==================== multicycle_ctrl_fsm
Fig. 1: multicycle_ctrl_fsm, gate families picked out
Bar = 20 um.
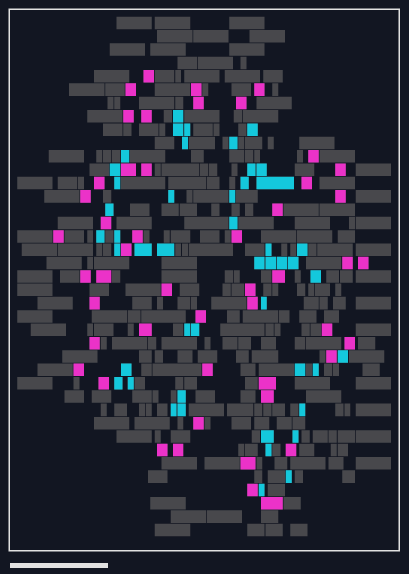
Fig. 2: multicycle_ctrl_fsm, placement view
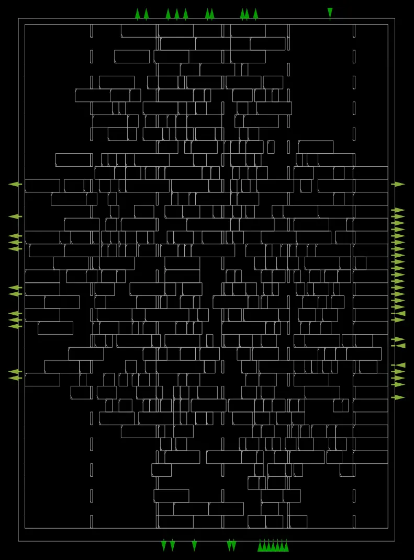
Fig. 3: multicycle_ctrl_fsm, local utilization
8 x 11 tiles, from black (low) to pale yellow (high), 0 to 100% covered.
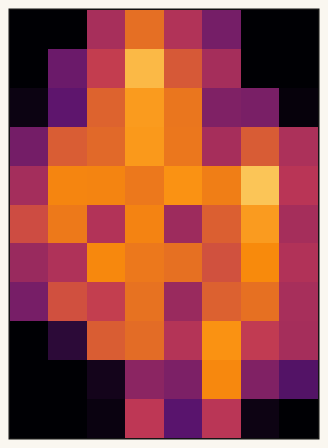
--- src/rtl/rv32i_ctrl_pkg.sv ---
// Shared encodings for the multi-cycle RV32I controller: opcodes, FSM states,
// datapath select codes and the packed control word driven by ctrl_out_decode.
package rv32i_ctrl_pkg;

  localparam logic [6:0] OP_LW  = 7'b0000011;
  localparam logic [6:0] OP_SW  = 7'b0100011;
  localparam logic [6:0] OP_R   = 7'b0110011;
  localparam logic [6:0] OP_I   = 7'b0010011;
  localparam logic [6:0] OP_BEQ = 7'b1100011;
  localparam logic [6:0] OP_JAL = 7'b1101111;

  typedef enum logic [3:0] {
    S_FETCH  = 4'd0,
    S_DECODE = 4'd1,
    S_MEMADR = 4'd2,
    S_MEMRD  = 4'd3,
    S_MEMWB  = 4'd4,
    S_MEMWR  = 4'd5,
    S_EXECR  = 4'd6,
    S_EXECI  = 4'd7,
    S_ALUWB  = 4'd8,
    S_BEQ    = 4'd9,
    S_JAL    = 4'd10,
    S_TRAP   = 4'd11
  } state_t;

  localparam logic [1:0] SRCA_PC     = 2'b00;
  localparam logic [1:0] SRCA_OLDPC  = 2'b01;
  localparam logic [1:0] SRCA_RS1    = 2'b10;
  localparam logic [1:0] SRCB_RS2    = 2'b00;
  localparam logic [1:0] SRCB_IMM    = 2'b01;
  localparam logic [1:0] SRCB_FOUR   = 2'b10;
  localparam logic [1:0] RES_ALUOUT  = 2'b00;
  localparam logic [1:0] RES_MEM     = 2'b01;
  localparam logic [1:0] RES_ALU     = 2'b10;
  localparam logic [1:0] ALUOP_ADD   = 2'b00;
  localparam logic [1:0] ALUOP_SUB   = 2'b01;
  localparam logic [1:0] ALUOP_FUNCT = 2'b10;

  // Controls that depend on state alone; ir_write/pc_write are qualified in the top.
  typedef struct packed {
    logic       mem_req;
    logic       mem_we;
    logic       adr_src;
    logic       reg_write;
    logic [1:0] alu_src_a;
    logic [1:0] alu_src_b;
    logic [1:0] result_src;
    logic [1:0] alu_op;
  } ctrl_word_t;

endpackage

--- src/rtl/ctrl_out_decode.sv ---
// Pure combinational state -> control word decode for the multi-cycle controller.
module ctrl_out_decode
  import rv32i_ctrl_pkg::*;
(
  input  state_t     state,
  output ctrl_word_t cw
);

  always_comb begin
    cw = '0;
    case (state)
      S_FETCH: begin
        cw.mem_req    = 1'b1;
        cw.alu_src_a  = SRCA_PC;
        cw.alu_src_b  = SRCB_FOUR;
        cw.result_src = RES_ALU;
      end
      // Branch/jump target is computed speculatively into ALUOut here.
      S_DECODE: begin
        cw.alu_src_a = SRCA_OLDPC;
        cw.alu_src_b = SRCB_IMM;
      end
      S_MEMADR: begin
        cw.alu_src_a = SRCA_RS1;
        cw.alu_src_b = SRCB_IMM;
      end
      S_MEMRD: begin
        cw.mem_req = 1'b1;
        cw.adr_src = 1'b1;
      end
      S_MEMWB: begin
        cw.result_src = RES_MEM;
        cw.reg_write  = 1'b1;
      end
      S_MEMWR: begin
        cw.mem_req = 1'b1;
        cw.mem_we  = 1'b1;
        cw.adr_src = 1'b1;
      end
      S_EXECR: begin
        cw.alu_src_a = SRCA_RS1;
        cw.alu_src_b = SRCB_RS2;
        cw.alu_op    = ALUOP_FUNCT;
      end
      S_EXECI: begin
        cw.alu_src_a = SRCA_RS1;
        cw.alu_src_b = SRCB_IMM;
      end
      S_ALUWB: begin
        cw.result_src = RES_ALUOUT;
        cw.reg_write  = 1'b1;
      end
      S_BEQ: begin
        cw.alu_src_a  = SRCA_RS1;
        cw.alu_src_b  = SRCB_RS2;
        cw.alu_op     = ALUOP_SUB;
        cw.result_src = RES_ALUOUT;
      end
      S_JAL: begin
        cw.alu_src_a  = SRCA_OLDPC;
        cw.alu_src_b  = SRCB_FOUR;
        cw.result_src = RES_ALUOUT;
      end
      default: cw = '0;
    endcase
  end

endmodule

--- src/rtl/multicycle_ctrl_fsm.sv ---
// Multi-cycle RV32I main controller: FSM, retired-instruction counter and memory handshake.
// Optional ILLEGAL_TRAP_EN: unknown opcodes enter a sticky TRAP state and raise 'illegal'.
module multicycle_ctrl_fsm
  import rv32i_ctrl_pkg::*;
#(
  parameter int CNT_W = 32
) (
  input  logic             clk,
  input  logic             reset,
  input  logic [6:0]       opcode,
  input  logic             zero,
  input  logic             mem_ready,
  output logic             mem_req,
  output logic             mem_we,
  output logic             adr_src,
  output logic             ir_write,
  output logic             pc_write,
  output logic             reg_write,
  output logic [1:0]       alu_src_a,
  output logic [1:0]       alu_src_b,
  output logic [1:0]       result_src,
  output logic [1:0]       alu_op,
  output logic [CNT_W-1:0] instret,
`ifdef ILLEGAL_TRAP_EN
  output logic             illegal,
`endif
  output logic [3:0]       state_o
);

  state_t           state_reg, state_next;
  logic [CNT_W-1:0] instret_reg;
  logic             ir_write_next, pc_write_next, retire;
  ctrl_word_t       cw;

  ctrl_out_decode u_dec (
    .state (state_reg),
    .cw    (cw)
  );

  always_ff @(posedge clk) begin
    if (!reset) begin
      state_reg   <= S_FETCH;
      instret_reg <= '0;
    end else begin
      state_reg <= state_next;
      if (retire) instret_reg <= instret_reg + CNT_W'(1);
    end
  end

  always_comb begin
    state_next    = state_reg;
    ir_write_next = 1'b0;
    pc_write_next = 1'b0;
    retire        = 1'b0;
    case (state_reg)
      S_FETCH: if (mem_ready) begin
        ir_write_next = 1'b1;
        pc_write_next = 1'b1;
        state_next    = S_DECODE;
      end
      S_DECODE: begin
        case (opcode)
          OP_LW, OP_SW: state_next = S_MEMADR;
          OP_R:         state_next = S_EXECR;
          OP_I:         state_next = S_EXECI;
          OP_BEQ:       state_next = S_BEQ;
          OP_JAL:       state_next = S_JAL;
          default: begin
`ifdef ILLEGAL_TRAP_EN
            state_next = S_TRAP;
`else
            state_next = S_FETCH;
            retire     = 1'b1;
`endif
          end
        endcase
      end
      S_MEMADR: state_next = (opcode == OP_LW) ? S_MEMRD : S_MEMWR;
      S_MEMRD:  if (mem_ready) state_next = S_MEMWB;
      S_MEMWB: begin
        retire     = 1'b1;
        state_next = S_FETCH;
      end
      S_MEMWR: if (mem_ready) begin
        retire     = 1'b1;
        state_next = S_FETCH;
      end
      S_EXECR, S_EXECI: state_next = S_ALUWB;
      S_ALUWB: begin
        retire     = 1'b1;
        state_next = S_FETCH;
      end
      S_BEQ: begin
        pc_write_next = zero;
        retire        = 1'b1;
        state_next    = S_FETCH;
      end
      // jal writes PC now and retires after rd <= oldPC+4 in ALUWB.
      S_JAL: begin
        pc_write_next = 1'b1;
        state_next    = S_ALUWB;
      end
`ifdef ILLEGAL_TRAP_EN
      S_TRAP: state_next = S_TRAP;
`endif
      default: state_next = S_FETCH;
    endcase
  end

  // Everything is held low while reset is asserted, including the abandoned mem_req.
  assign mem_req    = reset & cw.mem_req;
  assign mem_we     = reset & cw.mem_we;
  assign adr_src    = reset & cw.adr_src;
  assign reg_write  = reset & cw.reg_write;
  assign ir_write   = reset & ir_write_next;
  assign pc_write   = reset & pc_write_next;
  assign alu_src_a  = reset ? cw.alu_src_a  : 2'b00;
  assign alu_src_b  = reset ? cw.alu_src_b  : 2'b00;
  assign result_src = reset ? cw.result_src : 2'b00;
  assign alu_op     = reset ? cw.alu_op     : 2'b00;
  assign instret    = reset ? instret_reg   : '0;
  assign state_o    = reset ? state_reg     : 4'd0;
`ifdef ILLEGAL_TRAP_EN
  assign illegal    = reset & (state_reg == S_TRAP);
`endif

endmodule

--- config.mk ---
export PLATFORM = sky130hd
export DESIGN_NAME = multicycle_ctrl_fsm
export DESIGN_NICKNAME = d
export VERILOG_FILES = /design/src/rtl/rv32i_ctrl_pkg.sv /design/src/rtl/ctrl_out_decode.sv /design/src/rtl/multicycle_ctrl_fsm.sv
export SDC_FILE = /design/constraint.sdc
export NUM_CORES = 1
export LEC_CHECK = 0
export CORE_ASPECT_RATIO = 1.4
export CORE_MARGIN = 1
export CORE_UTILIZATION = 31
export CTS_CLUSTER_SIZE = 12
export DETAILED_ROUTE_END_ITERATION = 8
export PLACE_DENSITY = 0.61
export SLEW_MARGIN = 10
export SYNTH_ARGS = -nofsm -noshare
export SYNTH_HDL_FRONTEND = slang
export SYNTH_SLANG_ARGS = --single-unit
export TNS_END_PERCENT = 20
--- constraint.sdc ---
create_clock -name clk -period 3.9 [get_ports clk]
set_clock_uncertainty 0.05 [all_clocks]
set_input_delay 0.975 -clock clk [delete_from_list [all_inputs] [get_ports clk]]
set_output_delay 0.975 -clock clk [all_outputs]
set_load 0.05 [all_outputs]
==> job_summary.md <==
## Synthesis and layout report

| Metric | Value |
|---|---|
| CTS tree | `built` |
| Post-synth EDFFs | `0` |
| CP max-delay cell | `clkdlybuf4s50_1` |
| Leak Pwr | `1.518 nW` |
| Worst R2R Start | `state_reg[3]$_SDFFE_PN0P_` |
| Post-cts sizing count | `0` |
| Clock buffer depth | `2` |
| Clk sink count | `36` |
| Crit-path cells | `clkdlybuf4s50_1 > inv_1 > or3_1 > nor3_2 > and2_1 > buf_12` |
| Most frequent cells in the layout | `50 x nor2_1, 50 x buf_12, 36 x dfxtp_1` |
| Detail Route Antenna Nets | `0` |
| Synth unique cells | `60` |
| I/O Buffers | `60` |
| Part of the power in combinational logic | `0.186` |
| Sw frac | `0.2870` |
| Rel. slew slack | `0.4191` |
| Non-clk bufs | `66` |
| Via Count | `2551` |
| GRT overflow | `0` |
| DRT iter0 DRCs | `91` |
| Ao+oa area frac | `0.1650` |
| Run status | `finished clean` |
| H-tree depth | `2` |
| Flops | `36` |
| Detailed Route WL | `6706 um` |
| Worst Hold End | `instret_reg[21]$_SDFFE_PN0P_` |
| Worst-path maximum fanout | `5` |
| Simple Share, Synth | `0.3691` |
## Picture notes: Fig. 1
- AND and OR gates: magenta (cells 49; most used and2_1; where all over the die)
- NAND gates: cyan (cells 47; most used nand2_1)

## Picture notes: Fig. 2
FILL cells: 771
Seq area share: 0.1839

## Picture notes: Fig. 3
- nearly empty tiles: 16%
- tiles over 75% full: 8.0%
- mean over tiles: 44%

Yosys cell counts, drive strengths merged (3+ instances only):
master / instances / area share
a2111oi: 4 / 0.024
a211oi: 5 / 0.015
a21oi: 23 / 0.046
and2: 35 / 0.085
buf: 6 / 0.016
clkbuf: 13 / 0.019
dfxtp: 36 / 0.28
inv: 8 / 0.012
mux2: 28 / 0.12
nand2: 18 / 0.026
nand2b: 8 / 0.019
nand3: 13 / 0.029
nand4: 7 / 0.023
nor2: 50 / 0.073
nor2b: 4 / 0.0097
nor3: 8 / 0.015
nor4: 6 / 0.026
nor4b: 3 / 0.013
o21ai: 9 / 0.019
kinds of logic (layout without fill, tap and decap cells):
kind of cell / Yosys count / count (layout)
multiplexers: 29 / 29
AND/OR/NAND/NOR: 169 / 169
flip-flops: 36 / 36
buffers and inverters: 27 / 82
adder cells (fa/ha/maj): 1 / 1
AND-OR/OR-AND: 59 / 59
XOR/XNOR: 3 / 3
power by group through the flow:
stage                     combinational [W]  sequential (W)  clock, W
after floorplan                    0.000112        0.000383         0
after global placement             0.000176        0.000391         0
after detailed placement           0.000178        0.000391         0
after CTS                          0.000179        0.000383  0.000402
after global routing               0.000192        0.000385  0.000414
final                              0.000178        0.000383  0.000396

==================== aes_result_gate
Fig. 4: aes_result_gate, local utilization
17 x 9 tiles, from black (low) to pale yellow (high), 0 to 100% covered.
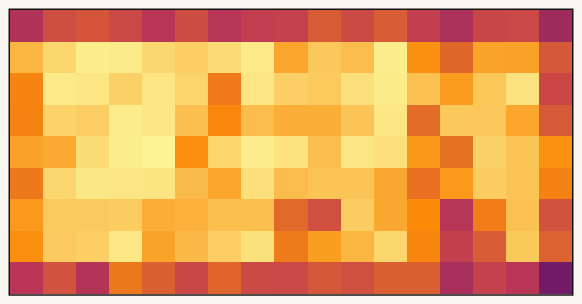
==> src/rtl/aes_gate_pkg.sv <==
// Shared types and constants for the AES result gate.
package aes_gate_pkg;

  localparam int AES_BLK_W              = 128;
  localparam int GATE_DEF_LOCK_THRESHOLD = 3;
  localparam int GATE_DEF_CNT_W          = 4;

  typedef enum logic [1:0] {
    IDLE   = 2'd0,
    HOLD   = 2'd1,
    LOCKED = 2'd2
  } gate_state_e;

endpackage

==> src/rtl/aes_event_edge.sv <==
// Rising-edge detector: turns a level into a single-cycle event.
// Latency: combinational event, one register of history; no backpressure.
module aes_event_edge (
  input  logic clk,
  input  logic rst_n,
  input  logic sig_i,
  output logic evt_o
);

  logic sig_q;

  always_ff @(posedge clk or negedge rst_n) begin
    if (!rst_n) sig_q <= 1'b0;
    else        sig_q <= sig_i;
  end

  assign evt_o = sig_i & ~sig_q;

endmodule

==> src/rtl/aes_result_gate.sv <==
// Releases matched AES ciphertext over valid/ready, counts faults, locks out at threshold; out_valid 1 clk after event.
// Backpressure: held result stays stable until out_ready; new results arriving while stalled are dropped and flag overrun.
// Optional AES_GATE_RETRY_EN: pulse retry_req alongside fault_irq for non-locking faults.
module aes_result_gate
  import aes_gate_pkg::*;
#(
  parameter int LOCK_THRESHOLD = GATE_DEF_LOCK_THRESHOLD,
  parameter int CNT_W          = GATE_DEF_CNT_W
) (
  input  logic                 clk,
  input  logic                 rst_n,
  input  logic                 aes_valid,
  input  logic                 aes_fault_alert,
  input  logic [AES_BLK_W-1:0] aes_ciphertext,
  output logic                 out_valid,
  input  logic                 out_ready,
  output logic [AES_BLK_W-1:0] out_data,
  output logic [CNT_W-1:0]     fault_count,
  output logic                 fault_irq,
  output logic                 overrun,
  output logic                 locked,
  output logic                 retry_req
);

  localparam logic [CNT_W-1:0] CNT_MAX = '1;
  localparam logic [CNT_W-1:0] LOCK_TH = CNT_W'(LOCK_THRESHOLD);

  gate_state_e          state_q, state_d;
  logic [AES_BLK_W-1:0] data_q, data_d;
  logic [CNT_W-1:0]     cnt_q, cnt_d, cnt_inc;
  logic                 irq_q, irq_d;
  logic                 ovr_q, ovr_d;
  logic                 valid_raw, fault_evt, valid_evt;
  logic                 lock_now;

  aes_event_edge u_valid_edge (
    .clk   (clk),
    .rst_n (rst_n),
    .sig_i (aes_valid),
    .evt_o (valid_raw)
  );

  aes_event_edge u_fault_edge (
    .clk   (clk),
    .rst_n (rst_n),
    .sig_i (aes_fault_alert),
    .evt_o (fault_evt)
  );

  // A simultaneous fault disqualifies the matched result.
  assign valid_evt = valid_raw & ~fault_evt;
  assign cnt_inc   = (cnt_q == CNT_MAX) ? cnt_q : cnt_q + CNT_W'(1);
  assign lock_now  = fault_evt && (state_q != LOCKED) && (cnt_inc >= LOCK_TH);

  always_comb begin
    state_d = state_q;
    data_d  = data_q;
    cnt_d   = cnt_q;
    irq_d   = 1'b0;
    ovr_d   = ovr_q;
    unique case (state_q)
      IDLE: begin
        if (valid_evt) begin
          data_d  = aes_ciphertext;
          state_d = HOLD;
        end
      end
      HOLD: begin
        if (out_ready) begin
          if (valid_evt) begin
            data_d = aes_ciphertext;
          end else begin
            data_d  = '0;
            state_d = IDLE;
          end
        end else if (valid_evt) begin
          ovr_d = 1'b1;
        end
      end
      LOCKED: begin
      end
      default: begin
        data_d  = '0;
        state_d = LOCKED;
      end
    endcase
    if (fault_evt && (state_q == IDLE || state_q == HOLD)) begin
      cnt_d = cnt_inc;
      irq_d = 1'b1;
      if (lock_now) begin
        state_d = LOCKED;
        data_d  = '0;
      end
    end
  end

  always_ff @(posedge clk or negedge rst_n) begin
    if (!rst_n) begin
      state_q <= IDLE;
      data_q  <= '0;
      cnt_q   <= '0;
      irq_q   <= 1'b0;
      ovr_q   <= 1'b0;
    end else begin
      state_q <= state_d;
      data_q  <= data_d;
      cnt_q   <= cnt_d;
      irq_q   <= irq_d;
      ovr_q   <= ovr_d;
    end
  end

`ifdef AES_GATE_RETRY_EN
  logic retry_q;

  always_ff @(posedge clk or negedge rst_n) begin
    if (!rst_n) retry_q <= 1'b0;
    else        retry_q <= fault_evt && (state_q == IDLE || state_q == HOLD) && !lock_now;
  end

  assign retry_req = retry_q;
`else
  assign retry_req = 1'b0;
`endif

  assign out_valid   = (state_q == HOLD);
  assign out_data    = data_q;
  assign fault_count = cnt_q;
  assign fault_irq   = irq_q;
  assign overrun     = ovr_q;
  assign locked      = (state_q == LOCKED);

endmodule

==> config.mk <==
export PLATFORM = sky130hd
export DESIGN_NAME = aes_result_gate
export DESIGN_NICKNAME = d
export VERILOG_FILES = /design/src/rtl/aes_gate_pkg.sv /design/src/rtl/aes_event_edge.sv /design/src/rtl/aes_result_gate.sv
export SDC_FILE = /design/constraint.sdc
export NUM_CORES = 1
export LEC_CHECK = 0
export ABC_CLOCK_PERIOD_IN_PS = 1540
export CORE_ASPECT_RATIO = 0.5
export CORE_UTILIZATION = 37
export DETAILED_ROUTE_END_ITERATION = 7
export PLACE_DENSITY_LB_ADDON = 0.15
export SYNTH_ARGS = -nofsm -noshare
export SYNTH_HDL_FRONTEND = slang
export SYNTH_SLANG_ARGS = --single-unit
==> constraint.sdc <==
create_clock -name clk -period 1.54 [get_ports clk]
set_clock_uncertainty 0.05 [all_clocks]
set_input_delay 0.385 -clock clk [delete_from_list [all_inputs] [get_ports clk]]
set_output_delay 0.385 -clock clk [all_outputs]
set_load 0.1 [all_outputs]
==> job_summary.md <==
## Synthesis and layout report

| Metric | Value |
|---|---|
| Comb gates | `291` |
| Routed met3 length | `1372 um` |
| Max-area cell class | `non-clock buffers` |
| Violated checks | `setup timing` |
| Worst hold path stage count | `1` |
| Comb/total area | `0.1920` |
| Placement Setup Slack | `-0.5731 ns` |
| Critical path class | `in2reg` |
| # setup viols final | `133` |
| Run status | `complete, but fails checks` |
| HPWL after DPL | `12620 um` |
| Clock buffer depth | `2` |
| PnR worst setup slack | `-0.2862 ns` |
| Crit. End Element | `register` |
| I/O Buffers | `268` |
| Post-synth EDFFs | `0` |
| # IOs | `270` |
| Tap Cells | `192` |
| Tool Warnings | `29` |
Notes on Fig. 4 above:
- tiles over 75% full: 62%
- mean over tiles: 77%
- fullest tile: 97%

## cells in the mapped netlist (3+ instances only)
library cell | instances | area [sq um]
buf_4 | 34 | 255.2
dfrtp_1 | 138 | 3453
buf_2 | 8 | 40.04
nand2_1 | 4 | 15.01
a22oi_1 | 129 | 968.4
nor2_1 | 132 | 495.5
a21oi_1 | 3 | 15.01
## sequential cells by signal, summed over array words and instances (netlist names)
register,flops
out_data,128
u_fault_edge.sig_q,1
u_valid_edge.sig_q,1
fault_irq,1
overrun,1
fault_count,4
state_q,2
## stage by stage
| step | instances |
|---|---|
| after global placement | 933 |
| after global routing | 1008 |
| after floorplan | 474 |
| after detailed placement | 933 |
| final | 1008 |
| after CTS | 999 |

==================== vram_arbiter
==> src/rtl/vram_arbiter.sv <==
// VRAM arbiter: shares one registered-read RAM port between the PPU, OAM-DMA and CPU.
// A grant is made combinationally in the request cycle; read data comes back one cycle
// later to whichever requester the registered owner tag names.
module vram_arbiter #(
    parameter int STARVE_MAX = 4
) (
    input  logic        clock,
    input  logic        reset_n,
    input  logic        ppu_req,
    input  logic [12:0] ppu_addr,
    output logic        ppu_ack,
    output logic        ppu_rvalid,
    output logic [7:0]  ppu_rdata,
    input  logic        dma_req,
    input  logic [12:0] dma_addr,
    output logic        dma_ack,
    output logic        dma_rvalid,
    output logic [7:0]  dma_rdata,
    input  logic        cpu_req,
    input  logic        cpu_we,
    input  logic [12:0] cpu_addr,
    input  logic [7:0]  cpu_wdata,
    output logic        cpu_ack,
    output logic        cpu_rvalid,
    output logic [7:0]  cpu_rdata,
    input  logic        ppu_lock,
    output logic [12:0] vram_address,
    output logic [7:0]  vram_data,
    output logic        vram_wren,
    input  logic [7:0]  vram_q
);

    localparam int SW = (STARVE_MAX < 1) ? 1 : $clog2(STARVE_MAX + 1);

    // Owner of the RAM read launched last cycle.  A locked CPU read never touches the
    // RAM and can finish alongside a PPU/DMA read, so it is tracked in its own bit.
    typedef enum logic [1:0] {
        TAG_NONE   = 2'd0,
        TAG_PPU    = 2'd1,
        TAG_DMA    = 2'd2,
        TAG_CPU_RD = 2'd3
    } tag_e;

    tag_e          tag_q, tag_d;
    logic          lock_rd_q, lock_rd_d;
    logic [SW-1:0] starve_cnt_q, starve_cnt_d;
    logic [12:0]   addr_q, addr_d;
    logic [7:0]    ppu_rdata_q, ppu_rdata_d;
    logic [7:0]    dma_rdata_q, dma_rdata_d;
    logic [7:0]    cpu_rdata_q, cpu_rdata_d;

    logic ppu_win, dma_win, cpu_win, cpu_open, cpu_lock_done, starved;

    // Grant selection: PPU always first; CPU jumps ahead of DMA once it has starved.
    always_comb begin
        starved       = (starve_cnt_q == SW'(STARVE_MAX));
        ppu_win       = reset_n & ppu_req;
        cpu_open      = reset_n & cpu_req & ~ppu_lock;
        cpu_lock_done = reset_n & cpu_req & ppu_lock;
        if (starved) begin
            cpu_win = cpu_open & ~ppu_win;
            dma_win = reset_n & dma_req & ~ppu_win & ~cpu_win;
        end else begin
            dma_win = reset_n & dma_req & ~ppu_win;
            cpu_win = cpu_open & ~ppu_win & ~dma_win;
        end
        ppu_ack = ppu_win;
        dma_ack = dma_win;
        cpu_ack = cpu_win | cpu_lock_done;
    end

    // RAM port drive; the address parks on its last value when nobody wins.
    always_comb begin
        if (ppu_win)      addr_d = ppu_addr;
        else if (dma_win) addr_d = dma_addr;
        else if (cpu_win) addr_d = cpu_addr;
        else              addr_d = addr_q;
        vram_address = addr_d;
        vram_wren    = cpu_win & cpu_we;
        vram_data    = vram_wren ? cpu_wdata : 8'h00;
    end

    // Next owner tag, locked-read flag and CPU starvation count.
    always_comb begin
        if (ppu_win)                 tag_d = TAG_PPU;
        else if (dma_win)            tag_d = TAG_DMA;
        else if (cpu_win && !cpu_we) tag_d = TAG_CPU_RD;
        else                         tag_d = TAG_NONE;
        lock_rd_d = cpu_lock_done & ~cpu_we;

        if (!cpu_req || cpu_ack)
            starve_cnt_d = '0;
        else if (!ppu_lock && dma_win)
            starve_cnt_d = starved ? starve_cnt_q : starve_cnt_q + 1'b1;
        else
            starve_cnt_d = starve_cnt_q;
    end

    // Read return: one-cycle valid pulse to the tagged owner, data held otherwise.
    always_comb begin
        ppu_rvalid  = (tag_q == TAG_PPU);
        dma_rvalid  = (tag_q == TAG_DMA);
        cpu_rvalid  = (tag_q == TAG_CPU_RD) | lock_rd_q;
        ppu_rdata_d = ppu_rvalid ? vram_q : ppu_rdata_q;
        dma_rdata_d = dma_rvalid ? vram_q : dma_rdata_q;
        if (lock_rd_q)                cpu_rdata_d = 8'hFF;
        else if (tag_q == TAG_CPU_RD) cpu_rdata_d = vram_q;
        else                          cpu_rdata_d = cpu_rdata_q;
        ppu_rdata = ppu_rdata_d;
        dma_rdata = dma_rdata_d;
        cpu_rdata = cpu_rdata_d;
    end

    // State registers; reset drops any in-flight read and clears held data.
    always_ff @(posedge clock or negedge reset_n) begin
        if (!reset_n) begin
            tag_q        <= TAG_NONE;
            lock_rd_q    <= 1'b0;
            starve_cnt_q <= '0;
            addr_q       <= '0;
            ppu_rdata_q  <= '0;
            dma_rdata_q  <= '0;
            cpu_rdata_q  <= '0;
        end else begin
            tag_q        <= tag_d;
            lock_rd_q    <= lock_rd_d;
            starve_cnt_q <= starve_cnt_d;
            addr_q       <= addr_d;
            ppu_rdata_q  <= ppu_rdata_d;
            dma_rdata_q  <= dma_rdata_d;
            cpu_rdata_q  <= cpu_rdata_d;
        end
    end

endmodule
==> config.mk <==
export PLATFORM = sky130hd
export DESIGN_NAME = vram_arbiter
export DESIGN_NICKNAME = d
export VERILOG_FILES = /design/src/rtl/vram_arbiter.sv
export SDC_FILE = /design/constraint.sdc
export NUM_CORES = 1
export LEC_CHECK = 0
export ABC_CLOCK_PERIOD_IN_PS = 3900
export CAP_MARGIN = 20
export CORE_MARGIN = 2
export CORE_UTILIZATION = 29
export DETAILED_ROUTE_END_ITERATION = 16
export SLEW_MARGIN = 15
export SYNTH_ARGS = -nofsm -noshare
export SYNTH_HDL_FRONTEND = slang
export SYNTH_SLANG_ARGS = --single-unit
==> constraint.sdc <==
create_clock -name clock -period 3.9 [get_ports clock]
set_clock_uncertainty 0.05 [all_clocks]
set_input_delay 0.78 -clock clock [delete_from_list [all_inputs] [get_ports clock]]
set_output_delay 0.78 -clock clock [all_outputs]
set_load 0.05 [all_outputs]
Fig. 5: vram_arbiter, wires at chosen ports, followed through buffers
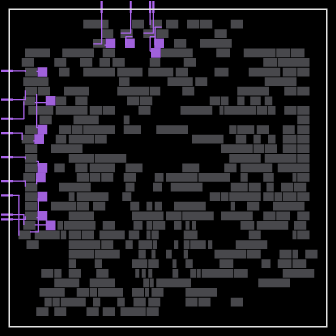
- dma_addr: purple (direction input; end cells 13; buffers 13; wire 142 um)

Fig. 6: vram_arbiter, local utilization
9 x 9 tiles, from black (low) to pale yellow (high), 0 to 100% covered.
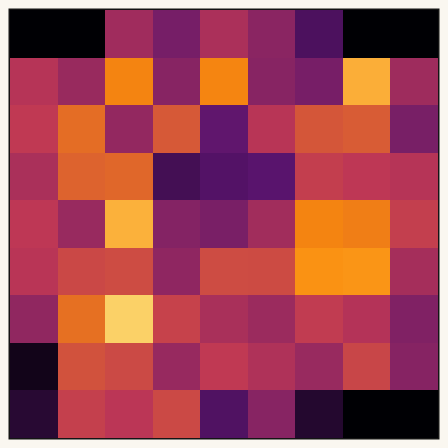
- tiles over 75% full: 6.2%
- nearly empty tiles: 7.4%
- mean over tiles: 44%
- emptiest ninth of the die: lower right

==> job_summary.md <==
## Synthesis and layout report

| Metric | Value |
|---|---|
| Main synth FF type | `dfrtp_1` |
| GRT met2 Usage | `0.2400` |
| R2R setup slack | `2.02 ns` |
| CP delay by family, top | `buffers and inverters` |
| Max cap viols | `0` |
| Worst EP arrival | `2.57 ns` |
| Site row count | `31` |
| Final Max Slew Viols | `0` |
| Clock buffer depth | `2` |
| Final worst-path cycle share | `0.8727` |
| Worst setup path start | `cpu_req` |
| # setup viols final | `0` |
| Run status | `finished clean` |
| Avg WL per Cell | `14.88 um` |
| Vias in the first global route | `1795` |
[kinds of logic after synthesis]
group,Yosys count,share of synthesized area
mux,31,0.1557
fa+ha+maj,2,0.01175
compound gates,41,0.1563
simple gates,44,0.1210
flops,43,0.5053
buf+inv,18,0.04993
[state kept, by name (all words and copies together), names as in the netlist]
signal and cells:
dma_rdata_q 8, ppu_rdata_q 8, tag_q 2, cpu_rdata_q 8, addr_q 13, starve_cnt_q 3
lock_rd_q 1
[power by group through the flow]
stage	clock network (W)	logic, W	registers (W)
5_1_grt	0.000311	0.000769	0.000550
3_3_place_gp	0	0.000732	0.000549
3_5_place_dp	0	0.000737	0.000553
2_1_floorplan	0	0.000432	0.000543
4_1_cts	0.000290	0.000739	0.000544
6_report	0.000277	0.000731	0.000543
[cell type report]
| cell class | instances | area, sq um |
|---|---|---|
| Fill cell | 654 | 3525 |
| Timing Repair Buffer | 117 | 1396 |
| Sequential cell | 43 | 1076 |
| Multi-Input combinational cell | 118 | 947.2 |
| Tap cell | 99 | 123.9 |
| Clock buffer | 6 | 72.57 |
| Inverter | 6 | 22.52 |
| Clock inverter | 2 | 12.51 |

==================== glitch_sequencer
`config.mk`:
```
export PLATFORM = sky130hd
export DESIGN_NAME = glitch_sequencer
export DESIGN_NICKNAME = d
export VERILOG_FILES = /design/src/rtl/glitch_pkg.sv /design/src/rtl/cycle_counter.sv /design/src/rtl/glitch_sequencer.sv
export SDC_FILE = /design/constraint.sdc
export NUM_CORES = 1
export LEC_CHECK = 0
export ABC_AREA = 1
export CAP_MARGIN = 15
export CORE_UTILIZATION = 50
export DETAILED_ROUTE_END_ITERATION = 6
export PLACE_DENSITY = 0.71
export SYNTH_ARGS = -nofsm -noshare
export SYNTH_HDL_FRONTEND = slang
export SYNTH_SLANG_ARGS = --single-unit
```
`constraint.sdc`:
```
create_clock -name clk -period 3.1 [get_ports clk]
set_clock_uncertainty 0.1 [all_clocks]
set_input_delay 0.62 -clock clk [delete_from_list [all_inputs] [get_ports clk]]
set_output_delay 0.62 -clock clk [all_outputs]
set_load 0.01 [all_outputs]
```
`src/rtl/glitch_pkg.sv`:
```
// Shared types and field widths for the glitch sequencer and its down-counter.
package glitch_pkg;

   localparam int DELAY_W   = 16;
   localparam int WIDTH_W   = 8;
   localparam int NUM_W     = 8;
   localparam int SPACING_W = 16;
   localparam int RSTLEN_W  = 16;
   localparam int CNT_W     = 16;

   typedef enum logic [2:0] {
      ST_IDLE,
      ST_TRST,
      ST_DELAY,
      ST_PULSE,
      ST_SPACE,
      ST_DONE
   } state_e;

   typedef struct packed {
      logic [DELAY_W-1:0]   delay;
      logic [WIDTH_W-1:0]   width;
      logic [NUM_W-1:0]     num;
      logic [SPACING_W-1:0] spacing;
      logic [RSTLEN_W-1:0]  rstlen;
   } cfg_t;

   // A phase lasting len cycles is loaded with len-1 and left on the zero flag;
   // len 0 collapses to a single cycle, which callers only use where that is wanted.
   function automatic logic [CNT_W-1:0] len_to_load(input logic [CNT_W-1:0] len);
      return (len == '0) ? '0 : len - CNT_W'(1);
   endfunction

endpackage

```
`src/rtl/cycle_counter.sv`:
```
// Loadable 16-bit down-counter; saturates at zero and flags it combinationally.
module cycle_counter
   import glitch_pkg::*;
(
   input  logic             clk,
   input  logic             rst,
   input  logic             load_i,
   input  logic [CNT_W-1:0] load_val_i,
   input  logic             dec_i,
   output logic             zero_o
);

   logic [CNT_W-1:0] cnt_q;

   always_ff @(posedge clk) begin
      if (rst) begin
         cnt_q <= '0;
      end else if (load_i) begin
         cnt_q <= load_val_i;
      end else if (dec_i && (cnt_q != '0)) begin
         cnt_q <= cnt_q - CNT_W'(1);
      end
   end

   assign zero_o = (cnt_q == '0);

endmodule

```
`src/rtl/glitch_sequencer.sv`:
```
// Fault-injection sequencer: optional target reset, delay, then N glitch pulses with spacing.
// All outputs are registered from next-state; config is shadowed when a sequence starts.
module glitch_sequencer
   import glitch_pkg::*;
#(
   parameter logic TARGET_RST_ACTIVE = 1'b1
) (
   input  logic                 clk,
   input  logic                 rst,
   input  logic [DELAY_W-1:0]   delay_i,
   input  logic [WIDTH_W-1:0]   width_i,
   input  logic [NUM_W-1:0]     num_pulses_i,
   input  logic [SPACING_W-1:0] pulse_spacing_i,
   input  logic [RSTLEN_W-1:0]  reset_length_i,
   input  logic                 pulse_en_i,
   input  logic                 reset_en_i,
   input  logic                 abort_i,
   output logic                 glitch_o,
   output logic                 target_rst_o,
   output logic                 busy_o,
   output logic                 done_o
);

   state_e           state_q, state_d;
   cfg_t             shadow_q, shadow_d;
   cfg_t             live_cfg, cfg;
   logic [NUM_W-1:0] pcnt_q, pcnt_d;
   logic             glitch_q, trst_q, busy_q, done_q;

   logic             cnt_load, cnt_dec, cnt_zero;
   logic [CNT_W-1:0] cnt_val;

   state_e           run_state, dly_state;
   logic [CNT_W-1:0] run_load, dly_load;

   assign live_cfg = {delay_i, width_i, num_pulses_i, pulse_spacing_i, reset_length_i};

   // In IDLE the live inputs are what gets latched this edge, so decisions use them directly.
   assign cfg = (state_q == ST_IDLE) ? live_cfg : shadow_q;

   cycle_counter u_cnt (
      .clk        (clk),
      .rst        (rst),
      .load_i     (cnt_load),
      .load_val_i (cnt_val),
      .dec_i      (cnt_dec),
      .zero_o     (cnt_zero)
   );

   // Where to go once the delay has elapsed, and where to go once a strobe/reset is done.
   always_comb begin
      run_state = ST_PULSE;
      run_load  = len_to_load(CNT_W'(cfg.width));
      if ((cfg.width == '0) || (cfg.num == '0)) begin
         run_state = ST_DONE;
         run_load  = '0;
      end
      dly_state = run_state;
      dly_load  = run_load;
      if (cfg.delay != '0) begin
         dly_state = ST_DELAY;
         dly_load  = len_to_load(cfg.delay);
      end
   end

   always_comb begin
      state_d  = state_q;
      shadow_d = shadow_q;
      pcnt_d   = pcnt_q;
      cnt_load = 1'b0;
      cnt_val  = '0;
      cnt_dec  = 1'b0;

      unique case (state_q)
         ST_IDLE: begin
            if (reset_en_i || pulse_en_i) begin
               shadow_d = cfg;
               pcnt_d   = '0;
               cnt_load = 1'b1;
               if (reset_en_i && (cfg.rstlen != '0)) begin
                  state_d = ST_TRST;
                  cnt_val = len_to_load(cfg.rstlen);
               end else begin
                  state_d = dly_state;
                  cnt_val = dly_load;
               end
            end
         end
         ST_TRST: begin
            if (cnt_zero) begin
               state_d  = dly_state;
               cnt_load = 1'b1;
               cnt_val  = dly_load;
            end else begin
               cnt_dec = 1'b1;
            end
         end
         ST_DELAY: begin
            if (cnt_zero) begin
               state_d  = run_state;
               cnt_load = 1'b1;
               cnt_val  = run_load;
            end else begin
               cnt_dec = 1'b1;
            end
         end
         ST_PULSE: begin
            if (cnt_zero) begin
               if (pcnt_q == (cfg.num - NUM_W'(1))) begin
                  state_d = ST_DONE;
               end else begin
                  state_d  = ST_SPACE;
                  pcnt_d   = pcnt_q + NUM_W'(1);
                  cnt_load = 1'b1;
                  cnt_val  = len_to_load(cfg.spacing);
               end
            end else begin
               cnt_dec = 1'b1;
            end
         end
         ST_SPACE: begin
            if (cnt_zero) begin
               state_d  = ST_PULSE;
               cnt_load = 1'b1;
               cnt_val  = run_load;
            end else begin
               cnt_dec = 1'b1;
            end
         end
         ST_DONE: begin
            state_d = ST_IDLE;
         end
         default: begin
            state_d = ST_IDLE;
         end
      endcase

      // Abort beats everything, including a strobe arriving in the same cycle.
      if (abort_i) begin
         state_d  = ST_IDLE;
         shadow_d = shadow_q;
         pcnt_d   = '0;
         cnt_load = 1'b1;
         cnt_val  = '0;
      end
   end

   always_ff @(posedge clk) begin
      if (rst) begin
         state_q  <= ST_IDLE;
         shadow_q <= '0;
         pcnt_q   <= '0;
         glitch_q <= 1'b0;
         trst_q   <= ~TARGET_RST_ACTIVE;
         busy_q   <= 1'b0;
         done_q   <= 1'b0;
      end else begin
         state_q  <= state_d;
         shadow_q <= shadow_d;
         pcnt_q   <= pcnt_d;
         glitch_q <= (state_d == ST_PULSE);
         trst_q   <= (state_d == ST_TRST) ? TARGET_RST_ACTIVE : ~TARGET_RST_ACTIVE;
         busy_q   <= (state_d != ST_IDLE);
         done_q   <= (state_d == ST_DONE);
      end
   end

   assign glitch_o     = glitch_q;
   assign target_rst_o = trst_q;
   assign busy_o       = busy_q;
   assign done_o       = done_q;

endmodule
```
Fig. 7: glitch_sequencer, placement view
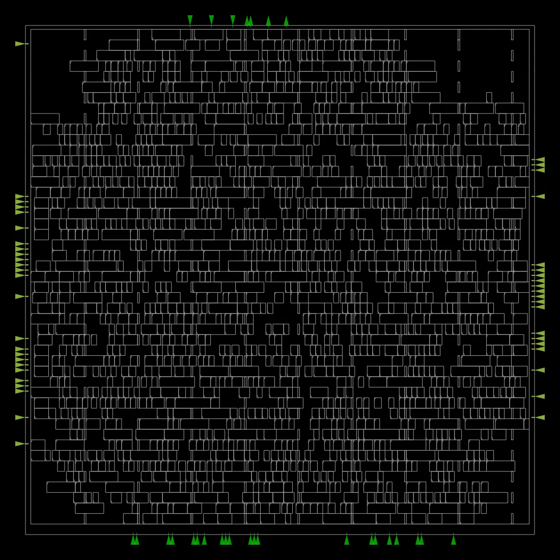
site row count: 47
final core occ: 0.5970
Seq area share: 0.1937
placeable core area: 16470 sq um
Tap Cells: 220

Fig. 8: glitch_sequencer, signal wires on met3
Bar = 50 um.
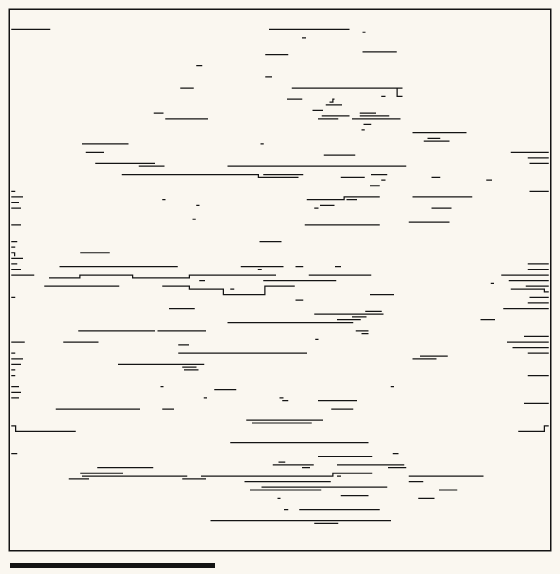
- nets with wire on the layer: 133
- share of all routed wire: 5.5%

==> job_summary.md <==
## Synthesis and layout report

| Metric | Value |
|---|---|
| Largest register by flop count | `shadow_q` |
| Worst-path maximum fanout | `20` |
| Worst Path Required | `3.25 ns` |
| Adder share | `0.01789` |
| Largest net degree at the start of global routing | `51` |
| Reg clk slew, reported paths | `0.07 ns` |
| Initial antenna violation count | `0` |
| Run status | `finished clean` |
| FFs w/ async S/R, synth | `0` |
| GPL Wtd Cong | `0.9327` |
| Detail Route Antenna Nets | `0` |
| Worst path max stage delay | `0.32 ns` |
| TritonRoute pass-1 iters | `6` |
| PwrDens | `427.5 nW/um^2` |
| Routed met3 length | `1399 um` |
| DIE WIDTH | `131.6 um` |
| Critical path class | `reg2reg` |
| Avg WL per Cell | `14.67 um` |
Fig. 9: glitch_sequencer, gate families picked out
Bar = 50 um.
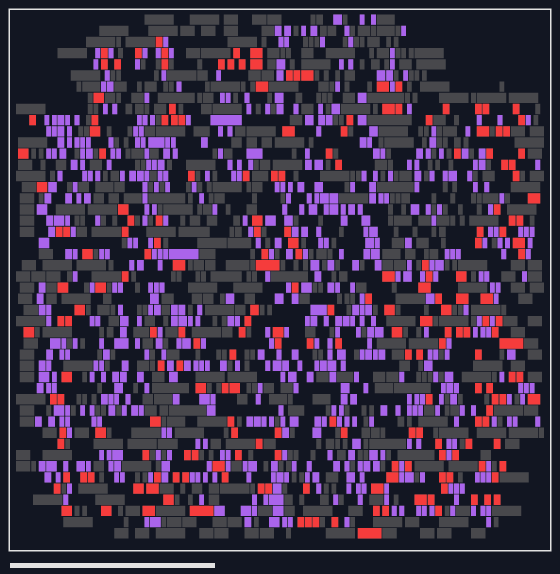
- inverting AOI/OAI gates: red (cells 209; most used a21oi_1; where all over the die)
- NAND gates: purple (cells 606; most used nand2_1; where all over the die)

-- through the flow --
step	setup slack, ns	hold slack, ns	total power, W	cell area (sq um)
6_report	0.2195	0.3524	0.004202	9831
5_1_grt	0.01304	0.3769	0.004473	9831
2_1_floorplan	0.4216	0.3297	0.002532	8393
3_3_place_gp	-0.03810	0.3374	0.002991	9472
4_1_cts	0.1487	0.3545	0.004190	9777
3_5_place_dp	-0.07779	0.3436	0.003004	9472
-- repair_timing --
item | 4_1_cts | 5_1_grt
endpoints found under the setup margin | 0 | 21
hold buffers | 0 | 0
endpoints found under the hold margin | 0 | 0
resized | 0 | 5
setup buffers | 0 | 1
-- power groups by stage --
stage          Combinational [W]  Clock, W  Sequential, W
3_5_place_dp             0.00158         0        0.00142
2_1_floorplan            0.00113         0        0.00141
4_1_cts                  0.00159   0.00120        0.00140
5_1_grt                  0.00181   0.00125        0.00141
3_3_place_gp             0.00157         0        0.00142
6_report                 0.00162   0.00118        0.00140
-- per-layer routing --
metal  vias up  global-route usage
met5         -                   0
met4         0              0.1130
met3        47             0.03279
met2       272              0.5118
met1      4118              0.3862
li1       4741                   -

==================== slave_logic
[src/rtl/axi_pkg.sv]
// Shared definitions for the master/slave link: occupancy states and default sizes.
package axi_pkg;

    localparam int DEF_DATA_W = 8;
    localparam int DEF_DEPTH  = 4;

    typedef enum logic [1:0] {
        EMPTY   = 2'd0,
        PARTIAL = 2'd1,
        FULL    = 2'd2
    } occ_state_t;

endpackage

[src/rtl/slave_fifo.sv]
// Receive buffer storage with wrapping read/write pointers; head entry read combinationally.
module slave_fifo
    import axi_pkg::*;
#(
    parameter int DATA_W = DEF_DATA_W,
    parameter int DEPTH  = DEF_DEPTH
) (
    input  logic              clk,
    input  logic              rst,
    input  logic              push,
    input  logic              pop,
    input  logic [DATA_W-1:0] wr_data,
    output logic [DATA_W-1:0] rd_data
);

    localparam int PTR_W = $clog2(DEPTH);

    logic [DATA_W-1:0] mem [DEPTH];
    logic [PTR_W-1:0]  wr_ptr;
    logic [PTR_W-1:0]  rd_ptr;

    // Storage is deliberately not reset; a write is suppressed on a reset edge.
    always_ff @(posedge clk) begin
        if (!rst && push) begin
            mem[wr_ptr] <= wr_data;
        end
    end

    always_ff @(posedge clk) begin
        if (rst) begin
            wr_ptr <= '0;
            rd_ptr <= '0;
        end else begin
            if (push) wr_ptr <= wr_ptr + 1'b1;
            if (pop)  rd_ptr <= rd_ptr + 1'b1;
        end
    end

    assign rd_data = mem[rd_ptr];

endmodule

[src/rtl/slave_logic.sv]
// Receive-side slave: handshake, occupancy FSM, stall-stability check, buffer.
// Optional accepted-beat counter rx_cnt enabled by SLAVE_LOGIC_BYTE_CNT_EN.
module slave_logic
    import axi_pkg::*;
#(
    parameter int DATA_W = DEF_DATA_W,
    parameter int DEPTH  = DEF_DEPTH
) (
    input  logic              clk,
    input  logic              rst,
    input  logic              m_valid,
    input  logic [DATA_W-1:0] m_s_data,
    output logic              s_ready,
    output logic [DATA_W-1:0] s_out_data,
    output logic              s_out_valid,
    input  logic              s_out_ready,
    output logic              s_err
`ifdef SLAVE_LOGIC_BYTE_CNT_EN
    ,
    output logic [15:0]       rx_cnt
`endif
);

    localparam int CNT_W = $clog2(DEPTH) + 1;
    localparam logic [CNT_W-1:0] FULL_CNT = CNT_W'(DEPTH);

    occ_state_t        state;
    logic [CNT_W-1:0]  count;
    logic [CNT_W-1:0]  count_nxt;
    logic              push;
    logic              pop;
    logic              stalled;
    logic [DATA_W-1:0] stall_data;

    assign push        = m_valid & s_ready;
    assign pop         = s_out_valid & s_out_ready;
    assign s_out_valid = (count != '0);

    always_comb begin
        count_nxt = count;
        if (push && !pop) begin
            count_nxt = count + 1'b1;
        end else if (pop && !push) begin
            count_nxt = count - 1'b1;
        end
    end

    always_ff @(posedge clk) begin
        if (rst) begin
            count   <= '0;
            state   <= EMPTY;
            s_ready <= 1'b1;
        end else begin
            count   <= count_nxt;
            s_ready <= (count_nxt < FULL_CNT);
            unique case (state)
                EMPTY: begin
                    if (push) state <= PARTIAL;
                end
                PARTIAL: begin
                    if (push && !pop && count == FULL_CNT - 1'b1) begin
                        state <= FULL;
                    end else if (pop && !push && count == CNT_W'(1)) begin
                        state <= EMPTY;
                    end
                end
                FULL: begin
                    if (pop) state <= PARTIAL;
                end
                default: state <= EMPTY;
            endcase
        end
    end

    // A beat offered but not taken must be re-offered unchanged on the next cycle.
    always_ff @(posedge clk) begin
        if (rst) begin
            s_err   <= 1'b0;
            stalled <= 1'b0;
        end else begin
            stalled    <= m_valid & ~s_ready;
            stall_data <= m_s_data;
            if (stalled && (!m_valid || m_s_data != stall_data)) begin
                s_err <= 1'b1;
            end
        end
    end

`ifdef SLAVE_LOGIC_BYTE_CNT_EN
    always_ff @(posedge clk) begin
        if (rst) begin
            rx_cnt <= '0;
        end else if (push) begin
            rx_cnt <= rx_cnt + 16'd1;
        end
    end
`endif

    slave_fifo #(
        .DATA_W (DATA_W),
        .DEPTH  (DEPTH)
    ) u_fifo (
        .clk     (clk),
        .rst     (rst),
        .push    (push),
        .pop     (pop),
        .wr_data (m_s_data),
        .rd_data (s_out_data)
    );

endmodule

[config.mk]
export PLATFORM = sky130hd
export DESIGN_NAME = slave_logic
export DESIGN_NICKNAME = d
export VERILOG_FILES = /design/src/rtl/axi_pkg.sv /design/src/rtl/slave_fifo.sv /design/src/rtl/slave_logic.sv
export SDC_FILE = /design/constraint.sdc
export NUM_CORES = 1
export LEC_CHECK = 0
export CAP_MARGIN = 10
export CORE_ASPECT_RATIO = 2
export CORE_MARGIN = 2
export CORE_UTILIZATION = 50
export CTS_CLUSTER_SIZE = 10
export DETAILED_ROUTE_END_ITERATION = 12
export GPL_TIMING_DRIVEN = 0
export PLACE_DENSITY_LB_ADDON = 0.08
export SLEW_MARGIN = 10
export SYNTH_ARGS = -nofsm -noshare
export SYNTH_HDL_FRONTEND = slang
export SYNTH_SLANG_ARGS = --single-unit
[constraint.sdc]
create_clock -name clk -period 3.1 [get_ports clk]
set_clock_uncertainty 0.05 [all_clocks]
set_input_delay 0.62 -clock clk [delete_from_list [all_inputs] [get_ports clk]]
set_output_delay 0.62 -clock clk [all_outputs]
set_load 0.05 [all_outputs]
Fig. 10: slave_logic, local utilization
5 x 10 tiles, from black (low) to pale yellow (high), 0 to 100% covered.
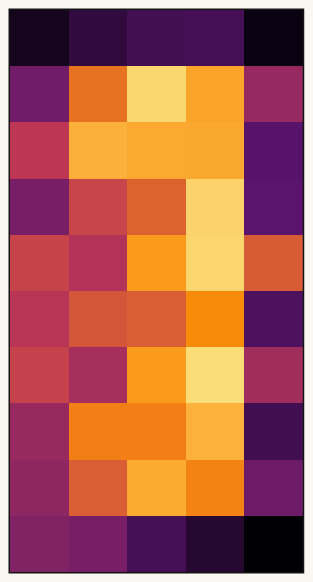
- fullest tile: 93%
- tiles over 75% full: 24%
- nearly empty tiles: 2.0%
- mean over tiles: 50%
- densest ninth of the die: centre

Fig. 11: slave_logic, wires at chosen ports, followed through buffers
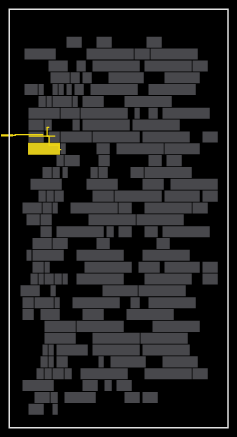
- s_ready: yellow (direction output; end cells 1; buffers 1; wire 22.1 um)

Fig. 12: slave_logic, signal wires on met3
Bar = 10 um.
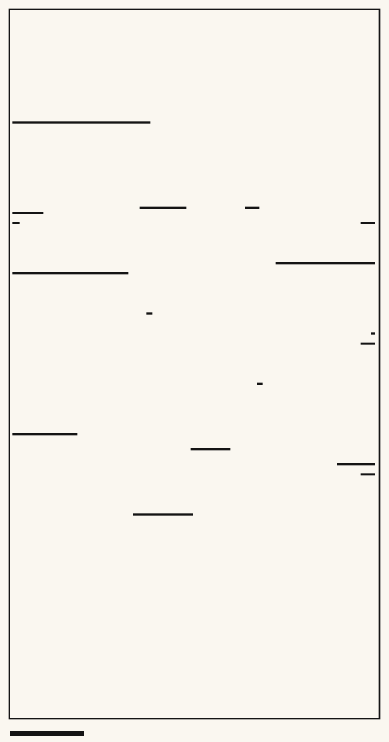
- longest straight run: 18.4 um
- wire length on this layer: 90.8 um
- share of all routed wire: 2.8%
- main direction: horizontal
- nets with wire on the layer: 13

==> cell type report <==
cell class | count | area, sq um | share of cell area
Multi-Input combinational cell | 69 | 615.6 | 0.2486
Timing Repair Buffer | 22 | 220.2 | 0.08893
Inverter | 10 | 37.54 | 0.01516
Clock inverter | 2 | 11.26 | 0.004548
Tap cell | 52 | 65.06 | 0.02628
Clock buffer | 6 | 72.57 | 0.02931
Sequential cell | 52 | 1441 | 0.5821
Buffer | 3 | 12.51 | 0.005053
==> worst min path at each step <==
stage,slack (ns),start,end
floorplan,0.40,u_fifo.rd_ptr[1]$_SDFFE_PP0P_,register
global placement,0.42,u_fifo.rd_ptr[1]$_SDFFE_PP0P_,u_fifo.rd_ptr[1]$_SDFFE_PP0P_
detailed placement,0.42,s_ready$_SDFF_PP1_,stalled$_SDFF_PP0_
CTS,0.43,s_ready$_SDFF_PP1_,stalled$_SDFF_PP0_
global route,0.44,s_ready$_SDFF_PP1_,stalled$_SDFF_PP0_
finish,0.43,s_ready$_SDFF_PP1_,stalled$_SDFF_PP0_
==> worst max-delay path: stages (launching register included) <==
cell and delay [ns]:
dfxtp_1 0.31, buf_2 0.28, mux4_2 0.56, clkdlybuf4s50_1 0.71
==> job_summary.md <==
## Synthesis and layout report

| Metric | Value |
|---|---|
| I/O Buffers | `22` |
| CTS tree | `built` |
| Psw | `0.0004216 W` |
| GRT Total Usage | `0.1624` |
| Largest net degree at the start of global routing | `17` |
| Post-CTS Repair Setup Buffers | `0` |
| Startpoint types | `register` |
| Fmax | `0.3538 GHz` |
| Clk sink count | `52` |
| # nets final | `184` |
| Run status | `finished clean` |
| Synth unique cells | `26` |
| Worst Path Required | `2.43 ns` |
| CTS buffer count | `5` |
| Biggest regs | `u_fifo.mem: 32 flops, stall_data: 8 flops` |
| Placeable core area | `4088 sq um` |
| Sw frac | `0.2807` |
| Post-Syn Instances | `134` |
| Final worst-path cycle share | `0.9117` |

==================== tone_decoder
==> config.mk <==
export PLATFORM = sky130hd
export DESIGN_NAME = tone_decoder
export DESIGN_NICKNAME = d
export VERILOG_FILES = /design/src/rtl/tone_defs_pkg.sv /design/src/rtl/tone_period_classifier.sv /design/src/rtl/tone_decoder.sv
export SDC_FILE = /design/constraint.sdc
export NUM_CORES = 1
export LEC_CHECK = 0
export ABC_CLOCK_PERIOD_IN_PS = 15100
export CAP_MARGIN = 5
export CORE_UTILIZATION = 65
export CTS_CLUSTER_SIZE = 28
export DETAILED_ROUTE_END_ITERATION = 7
export PLACE_DENSITY = 0.83
export SKIP_CTS_REPAIR_TIMING = 1
export SYNTH_ARGS = -nofsm -noshare
export SYNTH_HDL_FRONTEND = slang
export SYNTH_SLANG_ARGS = --single-unit
==> constraint.sdc <==
create_clock -name clk -period 15.1 [get_ports clk]
set_input_delay 1.51 -clock clk [delete_from_list [all_inputs] [get_ports clk]]
set_output_delay 1.51 -clock clk [all_outputs]
set_load 0.01 [all_outputs]
==> src/rtl/tone_defs_pkg.sv <==
// Shared definitions for the tone receive path: note period table, note code
// encoding and decoder state encoding.
package tone_defs;

    localparam int NUM_NOTES = 11;

    typedef enum logic [3:0] {
        NOTE_REST = 4'd0,
        NOTE_M1   = 4'd1,
        NOTE_M2   = 4'd2,
        NOTE_M3   = 4'd3,
        NOTE_M4   = 4'd4,
        NOTE_M5   = 4'd5,
        NOTE_M6   = 4'd6,
        NOTE_M7   = 4'd7,
        NOTE_H1   = 4'd8,
        NOTE_H2   = 4'd9,
        NOTE_H3   = 4'd10,
        NOTE_H4   = 4'd11
    } note_code_e;

    localparam logic [1:0] ST_IDLE  = 2'd0;
    localparam logic [1:0] ST_ARMED = 2'd1;
    localparam logic [1:0] ST_ACQ   = 2'd2;
    localparam logic [1:0] ST_LOCK  = 2'd3;

    // Nominal tone period in clk cycles for note codes 1..11.
    function automatic int note_period(input int code);
        case (code)
            1:       return 381680;
            2:       return 340136;
            3:       return 303030;
            4:       return 285714;
            5:       return 255102;
            6:       return 227273;
            7:       return 202429;
            8:       return 191204;
            9:       return 170357;
            10:      return 151745;
            11:      return 143061;
            default: return 0;
        endcase
    endfunction

endpackage

==> src/rtl/tone_period_classifier.sv <==
// Matches a measured tone period against the note table; code_now is the note
// whose period lies within TOL cycles, or 0 when none does.
module tone_period_classifier
    import tone_defs::*;
#(
    parameter int CNT_W       = 20,
    parameter int TOL         = 2000,
    parameter int TABLE_SHIFT = 0
)(
    input  logic [CNT_W-1:0] period,
    output logic [3:0]       code_now
);

    logic [NUM_NOTES-1:0] hit;

    generate
        for (genvar gi = 0; gi < NUM_NOTES; gi++) begin : g_cmp
            localparam int TK = note_period(gi + 1) >>> TABLE_SHIFT;
            logic signed [31:0] diff;
            assign diff    = int'(period) - TK;
            assign hit[gi] = (diff <= TOL) && (diff >= -TOL);
        end
    endgenerate

    // Table entries are spaced further apart than 2*TOL, so at most one hits.
    always_comb begin
        code_now = NOTE_REST;
        for (int k = 0; k < NUM_NOTES; k++) begin
            if (hit[k]) code_now = 4'(k + 1);
        end
    end

endmodule

==> src/rtl/tone_decoder.sv <==
// Tone line receiver: measures rise-to-rise periods, locks onto notes and emits one
// event per played note. Define REST_REPORT_EN to also report silence after a note.
module tone_decoder
    import tone_defs::*;
#(
    parameter int CNT_W       = 20,
    parameter int TOL         = 2000,
    parameter int SILENCE_CYC = 600000,
    parameter int MIN_PERIODS = 4,
    parameter int TABLE_SHIFT = 0     // >0 scales the note table down (simulation only)
)(
    input  logic        clk,
    input  logic        rst,
    input  logic        tone_in,
    output logic        note_valid,
    output logic [3:0]  note_code,
    output logic [15:0] note_len,
    output logic        busy
);

    localparam logic [CNT_W-1:0] CNT_MAX = CNT_W'(SILENCE_CYC - 1);
    localparam logic [15:0]      MIN_LEN = 16'(MIN_PERIODS);
    localparam logic [15:0]      LEN_MAX = 16'hFFFF;

    logic             sync1_reg, sync2_reg, prev_reg;
    logic [CNT_W-1:0] cnt_reg, cnt_next;
    logic [1:0]       state_reg, state_next;
    logic [3:0]       cand_reg, cand_next;
    logic [15:0]      mcnt_reg, mcnt_next;
    logic [15:0]      len_reg, len_next;
    logic             note_valid_reg, busy_reg;
    logic [3:0]       note_code_reg;
    logic [15:0]      note_len_reg;
`ifdef REST_REPORT_EN
    logic             rest_active_reg, rest_active_next;
    logic [15:0]      rest_cnt_reg, rest_cnt_next;
`endif

    logic             rise, timeout, emit;
    logic [CNT_W-1:0] period;
    logic [3:0]       code_now, emit_code;
    logic [15:0]      emit_len;

    assign rise    = sync2_reg & ~prev_reg;
    assign timeout = (cnt_reg == CNT_MAX) & ~rise;
    assign period  = cnt_reg + CNT_W'(1);

    tone_period_classifier #(
        .CNT_W       (CNT_W),
        .TOL         (TOL),
        .TABLE_SHIFT (TABLE_SHIFT)
    ) u_classifier (
        .period   (period),
        .code_now (code_now)
    );

    // With rest reporting the counter restarts on each timeout so silence is
    // measured in whole windows; otherwise it simply parks at its maximum.
    always_comb begin
        cnt_next = cnt_reg;
        if (rise) begin
            cnt_next = '0;
`ifdef REST_REPORT_EN
        end else if (timeout) begin
            cnt_next = '0;
`endif
        end else if (cnt_reg != CNT_MAX) begin
            cnt_next = cnt_reg + CNT_W'(1);
        end
    end

    always_comb begin
        state_next = state_reg;
        cand_next  = cand_reg;
        mcnt_next  = mcnt_reg;
        len_next   = len_reg;
        emit       = 1'b0;
        emit_code  = cand_reg;
        emit_len   = len_reg;
`ifdef REST_REPORT_EN
        rest_active_next = rest_active_reg;
        rest_cnt_next    = rest_cnt_reg;
`endif
        if (timeout) begin
            state_next = ST_IDLE;
            if (state_reg == ST_LOCK) begin
                emit = 1'b1;
`ifdef REST_REPORT_EN
                rest_active_next = 1'b1;
                rest_cnt_next    = 16'd1;
            end else if (state_reg == ST_IDLE && rest_active_reg && rest_cnt_reg != LEN_MAX) begin
                rest_cnt_next = rest_cnt_reg + 16'd1;
`endif
            end
        end else if (rise) begin
            case (state_reg)
                ST_IDLE: begin
                    state_next = ST_ARMED;
`ifdef REST_REPORT_EN
                    if (rest_active_reg) begin
                        emit             = 1'b1;
                        emit_code        = NOTE_REST;
                        emit_len         = rest_cnt_reg;
                        rest_active_next = 1'b0;
                    end
`endif
                end
                ST_ARMED: begin
                    if (code_now != NOTE_REST) begin
                        state_next = ST_ACQ;
                        cand_next  = code_now;
                        mcnt_next  = 16'd1;
                    end
                end
                ST_ACQ: begin
                    if (code_now == NOTE_REST) begin
                        state_next = ST_ARMED;
                    end else if (code_now == cand_reg) begin
                        mcnt_next = mcnt_reg + 16'd1;
                        if (mcnt_reg + 16'd1 == MIN_LEN) begin
                            state_next = ST_LOCK;
                            len_next   = MIN_LEN;
                        end
                    end else begin
                        cand_next = code_now;
                        mcnt_next = 16'd1;
                    end
                end
                default: begin
                    if (code_now == cand_reg) begin
                        if (len_reg != LEN_MAX) len_next = len_reg + 16'd1;
                    end else begin
                        emit = 1'b1;
                        if (code_now == NOTE_REST) begin
                            state_next = ST_ARMED;
                        end else begin
                            state_next = ST_ACQ;
                            cand_next  = code_now;
                            mcnt_next  = 16'd1;
                        end
                    end
                end
            endcase
        end
    end

    always_ff @(posedge clk or posedge rst) begin
        if (rst) begin
            sync1_reg      <= 1'b1;
            sync2_reg      <= 1'b1;
            prev_reg       <= 1'b1;
            cnt_reg        <= '0;
            state_reg      <= ST_IDLE;
            cand_reg       <= '0;
            mcnt_reg       <= '0;
            len_reg        <= '0;
            note_valid_reg <= 1'b0;
            note_code_reg  <= '0;
            note_len_reg   <= '0;
            busy_reg       <= 1'b0;
`ifdef REST_REPORT_EN
            rest_active_reg <= 1'b0;
            rest_cnt_reg    <= '0;
`endif
        end else begin
            sync1_reg      <= tone_in;
            sync2_reg      <= sync1_reg;
            prev_reg       <= sync2_reg;
            cnt_reg        <= cnt_next;
            state_reg      <= state_next;
            cand_reg       <= cand_next;
            mcnt_reg       <= mcnt_next;
            len_reg        <= len_next;
            note_valid_reg <= emit;
            if (emit) begin
                note_code_reg <= emit_code;
                note_len_reg  <= emit_len;
            end
            busy_reg       <= (state_next == ST_LOCK);
`ifdef REST_REPORT_EN
            rest_active_reg <= rest_active_next;
            rest_cnt_reg    <= rest_cnt_next;
`endif
        end
    end

    assign note_valid = note_valid_reg;
    assign note_code  = note_code_reg;
    assign note_len   = note_len_reg;
    assign busy       = busy_reg;

endmodule
Fig. 13: tone_decoder, signal wires on met3
Bar = 50 um.
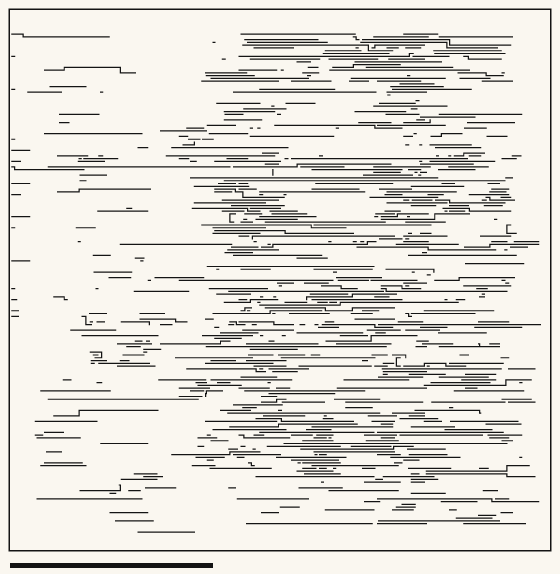
- nets with wire on the layer: 315
- share of all routed wire: 14%
- main direction: horizontal

==> job_summary.md <==
## Synthesis and layout report

| Metric | Value |
|---|---|
| Rel. slew slack | `0.09678` |
| CP max-delay cell | `o32ai_1` |
| Flops out of synthesis | `83` |
| Final Critical Period | `8.088 ns` |
| Post-synth EDFFs | `0` |
| Cell Area, Placed | `11370 sq um` |
| Mapped Nets | `1583` |
| First-pass GRT wire length | `66800 um` |
| Post-route DRC | `6` |
| GRT overflow | `0` |
| Crit-path cells | `ha_1 > nand3_1 > xor2_1 > buf_4 > inv_1 > ha_1 > o21ai_0 > o32ai_1 > o32ai_1 > a211oi_2 > xnor2_1 > or3b_1 > nor4b_1 > nor4_1 > a31o_2 > a222oi_1 > and2_1 > a21boi_2 > mux2_2` |
| Violated checks | `DRC` |
| Sequential share of power | `0.338` |
| Worst path max stage delay | `1.03 ns` |
| R2R setup slack | `7.01 ns` |
| Run status | `complete, but fails checks` |
Fig. 14: tone_decoder, placement view
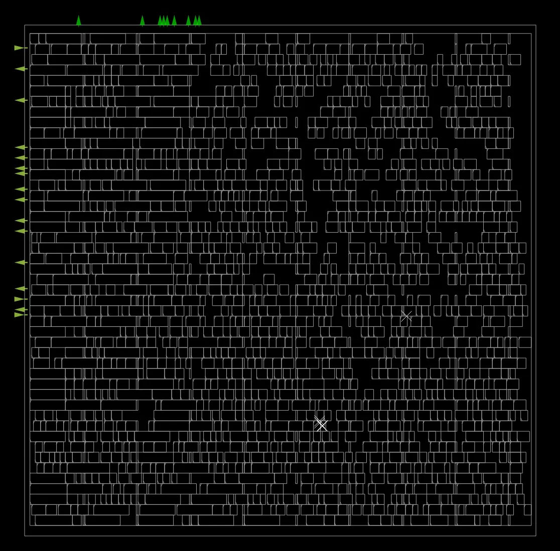
final core occ: 0.7008
placeable core area: 16640 sq um
FILL cells: 1382
fin cells: 1719

==> critical path: cells and delay by family, from the launching register on <==
family | cells | cell delay [ns]
AOI/OAI and AO/OA | 7 | 3.13
and+or+nand+nor | 5 | 1.80
adders and majority gates | 2 | 1.05
DFF | 1 | 0.77
buffers and inverters | 2 | 0.51
muxes | 1 | 0.37
xor gates and xnor gates | 2 | 0.31
==> power by group through the flow <==
| stage | clock network, W | registers [W] | logic [W] |
|---|---|---|---|
| 2_1_floorplan | 0 | 0.000234 | 0.000186 |
| 3_3_place_gp | 0 | 0.000245 | 0.000238 |
| 3_5_place_dp | 0 | 0.000245 | 0.000241 |
| 4_1_cts | 0.000219 | 0.000241 | 0.000242 |
| 5_1_grt | 0.000229 | 0.000244 | 0.000270 |
| 6_report | 0.000218 | 0.000242 | 0.000256 |
==> layout make-up <==
class / instances / area share
clock buffer: 11 / 0.02081
clock inverter: 5 / 0.004506
inverter: 40 / 0.01298
multi-input combinational: 1305 / 0.7191
sequential: 83 / 0.1784
tap: 220 / 0.02360
timing repair buffer: 55 / 0.04055

==================== rfg_axis_readout_deframing_flat
Fig. 15: rfg_axis_readout_deframing_flat, gate families picked out
Bar = 20 um.
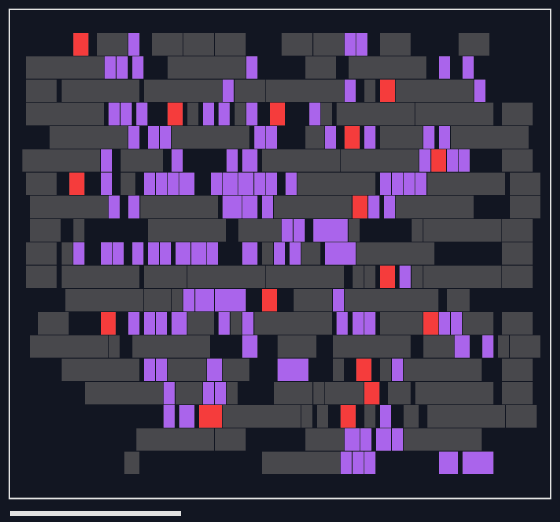
Fig. 16: rfg_axis_readout_deframing_flat, local utilization
6 x 6 tiles, from black (low) to pale yellow (high), 0 to 100% covered.
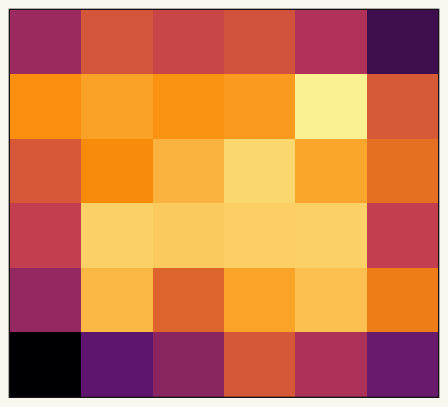
Fig. 17: rfg_axis_readout_deframing_flat, wires at chosen ports, followed through buffers
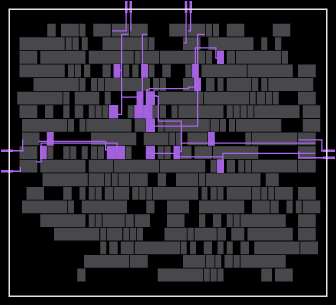
$ cat src/rtl/rfg_axis_framing_pkg.sv
`default_nettype none
// ============================================================================
// Module   : rfg_axis_framing_pkg
// Brief    : Shared constants and FSM state encoding for the readout
//            framing / deframing pair.
// Revision : 1.0 - initial release
// ============================================================================
package rfg_axis_framing_pkg;

  // Link fill byte; also terminates a frame when seen inside one.
  localparam logic [7:0] c_IDLE_BYTE = 8'hBC;

  // Deframer states.
  typedef enum logic [1:0] {
    ST_IDLE = 2'd0,
    ST_HDR  = 2'd1,
    ST_DATA = 2'd2,
    ST_DROP = 2'd3
  } state_t;

endpackage
`default_nettype wire

$ cat src/rtl/rfg_axis_readout_deframing_if.sv
`default_nettype none
// ============================================================================
// Module   : rfg_axis_readout_deframing_if
// Brief    : Link-side byte stream plus regenerated AXI-Stream frame bus.
//            slave  = deframer view, master = link source / frame sink view.
// Revision : 1.0 - initial release
// ============================================================================
interface rfg_axis_readout_deframing_if;
  logic [7:0] s_axis_tdata;
  logic       s_axis_tvalid;
  logic       s_axis_tready;
  logic [7:0] m_axis_tdata;
  logic       m_axis_tvalid;
  logic       m_axis_tlast;
  logic [7:0] m_axis_tid;
  logic       m_axis_tready;

  modport slave (
    input  s_axis_tdata, s_axis_tvalid, m_axis_tready,
    output s_axis_tready, m_axis_tdata, m_axis_tvalid, m_axis_tlast, m_axis_tid
  );

  modport master (
    output s_axis_tdata, s_axis_tvalid, m_axis_tready,
    input  s_axis_tready, m_axis_tdata, m_axis_tvalid, m_axis_tlast, m_axis_tid
  );
endinterface
`default_nettype wire

$ cat src/rtl/rfg_axis_readout_deframing.sv
`default_nettype none
// ============================================================================
// Module   : rfg_axis_readout_deframing
// Brief    : Strips IDLE fill and channel delimiter from the link byte stream
//            and regenerates AXI-Stream frames (tid/tdata/tlast). One data
//            byte is held back so the terminator can mark tlast.
// Revision : 1.0 - initial release
// ============================================================================
module rfg_axis_readout_deframing
  import rfg_axis_framing_pkg::*;
#(
  parameter int         MTU_SIZE  = 16,
  parameter logic [7:0] IDLE_BYTE = c_IDLE_BYTE
) (
  input  wire logic                           clk,
  input  wire logic                           resn,
  rfg_axis_readout_deframing_if.slave         axis,
  output logic                                err_overflow,
  output logic                                err_empty
);

  localparam int              c_CNT_W   = $clog2(MTU_SIZE + 1);
  localparam logic [c_CNT_W-1:0] c_CNT_ONE = c_CNT_W'(1);
  localparam logic [c_CNT_W-1:0] c_CNT_MAX = c_CNT_W'(MTU_SIZE);

  state_t               r_state;
  state_t               w_next_state;
  logic [7:0]           r_tid;
  logic [7:0]           r_hold;
  logic [c_CNT_W-1:0]   r_cnt;
  logic [7:0]           r_m_tdata;
  logic                 r_m_tvalid;
  logic                 r_m_tlast;
  logic [7:0]           r_m_tid;
  logic                 r_err_ovf;
  logic                 r_err_empty;

  logic                 w_out_free;
  logic                 w_tready;
  logic                 w_acc;
  logic                 w_is_idle;
  logic                 w_push;
  logic                 w_push_last;
  logic                 w_hold_load;
  logic                 w_cnt_first;
  logic                 w_cnt_inc;
  logic                 w_tid_load;
  logic                 w_err_empty;
  logic                 w_err_ovf;

  assign w_out_free = !r_m_tvalid || axis.m_axis_tready;
  assign w_is_idle  = (axis.s_axis_tdata == IDLE_BYTE);

  // Next-state, link ready and datapath strobes from the current state.
  always_comb begin
    w_next_state = r_state;
    w_tready     = 1'b1;
    w_push       = 1'b0;
    w_push_last  = 1'b0;
    w_hold_load  = 1'b0;
    w_cnt_first  = 1'b0;
    w_cnt_inc    = 1'b0;
    w_tid_load   = 1'b0;
    w_err_empty  = 1'b0;
    w_err_ovf    = 1'b0;
    if (r_state == ST_DATA) begin
      w_tready = w_out_free;
    end
    w_acc = axis.s_axis_tvalid && w_tready;
    if (w_acc) begin
      case (r_state)
        ST_IDLE: begin
          if (!w_is_idle) begin
            w_tid_load   = 1'b1;
            w_next_state = ST_HDR;
          end
        end
        ST_HDR: begin
          if (w_is_idle) begin
            w_err_empty  = 1'b1;
            w_next_state = ST_IDLE;
          end else begin
            w_hold_load  = 1'b1;
            w_cnt_first  = 1'b1;
            w_next_state = ST_DATA;
          end
        end
        ST_DATA: begin
          w_push = 1'b1;
          if (w_is_idle) begin
            w_push_last  = 1'b1;
            w_next_state = ST_IDLE;
          end else if (r_cnt < c_CNT_MAX) begin
            w_hold_load = 1'b1;
            w_cnt_inc   = 1'b1;
          end else begin
            w_push_last  = 1'b1;
            w_err_ovf    = 1'b1;
            w_next_state = ST_DROP;
          end
        end
        ST_DROP: begin
          if (w_is_idle) begin
            w_next_state = ST_IDLE;
          end
        end
        default: w_next_state = ST_IDLE;
      endcase
    end
  end

  // State register.
  always_ff @(posedge clk or negedge resn) begin
    if (!resn) begin
      r_state <= ST_IDLE;
    end else begin
      r_state <= w_next_state;
    end
  end

  // Channel capture, one-byte lookahead holding register and frame length.
  always_ff @(posedge clk or negedge resn) begin
    if (!resn) begin
      r_tid  <= 8'h00;
      r_hold <= 8'h00;
      r_cnt  <= '0;
    end else begin
      if (w_tid_load) begin
        r_tid <= axis.s_axis_tdata;
      end
      if (w_hold_load) begin
        r_hold <= axis.s_axis_tdata;
      end
      if (w_cnt_first) begin
        r_cnt <= c_CNT_ONE;
      end else if (w_cnt_inc) begin
        r_cnt <= r_cnt + c_CNT_ONE;
      end
    end
  end

  // Output register: load on push, otherwise drop valid once consumed.
  always_ff @(posedge clk or negedge resn) begin
    if (!resn) begin
      r_m_tdata  <= 8'h00;
      r_m_tvalid <= 1'b0;
      r_m_tlast  <= 1'b0;
      r_m_tid    <= 8'h00;
    end else if (w_push) begin
      r_m_tdata  <= r_hold;
      r_m_tvalid <= 1'b1;
      r_m_tlast  <= w_push_last;
      r_m_tid    <= r_tid;
    end else if (axis.m_axis_tready) begin
      r_m_tvalid <= 1'b0;
    end
  end

  // Single-cycle error pulses.
  always_ff @(posedge clk or negedge resn) begin
    if (!resn) begin
      r_err_ovf   <= 1'b0;
      r_err_empty <= 1'b0;
    end else begin
      r_err_ovf   <= w_err_ovf;
      r_err_empty <= w_err_empty;
    end
  end

  assign axis.s_axis_tready = w_tready;
  assign axis.m_axis_tdata  = r_m_tdata;
  assign axis.m_axis_tvalid = r_m_tvalid;
  assign axis.m_axis_tlast  = r_m_tlast;
  assign axis.m_axis_tid    = r_m_tid;
  assign err_overflow       = r_err_ovf;
  assign err_empty          = r_err_empty;

endmodule
`default_nettype wire

$ cat src/flat_wrapper.sv
// flat-port wrapper written by rule: the top's interface ports become plain ports
module rfg_axis_readout_deframing_flat import rfg_axis_framing_pkg::*;
#(
  parameter int         MTU_SIZE  = 16,
  parameter logic [7:0] IDLE_BYTE = c_IDLE_BYTE
)
  (clk, resn, err_overflow, err_empty, axis_s_axis_tdata, axis_s_axis_tvalid, axis_m_axis_tready, axis_s_axis_tready, axis_m_axis_tdata, axis_m_axis_tvalid, axis_m_axis_tlast, axis_m_axis_tid);
  rfg_axis_readout_deframing_if axis_i ();
  input  wire logic clk;
  input  wire logic resn;
  output logic err_overflow;
  output logic err_empty;
  input wire logic [$bits(axis_i.s_axis_tdata)-1:0] axis_s_axis_tdata;
  input wire logic [$bits(axis_i.s_axis_tvalid)-1:0] axis_s_axis_tvalid;
  input wire logic [$bits(axis_i.m_axis_tready)-1:0] axis_m_axis_tready;
  output wire logic [$bits(axis_i.s_axis_tready)-1:0] axis_s_axis_tready;
  output wire logic [$bits(axis_i.m_axis_tdata)-1:0] axis_m_axis_tdata;
  output wire logic [$bits(axis_i.m_axis_tvalid)-1:0] axis_m_axis_tvalid;
  output wire logic [$bits(axis_i.m_axis_tlast)-1:0] axis_m_axis_tlast;
  output wire logic [$bits(axis_i.m_axis_tid)-1:0] axis_m_axis_tid;
  assign axis_i.s_axis_tdata = axis_s_axis_tdata;
  assign axis_i.s_axis_tvalid = axis_s_axis_tvalid;
  assign axis_i.m_axis_tready = axis_m_axis_tready;
  assign axis_s_axis_tready = axis_i.s_axis_tready;
  assign axis_m_axis_tdata = axis_i.m_axis_tdata;
  assign axis_m_axis_tvalid = axis_i.m_axis_tvalid;
  assign axis_m_axis_tlast = axis_i.m_axis_tlast;
  assign axis_m_axis_tid = axis_i.m_axis_tid;
  rfg_axis_readout_deframing #(.MTU_SIZE(MTU_SIZE), .IDLE_BYTE(IDLE_BYTE)) u_core (.clk(clk), .resn(resn), .axis(axis_i), .err_overflow(err_overflow), .err_empty(err_empty));
endmodule
$ cat config.mk
export PLATFORM = sky130hd
export DESIGN_NAME = rfg_axis_readout_deframing_flat
export DESIGN_NICKNAME = d
export VERILOG_FILES = /design/src/rtl/rfg_axis_framing_pkg.sv /design/src/rtl/rfg_axis_readout_deframing_if.sv /design/src/rtl/rfg_axis_readout_deframing.sv /design/src/flat_wrapper.sv
export SDC_FILE = /design/constraint.sdc
export NUM_CORES = 1
export LEC_CHECK = 0
export ABC_AREA = 1
export CAP_MARGIN = 10
export CORE_ASPECT_RATIO = 0.9
export CORE_UTILIZATION = 56
export DETAILED_ROUTE_END_ITERATION = 10
export PLACE_DENSITY = 0.84
export SLEW_MARGIN = 10
export SYNTH_ARGS = -nofsm -noshare
export SYNTH_HDL_FRONTEND = slang
export SYNTH_SLANG_ARGS = --single-unit
$ cat constraint.sdc
create_clock -name clk -period 3.6 [get_ports clk]
set_input_delay 0.72 -clock clk [delete_from_list [all_inputs] [get_ports clk]]
set_output_delay 0.72 -clock clk [all_outputs]
set_load 0.02 [all_outputs]
==> job_summary.md <==
## Synthesis and layout report

| Metric | Value |
|---|---|
| Run status | `finished clean` |
| Post-CTS Repair Setup Buffers | `0` |
| I/O Buffers | `32` |
| DIE WIDTH | `63.17 um` |
| Placeable core area | `3138 sq um` |
| Worst Path Required | `2.88 ns` |
| Signal buf overhead | `0.1380` |
| Non-clk bufs | `33` |
| Comb group | `0.000807 W` |
| Final core occ | `0.7452` |
| VDD IR max | `539.6 uV` |
| Init Core Util | `0.6009` |
| N_diodes | `0` |
| Area grow syn2layout | `24.02%` |
| Final Max Slew Viols | `0` |
| Ys cells | `213` |
| Main synth FF type | `dfrtp_1` |
| Area leader, netlist | `dfrtp_1` |
## Picture notes: Fig. 15
- inverting AOI/OAI gates: red (cells 16; most used o21ai_0)
- NAND gates: purple (cells 112; most used nand2_1)

## Picture notes: Fig. 16
- emptiest ninth of the die: lower left
- tiles over 75% full: 42%
- mean over tiles: 63%
- fullest tile: 97%
- nearly empty tiles: 2.8%
- densest ninth of the die: centre

## Picture notes: Fig. 17
- axis_s_axis_tdata: purple (direction input; end cells 19; buffers 8; wire 263 um)

## cell families (layout without fill, tap and decap cells)
kind of cell | after synthesis | in the layout | synth area share
AND-OR/OR-AND | 16 | 16 | 0.04380
buffers and inverters | 24 | 59 | 0.05441
AND/OR/NAND/NOR | 121 | 121 | 0.2774
flip-flops | 43 | 43 | 0.5707
adder cells (fa/ha/maj) | 6 | 6 | 0.03981
XOR/XNOR | 3 | 3 | 0.01394
## state kept, by name, indices dropped and copies added (netlist names)
| signal | flops |
|---|---|
| u_core.axis.m_axis_tid | 8 |
| u_core.r_cnt | 5 |
| u_core.err_overflow | 1 |
| u_core.r_state | 2 |
| u_core.r_tid | 8 |
| u_core.err_empty | 1 |
| u_core.axis.m_axis_tlast | 1 |
| u_core.r_hold | 8 |
| u_core.axis.m_axis_tdata | 8 |
| u_core.axis.m_axis_tvalid | 1 |
## layer usage
layer | wire length, um | part of all wire | GRT usage
met4 | 60 | 0.017 | 0.1063
met2 | 1569 | 0.45 | 0.3364
met5 | 0 | 0 | 0
met3 | 170 | 0.049 | 0.05200
met1 | 1663 | 0.48 | 0.3032

==================== register_file
Fig. 18: register_file, gate families picked out
Bar = 100 um.
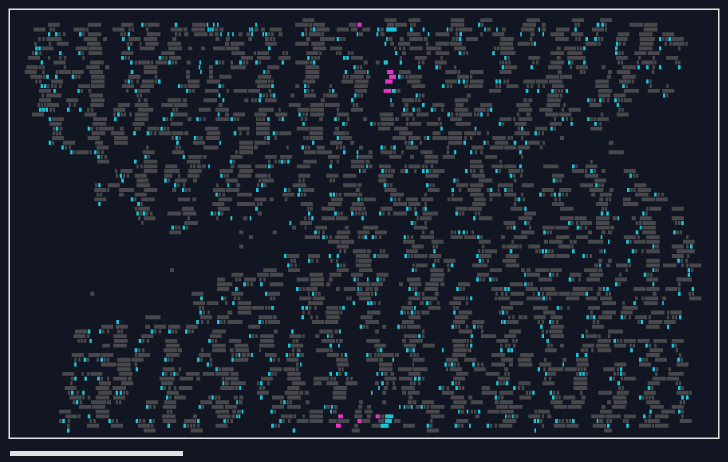
Fig. 19: register_file, placement view
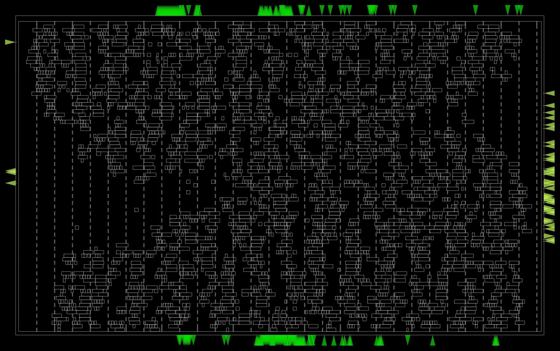
Fig. 20: register_file, local utilization
20 x 12 tiles, from black (low) to pale yellow (high), 0 to 100% covered.
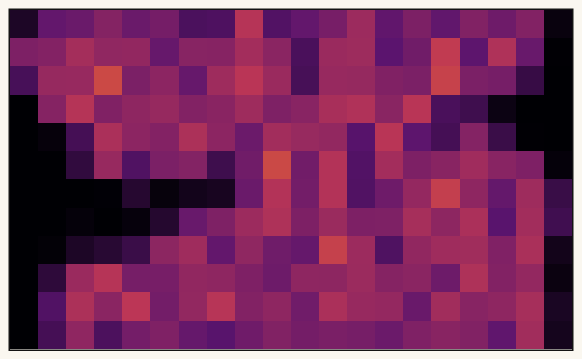
==> src/rtl/register_file_pkg.sv <==
`default_nettype none
// ============================================================================
// Module      : register_file_pkg
// Description : Shared sizing constants for the ARM-style register file.
// Revision    : 1.0 - initial release
// ============================================================================
package register_file_pkg;

  localparam int C_ADDR_WIDTH = 4;
  localparam int C_DATA_WIDTH = 32;
  localparam int C_NUM_REGS   = 16;
  localparam int C_PC_INDEX   = 15;

endpackage : register_file_pkg
`default_nettype wire

==> src/rtl/register_file_reg32.sv <==
`default_nettype none
// ============================================================================
// Module      : register_file_reg32
// Description : One storage register with load enable and synchronous clear.
// Revision    : 1.0 - initial release
// ============================================================================
module register_file_reg32
  import register_file_pkg::*;
#(
  parameter int WIDTH = C_DATA_WIDTH
) (
  input  logic             CLK,
  input  logic             RST,
  input  logic             LE,
  input  logic [WIDTH-1:0] D,
  output logic [WIDTH-1:0] Q
);

  logic [WIDTH-1:0] r_data_q;
  logic [WIDTH-1:0] w_data_d;

  always_comb begin
    w_data_d = r_data_q;
    if (LE) begin
      w_data_d = D;
    end
  end

  // Clear wins over load so a reset edge always leaves the register at zero.
  always_ff @(posedge CLK) begin
    if (RST) begin
      r_data_q <= '0;
    end else begin
      r_data_q <= w_data_d;
    end
  end

  assign Q = r_data_q;

endmodule : register_file_reg32
`default_nettype wire

==> src/rtl/register_file.sv <==
`default_nettype none
// ============================================================================
// Module      : register_file
// Description : 16 x 32 register file, three async read ports, one write port;
//               entry 15 reads back the externally supplied program counter.
// Revision    : 1.0 - initial release
// ============================================================================
module register_file
  import register_file_pkg::*;
#(
  parameter int ADDR_WIDTH = C_ADDR_WIDTH,
  parameter int DATA_WIDTH = C_DATA_WIDTH
) (
  input  logic                  CLK,
  input  logic                  RST,
  input  logic                  LE,
  input  logic [ADDR_WIDTH-1:0] RW,
  input  logic [DATA_WIDTH-1:0] PW,
  input  logic [ADDR_WIDTH-1:0] RA,
  input  logic [ADDR_WIDTH-1:0] RB,
  input  logic [ADDR_WIDTH-1:0] RC,
  input  logic [DATA_WIDTH-1:0] PROGCOUNT,
  output logic [DATA_WIDTH-1:0] PA,
  output logic [DATA_WIDTH-1:0] PB,
  output logic [DATA_WIDTH-1:0] PC
);

  localparam int NUM_REGS = 1 << ADDR_WIDTH;
  localparam int PC_INDEX = NUM_REGS - 1;

  logic [DATA_WIDTH-1:0] w_rd [NUM_REGS];

  // The PC slot has no storage, so a write addressed to it decodes to nothing.
  for (genvar i = 0; i < PC_INDEX; i++) begin : g_reg
    logic w_we;
    assign w_we = LE && (RW == ADDR_WIDTH'(i));

    register_file_reg32 #(
      .WIDTH (DATA_WIDTH)
    ) u_reg (
      .CLK (CLK),
      .RST (RST),
      .LE  (w_we),
      .D   (PW),
      .Q   (w_rd[i])
    );
  end

  assign w_rd[PC_INDEX] = PROGCOUNT;

  assign PA = w_rd[RA];
  assign PB = w_rd[RB];
  assign PC = w_rd[RC];

endmodule : register_file
`default_nettype wire

==> config.mk <==
export PLATFORM = sky130hd
export DESIGN_NAME = register_file
export DESIGN_NICKNAME = d
export VERILOG_FILES = /design/src/rtl/register_file_pkg.sv /design/src/rtl/register_file_reg32.sv /design/src/rtl/register_file.sv
export SDC_FILE = /design/constraint.sdc
export NUM_CORES = 1
export LEC_CHECK = 0
export CORE_ASPECT_RATIO = 0.6
export CORE_MARGIN = 2
export CORE_UTILIZATION = 30
export DETAILED_ROUTE_END_ITERATION = 10
export DONT_BUFFER_PORTS = 1
export PLACE_DENSITY_LB_ADDON = 0.08
export SETUP_SLACK_MARGIN = 0.4
export SYNTH_ARGS = -nofsm -noshare
export SYNTH_HDL_FRONTEND = slang
export SYNTH_SLANG_ARGS = --single-unit
==> constraint.sdc <==
create_clock -name CLK -period 6.65 [get_ports CLK]
set_input_delay 1.6625 -clock CLK [delete_from_list [all_inputs] [get_ports CLK]]
set_output_delay 1.6625 -clock CLK [all_outputs]
set_load 0.02 [all_outputs]
==> job_summary.md <==
## Synthesis and layout report

| Metric | Value |
|---|---|
| Run status | `complete, but fails checks` |
| Violated checks | `slew limit` |
| Non-CTS inverters | `0` |
| Pwr Total | `0.006807 W` |
| DIE WIDTH | `408.2 um` |
| Worst r2r path cells | `2` |
| Top cells by count | `481 x nand3_1, 480 x a21oi_1, 480 x dfxtp_1` |
| Top-count cell post-synth | `nand3_1` |
| Init Core Util | `0.3043` |
| Max cap viols | `0` |
| Tap Cells | `1305` |
| GR Layer Usage met3 | `0.07165` |
| Final Hold Viols | `0` |
| Wire length on met2 | `59920 um` |
| ClkCell Share | `0.05799` |
| Area leader, netlist | `dfxtp_1` |
| FF+latch area | `9609 sq um` |
| Critical path class | `in2out` |
| Final Max Slew Viols | `218` |
| Post-CTS Repair Setup Buffers | `0` |
Notes on Fig. 18 above:
- AND and OR gates: magenta (cells 9; most used and2_2)
- NAND gates: cyan (cells 582; most used nand3_1; where all over the die)

Notes on Fig. 19 above:
fin cells: 4065
placeable core area: 96670 sq um
Seq area share: 0.3061
site row count: 88

Notes on Fig. 20 above:
- emptiest ninth of the die: middle left
- nearly empty tiles: 11%
- fullest tile: 55%
- mean over tiles: 30%

cells by family after synthesis:
| logic type | Yosys count | synth area share |
|---|---|---|
| buffers and inverters | 424 | 0.06717 |
| and+or+nand+nor | 604 | 0.09979 |
| muxes | 384 | 0.2940 |
| AOI/OAI and AO/OA | 1152 | 0.2123 |
| DFF | 480 | 0.3267 |
placed cells by master, fill, tap and decap left out:
master	count
mux4_2	384
clkbuf_1	11
nor2_4	4
buf_4	32
nor2b_4	8
bufinv_16	3
buf_12	5
a21oi_1	480
or3b_4	1
and2_2	3
diode_2	3
nor3b_2	1
dfxtp_1	480
nand3_1	480
and2_4	1
clkinv_4	2
a22oi_1	192
nand3_4	1
and3_4	1
nand2_1	96
clkinv_2	10
clkbuf_8	16
inv_6	2
clkbuf_16	55
nand2_4	1
nand2b_4	2
and3b_4	2
nand3b_1	2
or2_4	1
o21ai_0	447
clkinvlp_4	1
o21ai_1	33
where the power goes:
group	total (W)	switching [W]	internal (W)
logic	0.000656	0.000434	0.000222
registers	0.00295	0.0000337	0.00291
clock network	0.00321	0.00139	0.00181
worst register-to-register path: stages (launching register included):
cell	delay (ns)
dfxtp_1	0.42
o21ai_0	0.12
a21oi_1	0.20

==================== mem_arbiter_flat
Fig. 21: mem_arbiter_flat, gate families picked out
Bar = 20 um.
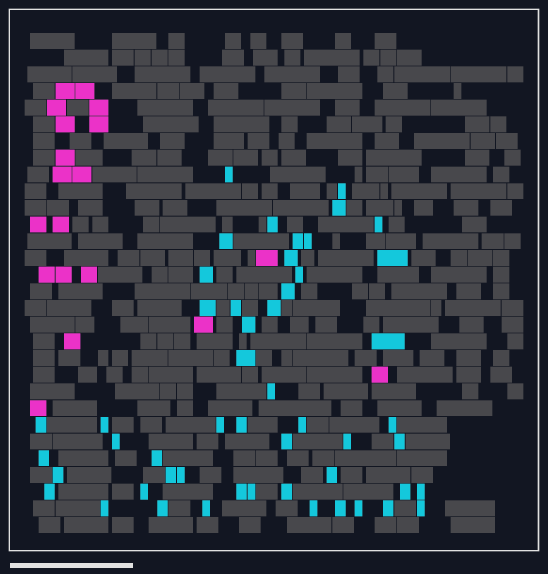
Fig. 22: mem_arbiter_flat, placement view
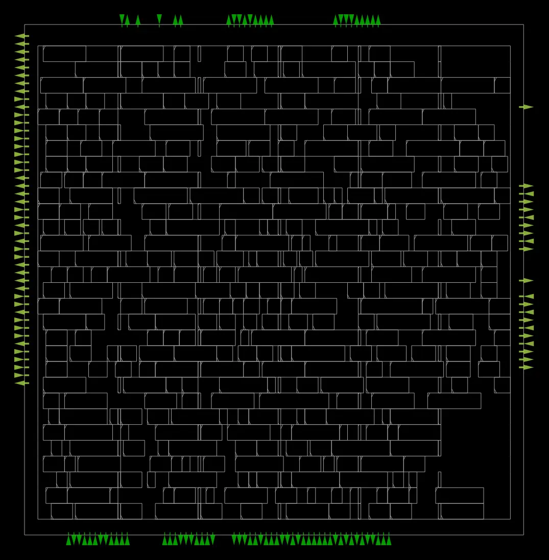
Fig. 23: mem_arbiter_flat, signal wires on met3
Bar = 20 um.
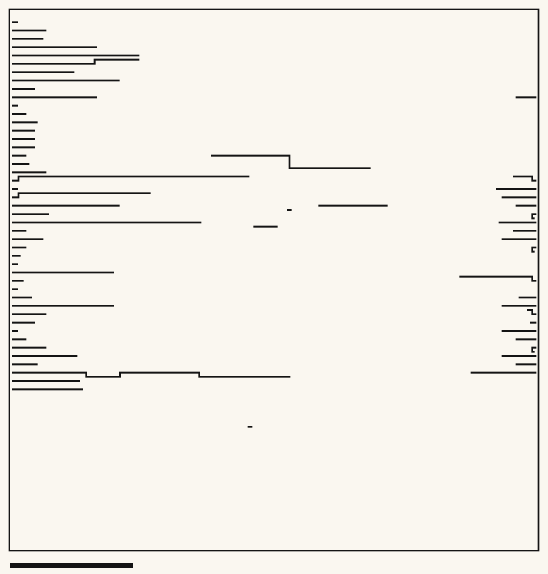
`src/rtl/mem_arbiter_if.sv`:
```
// Bundle of fetch-side, data-side and backing-memory signals around the memory arbiter.
// slave = arbiter view; master = requesters plus memory (the environment).
interface mem_arbiter_if #(
  parameter int ADDR_W = 16,
  parameter int DATA_W = 16
);
  logic              i_req;
  logic [ADDR_W-1:0] i_addr;
  logic              i_gnt;
  logic              i_rvalid;
  logic [DATA_W-1:0] i_rdata;
  logic              d_req;
  logic              d_wr;
  logic [ADDR_W-1:0] d_addr;
  logic [DATA_W-1:0] d_wdata;
  logic              d_gnt;
  logic              d_rvalid;
  logic [DATA_W-1:0] d_rdata;
  logic              mem_en;
  logic              mem_wr;
  logic [ADDR_W-1:0] mem_addr;
  logic [DATA_W-1:0] mem_wdata;
  logic [DATA_W-1:0] mem_rdata;
  logic              mem_busy;

  modport slave (
    input  i_req, i_addr, d_req, d_wr, d_addr, d_wdata, mem_rdata, mem_busy,
    output i_gnt, i_rvalid, i_rdata, d_gnt, d_rvalid, d_rdata,
           mem_en, mem_wr, mem_addr, mem_wdata
  );

  modport master (
    output i_req, i_addr, d_req, d_wr, d_addr, d_wdata, mem_rdata, mem_busy,
    input  i_gnt, i_rvalid, i_rdata, d_gnt, d_rvalid, d_rdata,
           mem_en, mem_wr, mem_addr, mem_wdata
  );
endinterface

```
`src/rtl/mem_arbiter.sv`:
```
// Single-port memory arbiter: fetch vs data side, data priority with a fetch starvation
// guard, fixed-latency read tracking and per-owner registered read data.
module mem_arbiter #(
  parameter int ADDR_W = 16,
  parameter int DATA_W = 16,
  parameter int LAT    = 2,
  parameter int STARVE = 4
) (
  input  logic           clk,
  input  logic           rst,
  mem_arbiter_if.slave   bus,
  output logic           busy,
  output logic           err
);
  localparam logic [0:0] IDLE = 1'b0;
  localparam logic [0:0] WAIT = 1'b1;
  localparam logic [2:0] LAT_L    = 3'(LAT);
  localparam logic [3:0] STARVE_L = 4'(STARVE);

  logic [0:0]        state_q, state_d;
  logic [2:0]        lat_q, lat_d;
  logic              owner_q, owner_d;   // 1 = data side owns the outstanding read
  logic [3:0]        starve_q, starve_d;
  logic [DATA_W-1:0] i_rdata_q, i_rdata_d, d_rdata_q, d_rdata_d;
  logic              i_rvalid_q, i_rvalid_d, d_rvalid_q, d_rvalid_d;
  logic              i_pend_q, i_pend_d, d_pend_q, d_pend_d;
  logic              err_q, err_d;

  logic can_grant, pick_i, i_gnt, d_gnt, rd_gnt, done;

  // Grants are combinational so a requester sees acceptance in the same cycle.
  assign can_grant = rst && (state_q == IDLE) && !bus.mem_busy;
  assign pick_i    = bus.i_req && (!bus.d_req || (starve_q == STARVE_L));
  assign i_gnt     = can_grant && pick_i;
  assign d_gnt     = can_grant && bus.d_req && !pick_i;
  assign rd_gnt    = i_gnt || (d_gnt && !bus.d_wr);
  assign done      = (state_q == WAIT) && (lat_q == 3'd1);

  assign bus.i_gnt     = i_gnt;
  assign bus.d_gnt     = d_gnt;
  assign bus.mem_en    = i_gnt || d_gnt;
  assign bus.mem_wr    = d_gnt && bus.d_wr;
  assign bus.mem_addr  = i_gnt ? bus.i_addr : (d_gnt ? bus.d_addr : '0);
  assign bus.mem_wdata = (d_gnt && bus.d_wr) ? bus.d_wdata : '0;
  assign bus.i_rvalid  = i_rvalid_q;
  assign bus.d_rvalid  = d_rvalid_q;
  assign bus.i_rdata   = i_rdata_q;
  assign bus.d_rdata   = d_rdata_q;
  assign busy          = (state_q == WAIT);
  assign err           = err_q;

  always_comb begin
    state_d   = state_q;
    lat_d     = lat_q;
    owner_d   = owner_q;
    starve_d  = starve_q;
    i_rdata_d = i_rdata_q;
    d_rdata_d = d_rdata_q;

    if (rd_gnt) begin
      state_d = WAIT;
      lat_d   = LAT_L;
      owner_d = d_gnt;
    end else if (state_q == WAIT) begin
      lat_d = lat_q - 3'd1;
      if (done) state_d = IDLE;
    end

    i_rvalid_d = done && !owner_q;
    d_rvalid_d = done && owner_q;
    if (i_rvalid_d) i_rdata_d = bus.mem_rdata;
    if (d_rvalid_d) d_rdata_d = bus.mem_rdata;

    // Counts data grants that overtook a waiting fetch; saturates at the guard value.
    if (i_gnt || !bus.i_req)
      starve_d = '0;
    else if (d_gnt && (starve_q != STARVE_L))
      starve_d = starve_q + 4'd1;

    i_pend_d = bus.i_req && !i_gnt;
    d_pend_d = bus.d_req && !d_gnt;
    err_d    = err_q || (i_pend_q && !bus.i_req) || (d_pend_q && !bus.d_req)
                     || (i_rvalid_d && d_rvalid_d);
  end

  always_ff @(posedge clk or negedge rst) begin
    if (!rst) begin
      state_q    <= IDLE;
      lat_q      <= '0;
      owner_q    <= 1'b0;
      starve_q   <= '0;
      i_rdata_q  <= '0;
      d_rdata_q  <= '0;
      i_rvalid_q <= 1'b0;
      d_rvalid_q <= 1'b0;
      i_pend_q   <= 1'b0;
      d_pend_q   <= 1'b0;
      err_q      <= 1'b0;
    end else begin
      state_q    <= state_d;
      lat_q      <= lat_d;
      owner_q    <= owner_d;
      starve_q   <= starve_d;
      i_rdata_q  <= i_rdata_d;
      d_rdata_q  <= d_rdata_d;
      i_rvalid_q <= i_rvalid_d;
      d_rvalid_q <= d_rvalid_d;
      i_pend_q   <= i_pend_d;
      d_pend_q   <= d_pend_d;
      err_q      <= err_d;
    end
  end
endmodule

```
`src/flat_wrapper.sv`:
```
// flat-port wrapper written by rule: the top's interface ports become plain ports
module mem_arbiter_flat 
#(
  parameter int ADDR_W = 16,
  parameter int DATA_W = 16,
  parameter int LAT    = 2,
  parameter int STARVE = 4
)
  (clk, rst, busy, err, bus_i_req, bus_i_addr, bus_d_req, bus_d_wr, bus_d_addr, bus_d_wdata, bus_mem_rdata, bus_mem_busy, bus_i_gnt, bus_i_rvalid, bus_i_rdata, bus_d_gnt, bus_d_rvalid, bus_d_rdata, bus_mem_en, bus_mem_wr, bus_mem_addr, bus_mem_wdata);
  mem_arbiter_if #(.ADDR_W(ADDR_W), .DATA_W(DATA_W)) bus_i ();
  input  logic clk;
  input  logic rst;
  output logic busy;
  output logic err;
  input wire logic [$bits(bus_i.i_req)-1:0] bus_i_req;
  input wire logic [$bits(bus_i.i_addr)-1:0] bus_i_addr;
  input wire logic [$bits(bus_i.d_req)-1:0] bus_d_req;
  input wire logic [$bits(bus_i.d_wr)-1:0] bus_d_wr;
  input wire logic [$bits(bus_i.d_addr)-1:0] bus_d_addr;
  input wire logic [$bits(bus_i.d_wdata)-1:0] bus_d_wdata;
  input wire logic [$bits(bus_i.mem_rdata)-1:0] bus_mem_rdata;
  input wire logic [$bits(bus_i.mem_busy)-1:0] bus_mem_busy;
  output wire logic [$bits(bus_i.i_gnt)-1:0] bus_i_gnt;
  output wire logic [$bits(bus_i.i_rvalid)-1:0] bus_i_rvalid;
  output wire logic [$bits(bus_i.i_rdata)-1:0] bus_i_rdata;
  output wire logic [$bits(bus_i.d_gnt)-1:0] bus_d_gnt;
  output wire logic [$bits(bus_i.d_rvalid)-1:0] bus_d_rvalid;
  output wire logic [$bits(bus_i.d_rdata)-1:0] bus_d_rdata;
  output wire logic [$bits(bus_i.mem_en)-1:0] bus_mem_en;
  output wire logic [$bits(bus_i.mem_wr)-1:0] bus_mem_wr;
  output wire logic [$bits(bus_i.mem_addr)-1:0] bus_mem_addr;
  output wire logic [$bits(bus_i.mem_wdata)-1:0] bus_mem_wdata;
  assign bus_i.i_req = bus_i_req;
  assign bus_i.i_addr = bus_i_addr;
  assign bus_i.d_req = bus_d_req;
  assign bus_i.d_wr = bus_d_wr;
  assign bus_i.d_addr = bus_d_addr;
  assign bus_i.d_wdata = bus_d_wdata;
  assign bus_i.mem_rdata = bus_mem_rdata;
  assign bus_i.mem_busy = bus_mem_busy;
  assign bus_i_gnt = bus_i.i_gnt;
  assign bus_i_rvalid = bus_i.i_rvalid;
  assign bus_i_rdata = bus_i.i_rdata;
  assign bus_d_gnt = bus_i.d_gnt;
  assign bus_d_rvalid = bus_i.d_rvalid;
  assign bus_d_rdata = bus_i.d_rdata;
  assign bus_mem_en = bus_i.mem_en;
  assign bus_mem_wr = bus_i.mem_wr;
  assign bus_mem_addr = bus_i.mem_addr;
  assign bus_mem_wdata = bus_i.mem_wdata;
  mem_arbiter #(.ADDR_W(ADDR_W), .DATA_W(DATA_W), .LAT(LAT), .STARVE(STARVE)) u_core (.clk(clk), .rst(rst), .bus(bus_i), .busy(busy), .err(err));
endmodule
```
`config.mk`:
```
export PLATFORM = sky130hd
export DESIGN_NAME = mem_arbiter_flat
export DESIGN_NICKNAME = d
export VERILOG_FILES = /design/src/rtl/mem_arbiter_if.sv /design/src/rtl/mem_arbiter.sv /design/src/flat_wrapper.sv
export SDC_FILE = /design/constraint.sdc
export NUM_CORES = 1
export LEC_CHECK = 0
export CORE_AREA = 2 2 84 86
export CTS_CLUSTER_DIAMETER = 40
export CTS_CLUSTER_SIZE = 25
export DETAILED_ROUTE_END_ITERATION = 8
export DIE_AREA = 0 0 86 88
export PLACE_DENSITY_LB_ADDON = 0.1
export SLEW_MARGIN = 30
export SYNTH_ARGS = -nofsm -noshare
export SYNTH_HDL_FRONTEND = slang
export SYNTH_SLANG_ARGS = --single-unit
```
`constraint.sdc`:
```
create_clock -name clk -period 2.6 [get_ports clk]
set_clock_uncertainty 0.05 [all_clocks]
set_input_delay 0.52 -clock clk [delete_from_list [all_inputs] [get_ports clk]]
set_output_delay 0.52 -clock clk [all_outputs]
set_load 0.1 [all_outputs]
```
==> job_summary.md <==
## Synthesis and layout report

| Metric | Value |
|---|---|
| Run status | `finished clean` |
| GRT Total Usage | `0.1989` |
| GPL Wtd Cong | `0.7379` |
| Post-cts sizing count | `10` |
| Via Count | `2243` |
| Top power group | `combinational cells` |
| HP Class | `in2async` |
| Worst Path Buf+Inv | `4` |
| Comb group | `0.00348 W` |
| Post-CTS Repair Setup Buffers | `6` |
| Clk sink count | `46` |
| Rel. slew slack | `0.6112` |
| Worst-path maximum fanout | `5` |
| Hold slack | `0.3051 ns` |
| First-pass GRT wire length | `11670 um` |
| Sequential share of the synthesized area | `0.4706` |
About Fig. 21:
- AND and OR gates: magenta (cells 19; most used and2_4)
- NAND gates: cyan (cells 51; most used nand2_1)

About Fig. 22:
site row count: 30
FILL cells: 487
final core occ: 0.7267
Flops: 46

About Fig. 23:
- nets with wire on the layer: 68
- share of all routed wire: 7.4%
- main direction: horizontal
- longest straight run: 37.5 um
- wire length on this layer: 537 um

==> cells by family (layout without fill, tap and decap cells) <==
logic type / after synthesis / after routing / synth area share
muxes: 48 / 48 / 0.2128
AOI/OAI and AO/OA: 16 / 18 / 0.05423
DFF: 46 / 46 / 0.4706
buffers and inverters: 21 / 183 / 0.05319
adders and majority gates: 4 / 4 / 0.02046
xor gates and xnor gates: 2 / 2 / 0.007162
and+or+nand+nor: 77 / 77 / 0.1816
==> cells in the mapped netlist, types with 2 or more instances <==
master    instances  share of area
dfrtp_1          46           0.47
mux2_2           32           0.15
nand2_1          21          0.032
nand3_1          19          0.039
and2_1           17          0.043
mux2i_1          16          0.065
inv_1             6         0.0092
buf_4             5          0.015
a21oi_1           4         0.0082
buf_6             4          0.018
ha_1              4          0.020
nand2b_1          4          0.010
clkbuf_1          3         0.0046
nand4_1           3         0.0077
a21oi_2           2         0.0072
buf_2             2         0.0041
nor2_1            2         0.0031
nor2b_1           2         0.0051
==> through the flow <==
step | total power, W | TNS [ns]
after detailed placement | 0.004636 | -0.2092
after CTS | 0.005176 | 0
after floorplan | 0.003816 | -0.7194
after global routing | 0.005363 | -0.9500
final | 0.005158 | 0
after global placement | 0.004591 | -0.09232

==================== request_unit
## config.mk

```make
export PLATFORM = sky130hd
export DESIGN_NAME = request_unit
export DESIGN_NICKNAME = d
export VERILOG_FILES = /design/src/rtl/request_unit.sv
export SDC_FILE = /design/constraint.sdc
export NUM_CORES = 1
export LEC_CHECK = 0
export CORE_MARGIN = 5
export CORE_UTILIZATION = 47
export CTS_BUF_LIST = sky130_fd_sc_hd__clkbuf_16
export CTS_CLUSTER_DIAMETER = 200
export CTS_CLUSTER_SIZE = 30
export DETAILED_ROUTE_END_ITERATION = 7
export GPL_TIMING_DRIVEN = 0
export PLACE_DENSITY = 0.82
export REMOVE_ABC_BUFFERS = 1
export SYNTH_ARGS = -nofsm -noshare
export SYNTH_HDL_FRONTEND = slang
export SYNTH_SLANG_ARGS = --single-unit
```

## constraint.sdc

```tcl
create_clock -name CLK -period 2.1 [get_ports CLK]
set_clock_uncertainty 0.2 [all_clocks]
set_input_delay 0.21 -clock CLK [delete_from_list [all_inputs] [get_ports CLK]]
set_output_delay 0.21 -clock CLK [all_outputs]
set_load 0.02 [all_outputs]
```

## src/rtl/request_unit.sv

```systemverilog
// request_unit: sequences instruction-fetch and data-memory requests for a
// single-cycle core, latches the halt and flags data requests that never
// receive an acknowledge.
//
// Handshake: a data request (dmemREN or dmemWEN) is raised on the edge after
// the accepting ihit and is held stable every cycle until dhit is sampled
// high. On that edge it drops. dhit in any other state is ignored.
module request_unit #(
    parameter int MAX_WAIT = 255
) (
    input  logic                               CLK,
    input  logic                               nRST,
    input  logic                               ihit,
    input  logic                               dhit,
    input  logic                               dmemREN_req,
    input  logic                               dmemWEN_req,
    input  logic                               halt,
    output logic                               imemREN,
    output logic                               dmemREN,
    output logic                               dmemWEN,
    output logic                               halted,
    output logic                               timeout,
    output logic [1:0]                         dbg_state,
    output logic [$clog2(MAX_WAIT+1)-1:0]      dbg_wcnt
);

    localparam int CW = $clog2(MAX_WAIT + 1);
    localparam logic [CW-1:0] WCNT_MAX = CW'(MAX_WAIT);

    typedef enum logic [1:0] {
        RUN    = 2'd0,
        DWAIT  = 2'd1,
        HALTED = 2'd2,
        ERR    = 2'd3
    } state_t;

    state_t          state_q, state_d;
    logic [CW-1:0]   wcnt_q, wcnt_d;
    logic            dmem_ren_q, dmem_ren_d;
    logic            dmem_wen_q, dmem_wen_d;
    logic            halted_q, halted_d;
    logic            timeout_q, timeout_d;

    // State, watchdog counter and registered outputs; reset returns to RUN.
    always_ff @(posedge CLK or negedge nRST) begin
        if (!nRST) begin
            state_q    <= RUN;
            wcnt_q     <= '0;
            dmem_ren_q <= 1'b0;
            dmem_wen_q <= 1'b0;
            halted_q   <= 1'b0;
            timeout_q  <= 1'b0;
        end else begin
            state_q    <= state_d;
            wcnt_q     <= wcnt_d;
            dmem_ren_q <= dmem_ren_d;
            dmem_wen_q <= dmem_wen_d;
            halted_q   <= halted_d;
            timeout_q  <= timeout_d;
        end
    end

    // Next-state logic: halt beats a data request, dhit beats the watchdog.
    always_comb begin
        state_d    = state_q;
        wcnt_d     = wcnt_q;
        dmem_ren_d = dmem_ren_q;
        dmem_wen_d = dmem_wen_q;
        halted_d   = halted_q;
        timeout_d  = timeout_q;
        case (state_q)
            RUN: begin
                if (ihit) begin
                    if (halt) begin
                        state_d  = HALTED;
                        halted_d = 1'b1;
                    end else if (dmemREN_req || dmemWEN_req) begin
                        state_d    = DWAIT;
                        wcnt_d     = '0;
                        // A read and a write together: the read is issued alone.
                        dmem_ren_d = dmemREN_req;
                        dmem_wen_d = dmemWEN_req & ~dmemREN_req;
                    end
                end
            end
            DWAIT: begin
                if (dhit) begin
                    state_d    = RUN;
                    dmem_ren_d = 1'b0;
                    dmem_wen_d = 1'b0;
                end else if (wcnt_q == WCNT_MAX) begin
                    state_d    = ERR;
                    dmem_ren_d = 1'b0;
                    dmem_wen_d = 1'b0;
                    halted_d   = 1'b1;
                    timeout_d  = 1'b1;
                end else begin
                    wcnt_d = wcnt_q + CW'(1);
                end
            end
            HALTED: begin
                state_d = HALTED;
            end
            ERR: begin
                state_d = ERR;
            end
            default: begin
                state_d = RUN;
            end
        endcase
    end

    // Outputs come only from flops or a decode of the state register.
    always_comb begin
        imemREN   = (state_q == RUN);
        dmemREN   = dmem_ren_q;
        dmemWEN   = dmem_wen_q;
        halted    = halted_q;
        timeout   = timeout_q;
        dbg_state = state_q;
        dbg_wcnt  = wcnt_q;
    end

endmodule

```

Fig. 24: request_unit, placement view
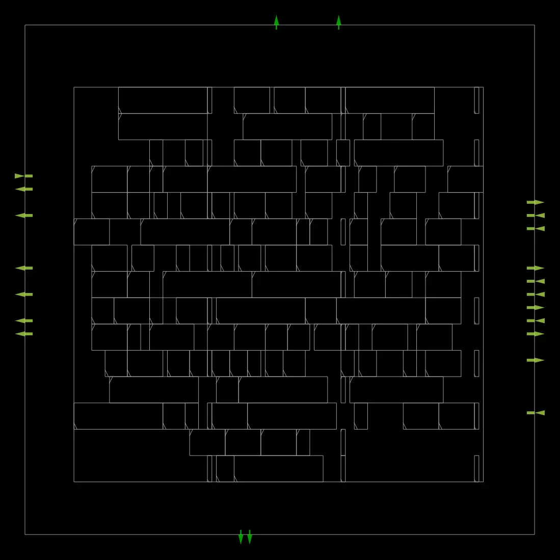
FILL cells: 154
fin cells: 137
placeable core area: 1727 sq um

==> job_summary.md <==
## Synthesis and layout report

| Metric | Value |
|---|---|
| Run status | `finished clean` |
| DRT iter0 DRCs | `10` |
| Hold slack | `0.1684 ns` |
| Detail Route Antenna Nets | `0` |
| Worst R2R End | `dbg_wcnt[3]$_DFFE_PN0P_` |
| CTS tree | `built` |
| # nets final | `121` |
| VDD IR max | `695.9 uV` |
| GPL Wtd Cong | `0.8064` |
| Crit. End Element | `register` |
| FFs w/ async S/R, synth | `1.000` |
| Flops out of synthesis | `14` |
| Post-Syn Instances | `89` |
| Simple Share, Synth | `0.2500` |
| Rel. slew slack | `0.5632` |
| Part of the power in combinational logic | `0.266` |
| Unrepaired setup endpoints after global routing | `no` |
| Sequential share of power | `0.367` |
| Post-synth EDFFs | `0` |
| Post-CTS Repair Setup Buffers | `0` |
| Worst-Skew Late Latency | `0.25 ns` |
Fig. 25: request_unit, local utilization
11 x 11 tiles, from black (low) to pale yellow (high), 0 to 100% covered.
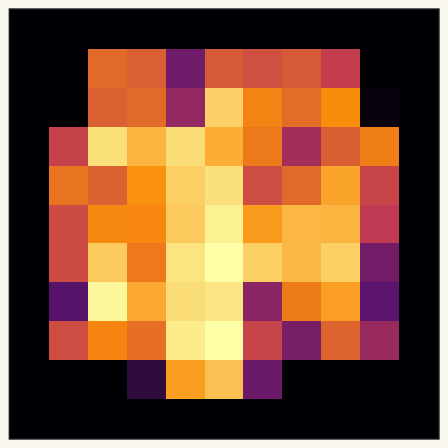
- mean over tiles: 41%
- densest ninth of the die: centre
- emptiest ninth of the die: lower right
- nearly empty tiles: 41%

power by group through the flow:
stage	combinational [W]	sequential, W	clock, W
floorplan	0.000109	0.000403	0
global placement	0.000262	0.000367	0
detailed placement	0.000265	0.000370	0
CTS	0.000267	0.000366	0.000364
global route	0.000291	0.000378	0.000386
finish	0.000267	0.000368	0.000367
critical path, stage by stage, from the launching register on:
cell and delay, ns:
dfrtp_1 0.41, ha_1 0.29, nand4_1 0.13, o22ai_2 0.12, or4_1 0.50, a21oi_1 0.17
what timing repair did:
| action | in CTS | in global routing |
|---|---|---|
| gates resized | 0 | 1 |
| setup endpoints to repair | 0 | 2 |
| hold buffers | 0 | 0 |
final cells by class:
cell class / count / area share
inverters: 2 / 0.006466
multi-input cells: 71 / 0.4149
clock buffers: 3 / 0.06466
clock inverters: 1 / 0.003233
flip-flops and latches: 14 / 0.3028
well taps: 25 / 0.02694
repair buffers: 21 / 0.1810
routing by layer:
metal  wire length [um]  up-vias
met1                931      366
met3                173        5
li1                   -      379
met2               1005       44
met4                 34        0
met5                  0        -
registers in the layout, summed over array words and instances, names as in the netlist:
name	cells
dmemREN	1
dbg_wcnt	8
dmemWEN	1
halted	1
dbg_state	2
timeout	1

==================== bcd_display_ctrl
File: config.mk
export PLATFORM = sky130hd
export DESIGN_NAME = bcd_display_ctrl
export DESIGN_NICKNAME = d
export VERILOG_FILES = /design/src/rtl/bcd_display_ctrl.sv
export SDC_FILE = /design/constraint.sdc
export NUM_CORES = 1
export LEC_CHECK = 0
export CORE_ASPECT_RATIO = 1.5
export CORE_MARGIN = 2
export CORE_UTILIZATION = 40
export DETAILED_ROUTE_END_ITERATION = 7
export GPL_ROUTABILITY_DRIVEN = 0
export PLACE_DENSITY = 0.69
export SYNTH_ARGS = -nofsm -noshare
export SYNTH_HDL_FRONTEND = slang
export SYNTH_SLANG_ARGS = --single-unit
File: constraint.sdc
create_clock -name clk -period 2.51 [get_ports clk]
set_input_delay 0.251 -clock clk [delete_from_list [all_inputs] [get_ports clk]]
set_output_delay 0.251 -clock clk [all_outputs]
set_load 0.02 [all_outputs]
File: src/rtl/bcd_display_ctrl.sv
// Binary-to-BCD converter (serial double-dabble, one bit per clock) feeding a
// 4-digit multiplexed 7-segment display driver with leading-zero blanking.
module bcd_display_ctrl #(
   parameter int N           = 10,
   parameter int REFRESH_DIV = 50000
) (
   input  logic         clk,
   input  logic         rst,
   input  logic         start,
   input  logic [N-1:0] bin_in,
   output logic         busy,
   output logic         done,
   output logic [3:0]   bcd_U,
   output logic [3:0]   bcd_D,
   output logic [3:0]   bcd_C,
   output logic [3:0]   bcd_M,
   output logic [0:6]   seg,
   output logic [3:0]   an
);

   localparam int CW = (N > 1) ? $clog2(N) : 1;
   localparam int RW = $clog2(REFRESH_DIV);

   typedef enum logic {IDLE, CONV} state_t;

   state_t         state_reg;
   logic [15:0]    bcd_sh_reg;
   logic [N-1:0]   bin_sh_reg;
   logic [CW-1:0]  iter_reg;
   logic [15:0]    bcd_adj;
   logic [15:0]    bcd_next;
   logic           unused_adj_msb;

   logic [RW-1:0]  refresh_reg;
   logic [1:0]     scan_idx_reg;
   logic [3:0]     digit_sel;
   logic           blank;

   genvar gi;
   generate
      for (gi = 0; gi < 4; gi++) begin : g_adjust
         assign bcd_adj[gi*4 +: 4] = (bcd_sh_reg[gi*4 +: 4] >= 4'd5)
                                     ? bcd_sh_reg[gi*4 +: 4] + 4'd3
                                     : bcd_sh_reg[gi*4 +: 4];
      end
   endgenerate

   // The thousands nibble can never overflow for N <= 13, so its carry-out is dropped.
   assign bcd_next       = {bcd_adj[14:0], bin_sh_reg[N-1]};
   assign unused_adj_msb = bcd_adj[15];

   always_ff @(posedge clk) begin
      if (rst) begin
         state_reg  <= IDLE;
         bcd_sh_reg <= '0;
         bin_sh_reg <= '0;
         iter_reg   <= '0;
         busy       <= 1'b0;
         done       <= 1'b0;
         bcd_U      <= 4'd0;
         bcd_D      <= 4'd0;
         bcd_C      <= 4'd0;
         bcd_M      <= 4'd0;
      end else begin
         done <= 1'b0;
         case (state_reg)
            IDLE: begin
               if (start) begin
                  bin_sh_reg <= bin_in;
                  bcd_sh_reg <= '0;
                  iter_reg   <= '0;
                  busy       <= 1'b1;
                  state_reg  <= CONV;
               end
            end
            CONV: begin
               bcd_sh_reg <= bcd_next;
               bin_sh_reg <= bin_sh_reg << 1;
               iter_reg   <= iter_reg + 1'b1;
               if (iter_reg == CW'(N - 1)) begin
                  bcd_U     <= bcd_next[3:0];
                  bcd_D     <= bcd_next[7:4];
                  bcd_C     <= bcd_next[11:8];
                  bcd_M     <= bcd_next[15:12];
                  busy      <= 1'b0;
                  done      <= 1'b1;
                  state_reg <= IDLE;
               end
            end
            default: state_reg <= IDLE;
         endcase
      end
   end

   always_ff @(posedge clk) begin
      if (rst) begin
         refresh_reg  <= '0;
         scan_idx_reg <= 2'd0;
      end else if (refresh_reg == RW'(REFRESH_DIV - 1)) begin
         refresh_reg  <= '0;
         scan_idx_reg <= scan_idx_reg + 2'd1;
      end else begin
         refresh_reg  <= refresh_reg + 1'b1;
      end
   end

   function automatic logic [0:6] seg_decode(input logic [3:0] d);
      case (d)
         4'd0:    return 7'b0000001;
         4'd1:    return 7'b1001111;
         4'd2:    return 7'b0010010;
         4'd3:    return 7'b0000110;
         4'd4:    return 7'b1001100;
         4'd5:    return 7'b0100100;
         4'd6:    return 7'b0100000;
         4'd7:    return 7'b0001111;
         4'd8:    return 7'b0000000;
         4'd9:    return 7'b0000100;
         default: return 7'b1111111;
      endcase
   endfunction

   always_comb begin
      digit_sel = bcd_U;
      blank     = 1'b0;
      case (scan_idx_reg)
         2'd0: begin
            digit_sel = bcd_U;
            blank     = 1'b0;
         end
         2'd1: begin
            digit_sel = bcd_D;
            blank     = (bcd_M == 4'd0) && (bcd_C == 4'd0) && (bcd_D == 4'd0);
         end
         2'd2: begin
            digit_sel = bcd_C;
            blank     = (bcd_M == 4'd0) && (bcd_C == 4'd0);
         end
         default: begin
            digit_sel = bcd_M;
            blank     = (bcd_M == 4'd0);
         end
      endcase
   end

   // Blanked digits keep their anode enabled; only the segments go dark.
   assign seg = blank ? 7'b1111111 : seg_decode(digit_sel);
   assign an  = ~(4'b0001 << scan_idx_reg);

endmodule
Fig. 26: bcd_display_ctrl, gate families picked out
Bar = 20 um.
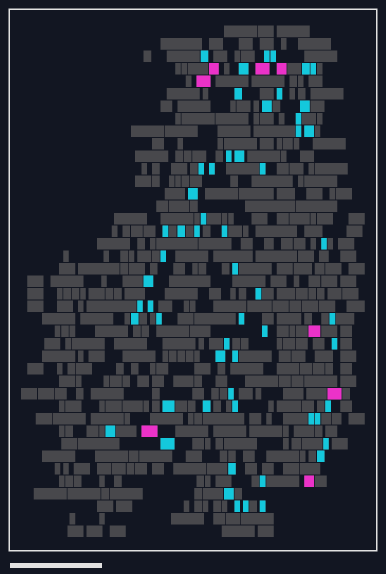
- NAND gates: cyan (cells 57; most used nand2_1)
- AND and OR gates: magenta (cells 8)

==> job_summary.md <==
## Synthesis and layout report

| Metric | Value |
|---|---|
| Run status | `complete, but fails checks` |
| Violated checks | `setup timing` |
| Clock Power Share | `0.521` |
| # setup viols final | `6` |
| CTS buffer count | `9` |
| Top power group | `the clock network` |
| Placed cells | `571` |
| GRT Total Usage | `0.1731` |
| Seq pwr | `0.00109 W` |
| Top-count cell post-synth | `dfxtp_1` |
| Worst r2r path cells | `5` |
| Fmax | `0.3839 GHz` |
| CTS tree | `built` |
| Post-CTS Repair Setup Buffers | `3` |
| Largest net degree at the start of global routing | `32` |
| Via density | `5.187` |
| Synth warn | `0` |
| XORs/XNORs by Area | `0.05098` |
| Mux share | `0.06336` |
| Area leader share | `0.3904` |
| Synth unique cells | `44` |
| Adder share | `0.07647` |
| Post-synth area from yosys stat | `3436 sq um` |
| Worst-Margin Slew | `0.5912 ns` |
| TritonRoute pass-1 iters | `4` |
| Hold slack | `0.3135 ns` |
| Worst setup endpoint | `seg[1]` |
| Sw frac | `0.2119` |
| PwrDens | `562.8 nW/um^2` |
| PnR worst setup slack | `-0.09513 ns` |
Fig. 27: bcd_display_ctrl, placement view
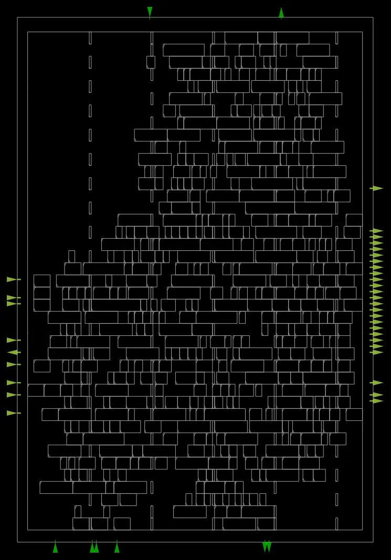
Flops: 67
final core occ: 0.5397
Tap Cells: 107

==> worst max-delay path, cell delays in order, from the launching register on <==
cell	delay [ns]
dfxtp_2	0.36
buf_6	0.12
ha_2	0.20
buf_4	0.16
mux2i_2	0.26
inv_2	0.09
ha_1	0.33
o21ai_0	0.17
o21ai_0	0.12
nand2_1	0.08
buf_4	0.13
==> cell usage in the layout (no fill, tap or decap), types with 3 or more instances in the layout <==
cell type / instances
o21ba_2: 3
nor3b_1: 10
clkdlybuf4s50_1: 33
ha_4: 3
a31oi_1: 3
buf_6: 6
a222oi_1: 4
mux2i_1: 17
a21oi_1: 41
nand4_1: 4
o21ai_0: 13
nand2b_1: 6
inv_1: 20
nand3_1: 8
nor2_1: 66
nor3_1: 19
nand2_1: 37
clkinvlp_4: 4
nor4_1: 3
xor2_1: 8
ha_1: 16
dfxtp_1: 65
a311oi_1: 3
a211oi_1: 5
clkbuf_16: 9
buf_4: 31
xnor2_1: 12
==> area by class of cell <==
class / count / area, sq um
repair buffers: 72 / 640.6
flip-flops and latches: 67 / 1346
clock buffers: 10 / 229.0
well taps: 107 / 133.9
clock inverters: 6 / 90.09
multi-input cells: 307 / 1978
fillers: 760 / 3849
inverters: 24 / 95.09


==> screenshots <==
Gate families picked out.
picture 1
Bar = 50 um.
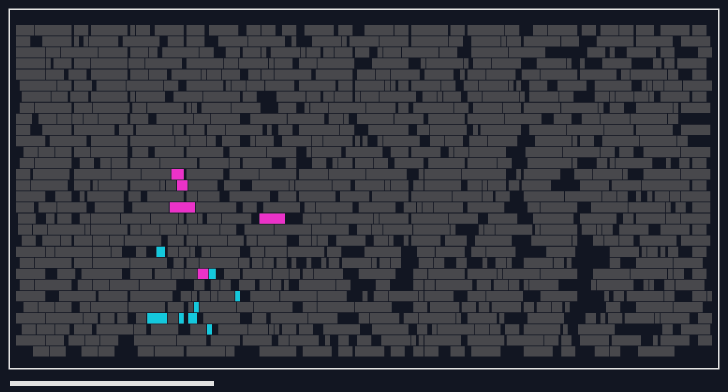
picture 2
Bar = 10 um.
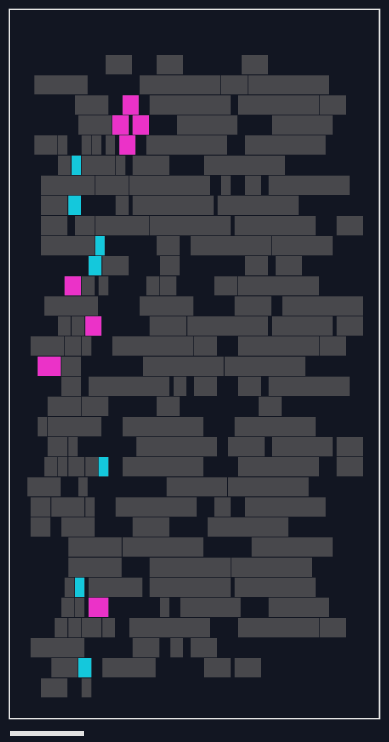
picture 3
Bar = 20 um.
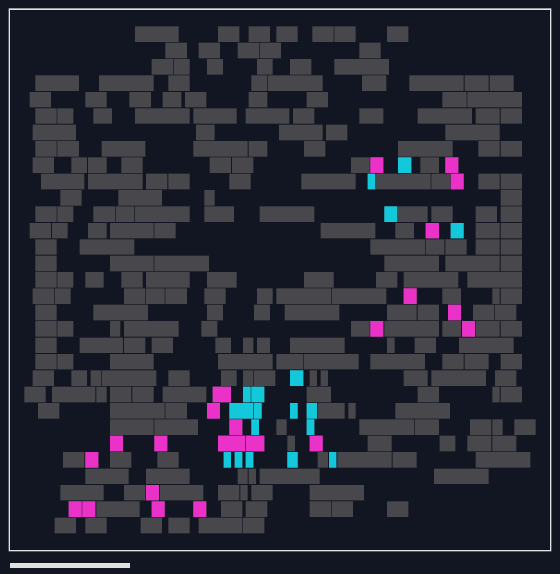
picture 4
Bar = 20 um.
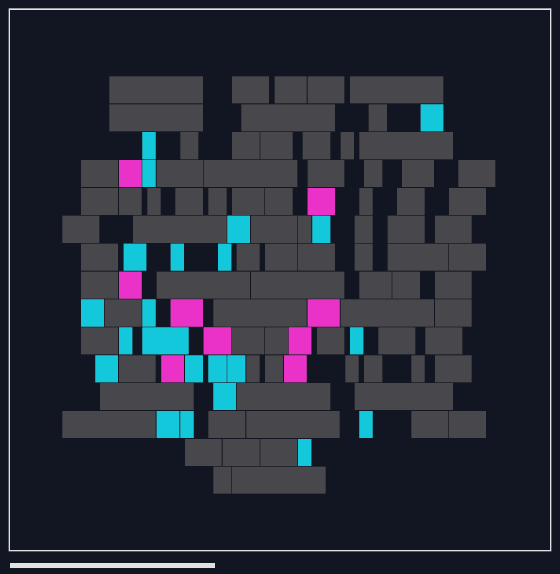
picture 5
Bar = 50 um.
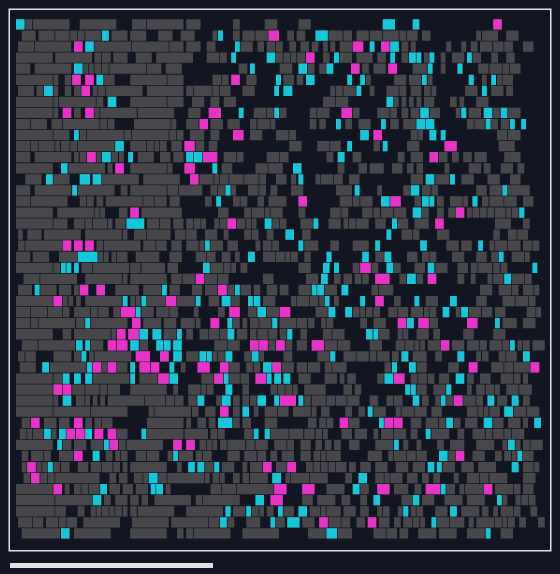
| from | picture |
|---|---|
| vram_arbiter | picture 3 |
| slave_logic | picture 2 |
| aes_result_gate | picture 1 |
| tone_decoder | picture 5 |
| request_unit | picture 4 |
Of these, largest die: picture 5


==> notes/layouts.md <==
Pictures saved along the way, in no particular order.

Placement view.
Plate I
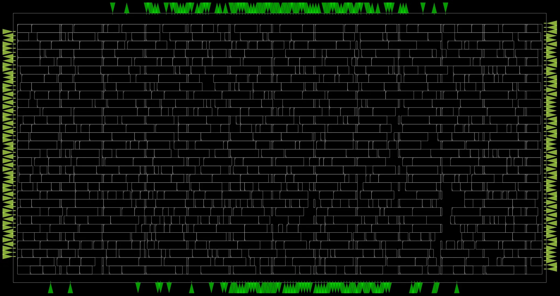
Plate II
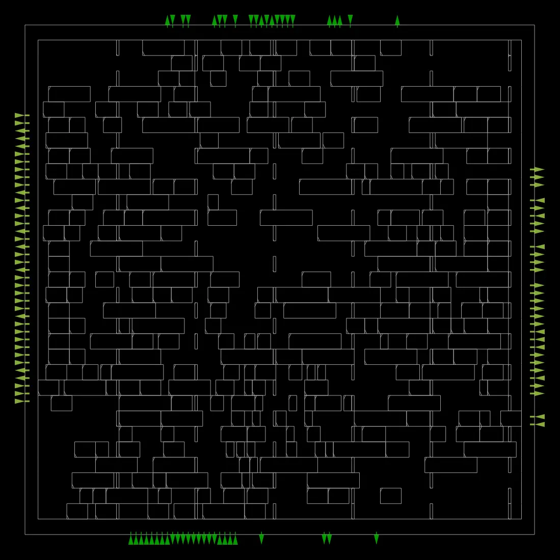
Plate III
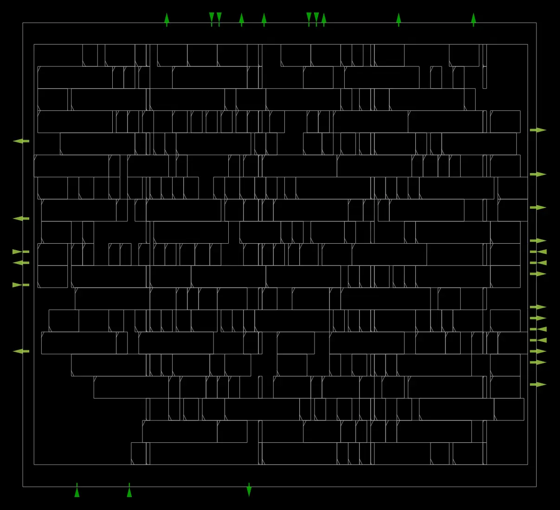
Plate IV
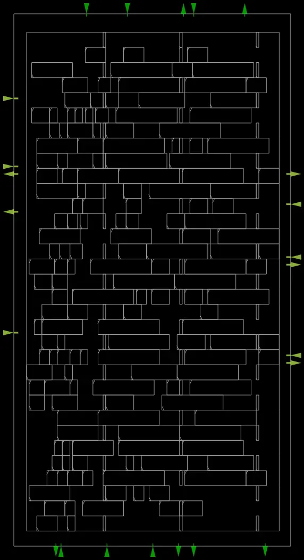
The one with the most sequential cells is Plate I.
The one with the highest utilization is Plate I.
| picture | from |
|---|---|
| Plate II | vram_arbiter |
| Plate III | rfg_axis_readout_deframing_flat |
| Plate IV | slave_logic |
| Plate I | aes_result_gate |

Power and IR drop assume default switching activity.
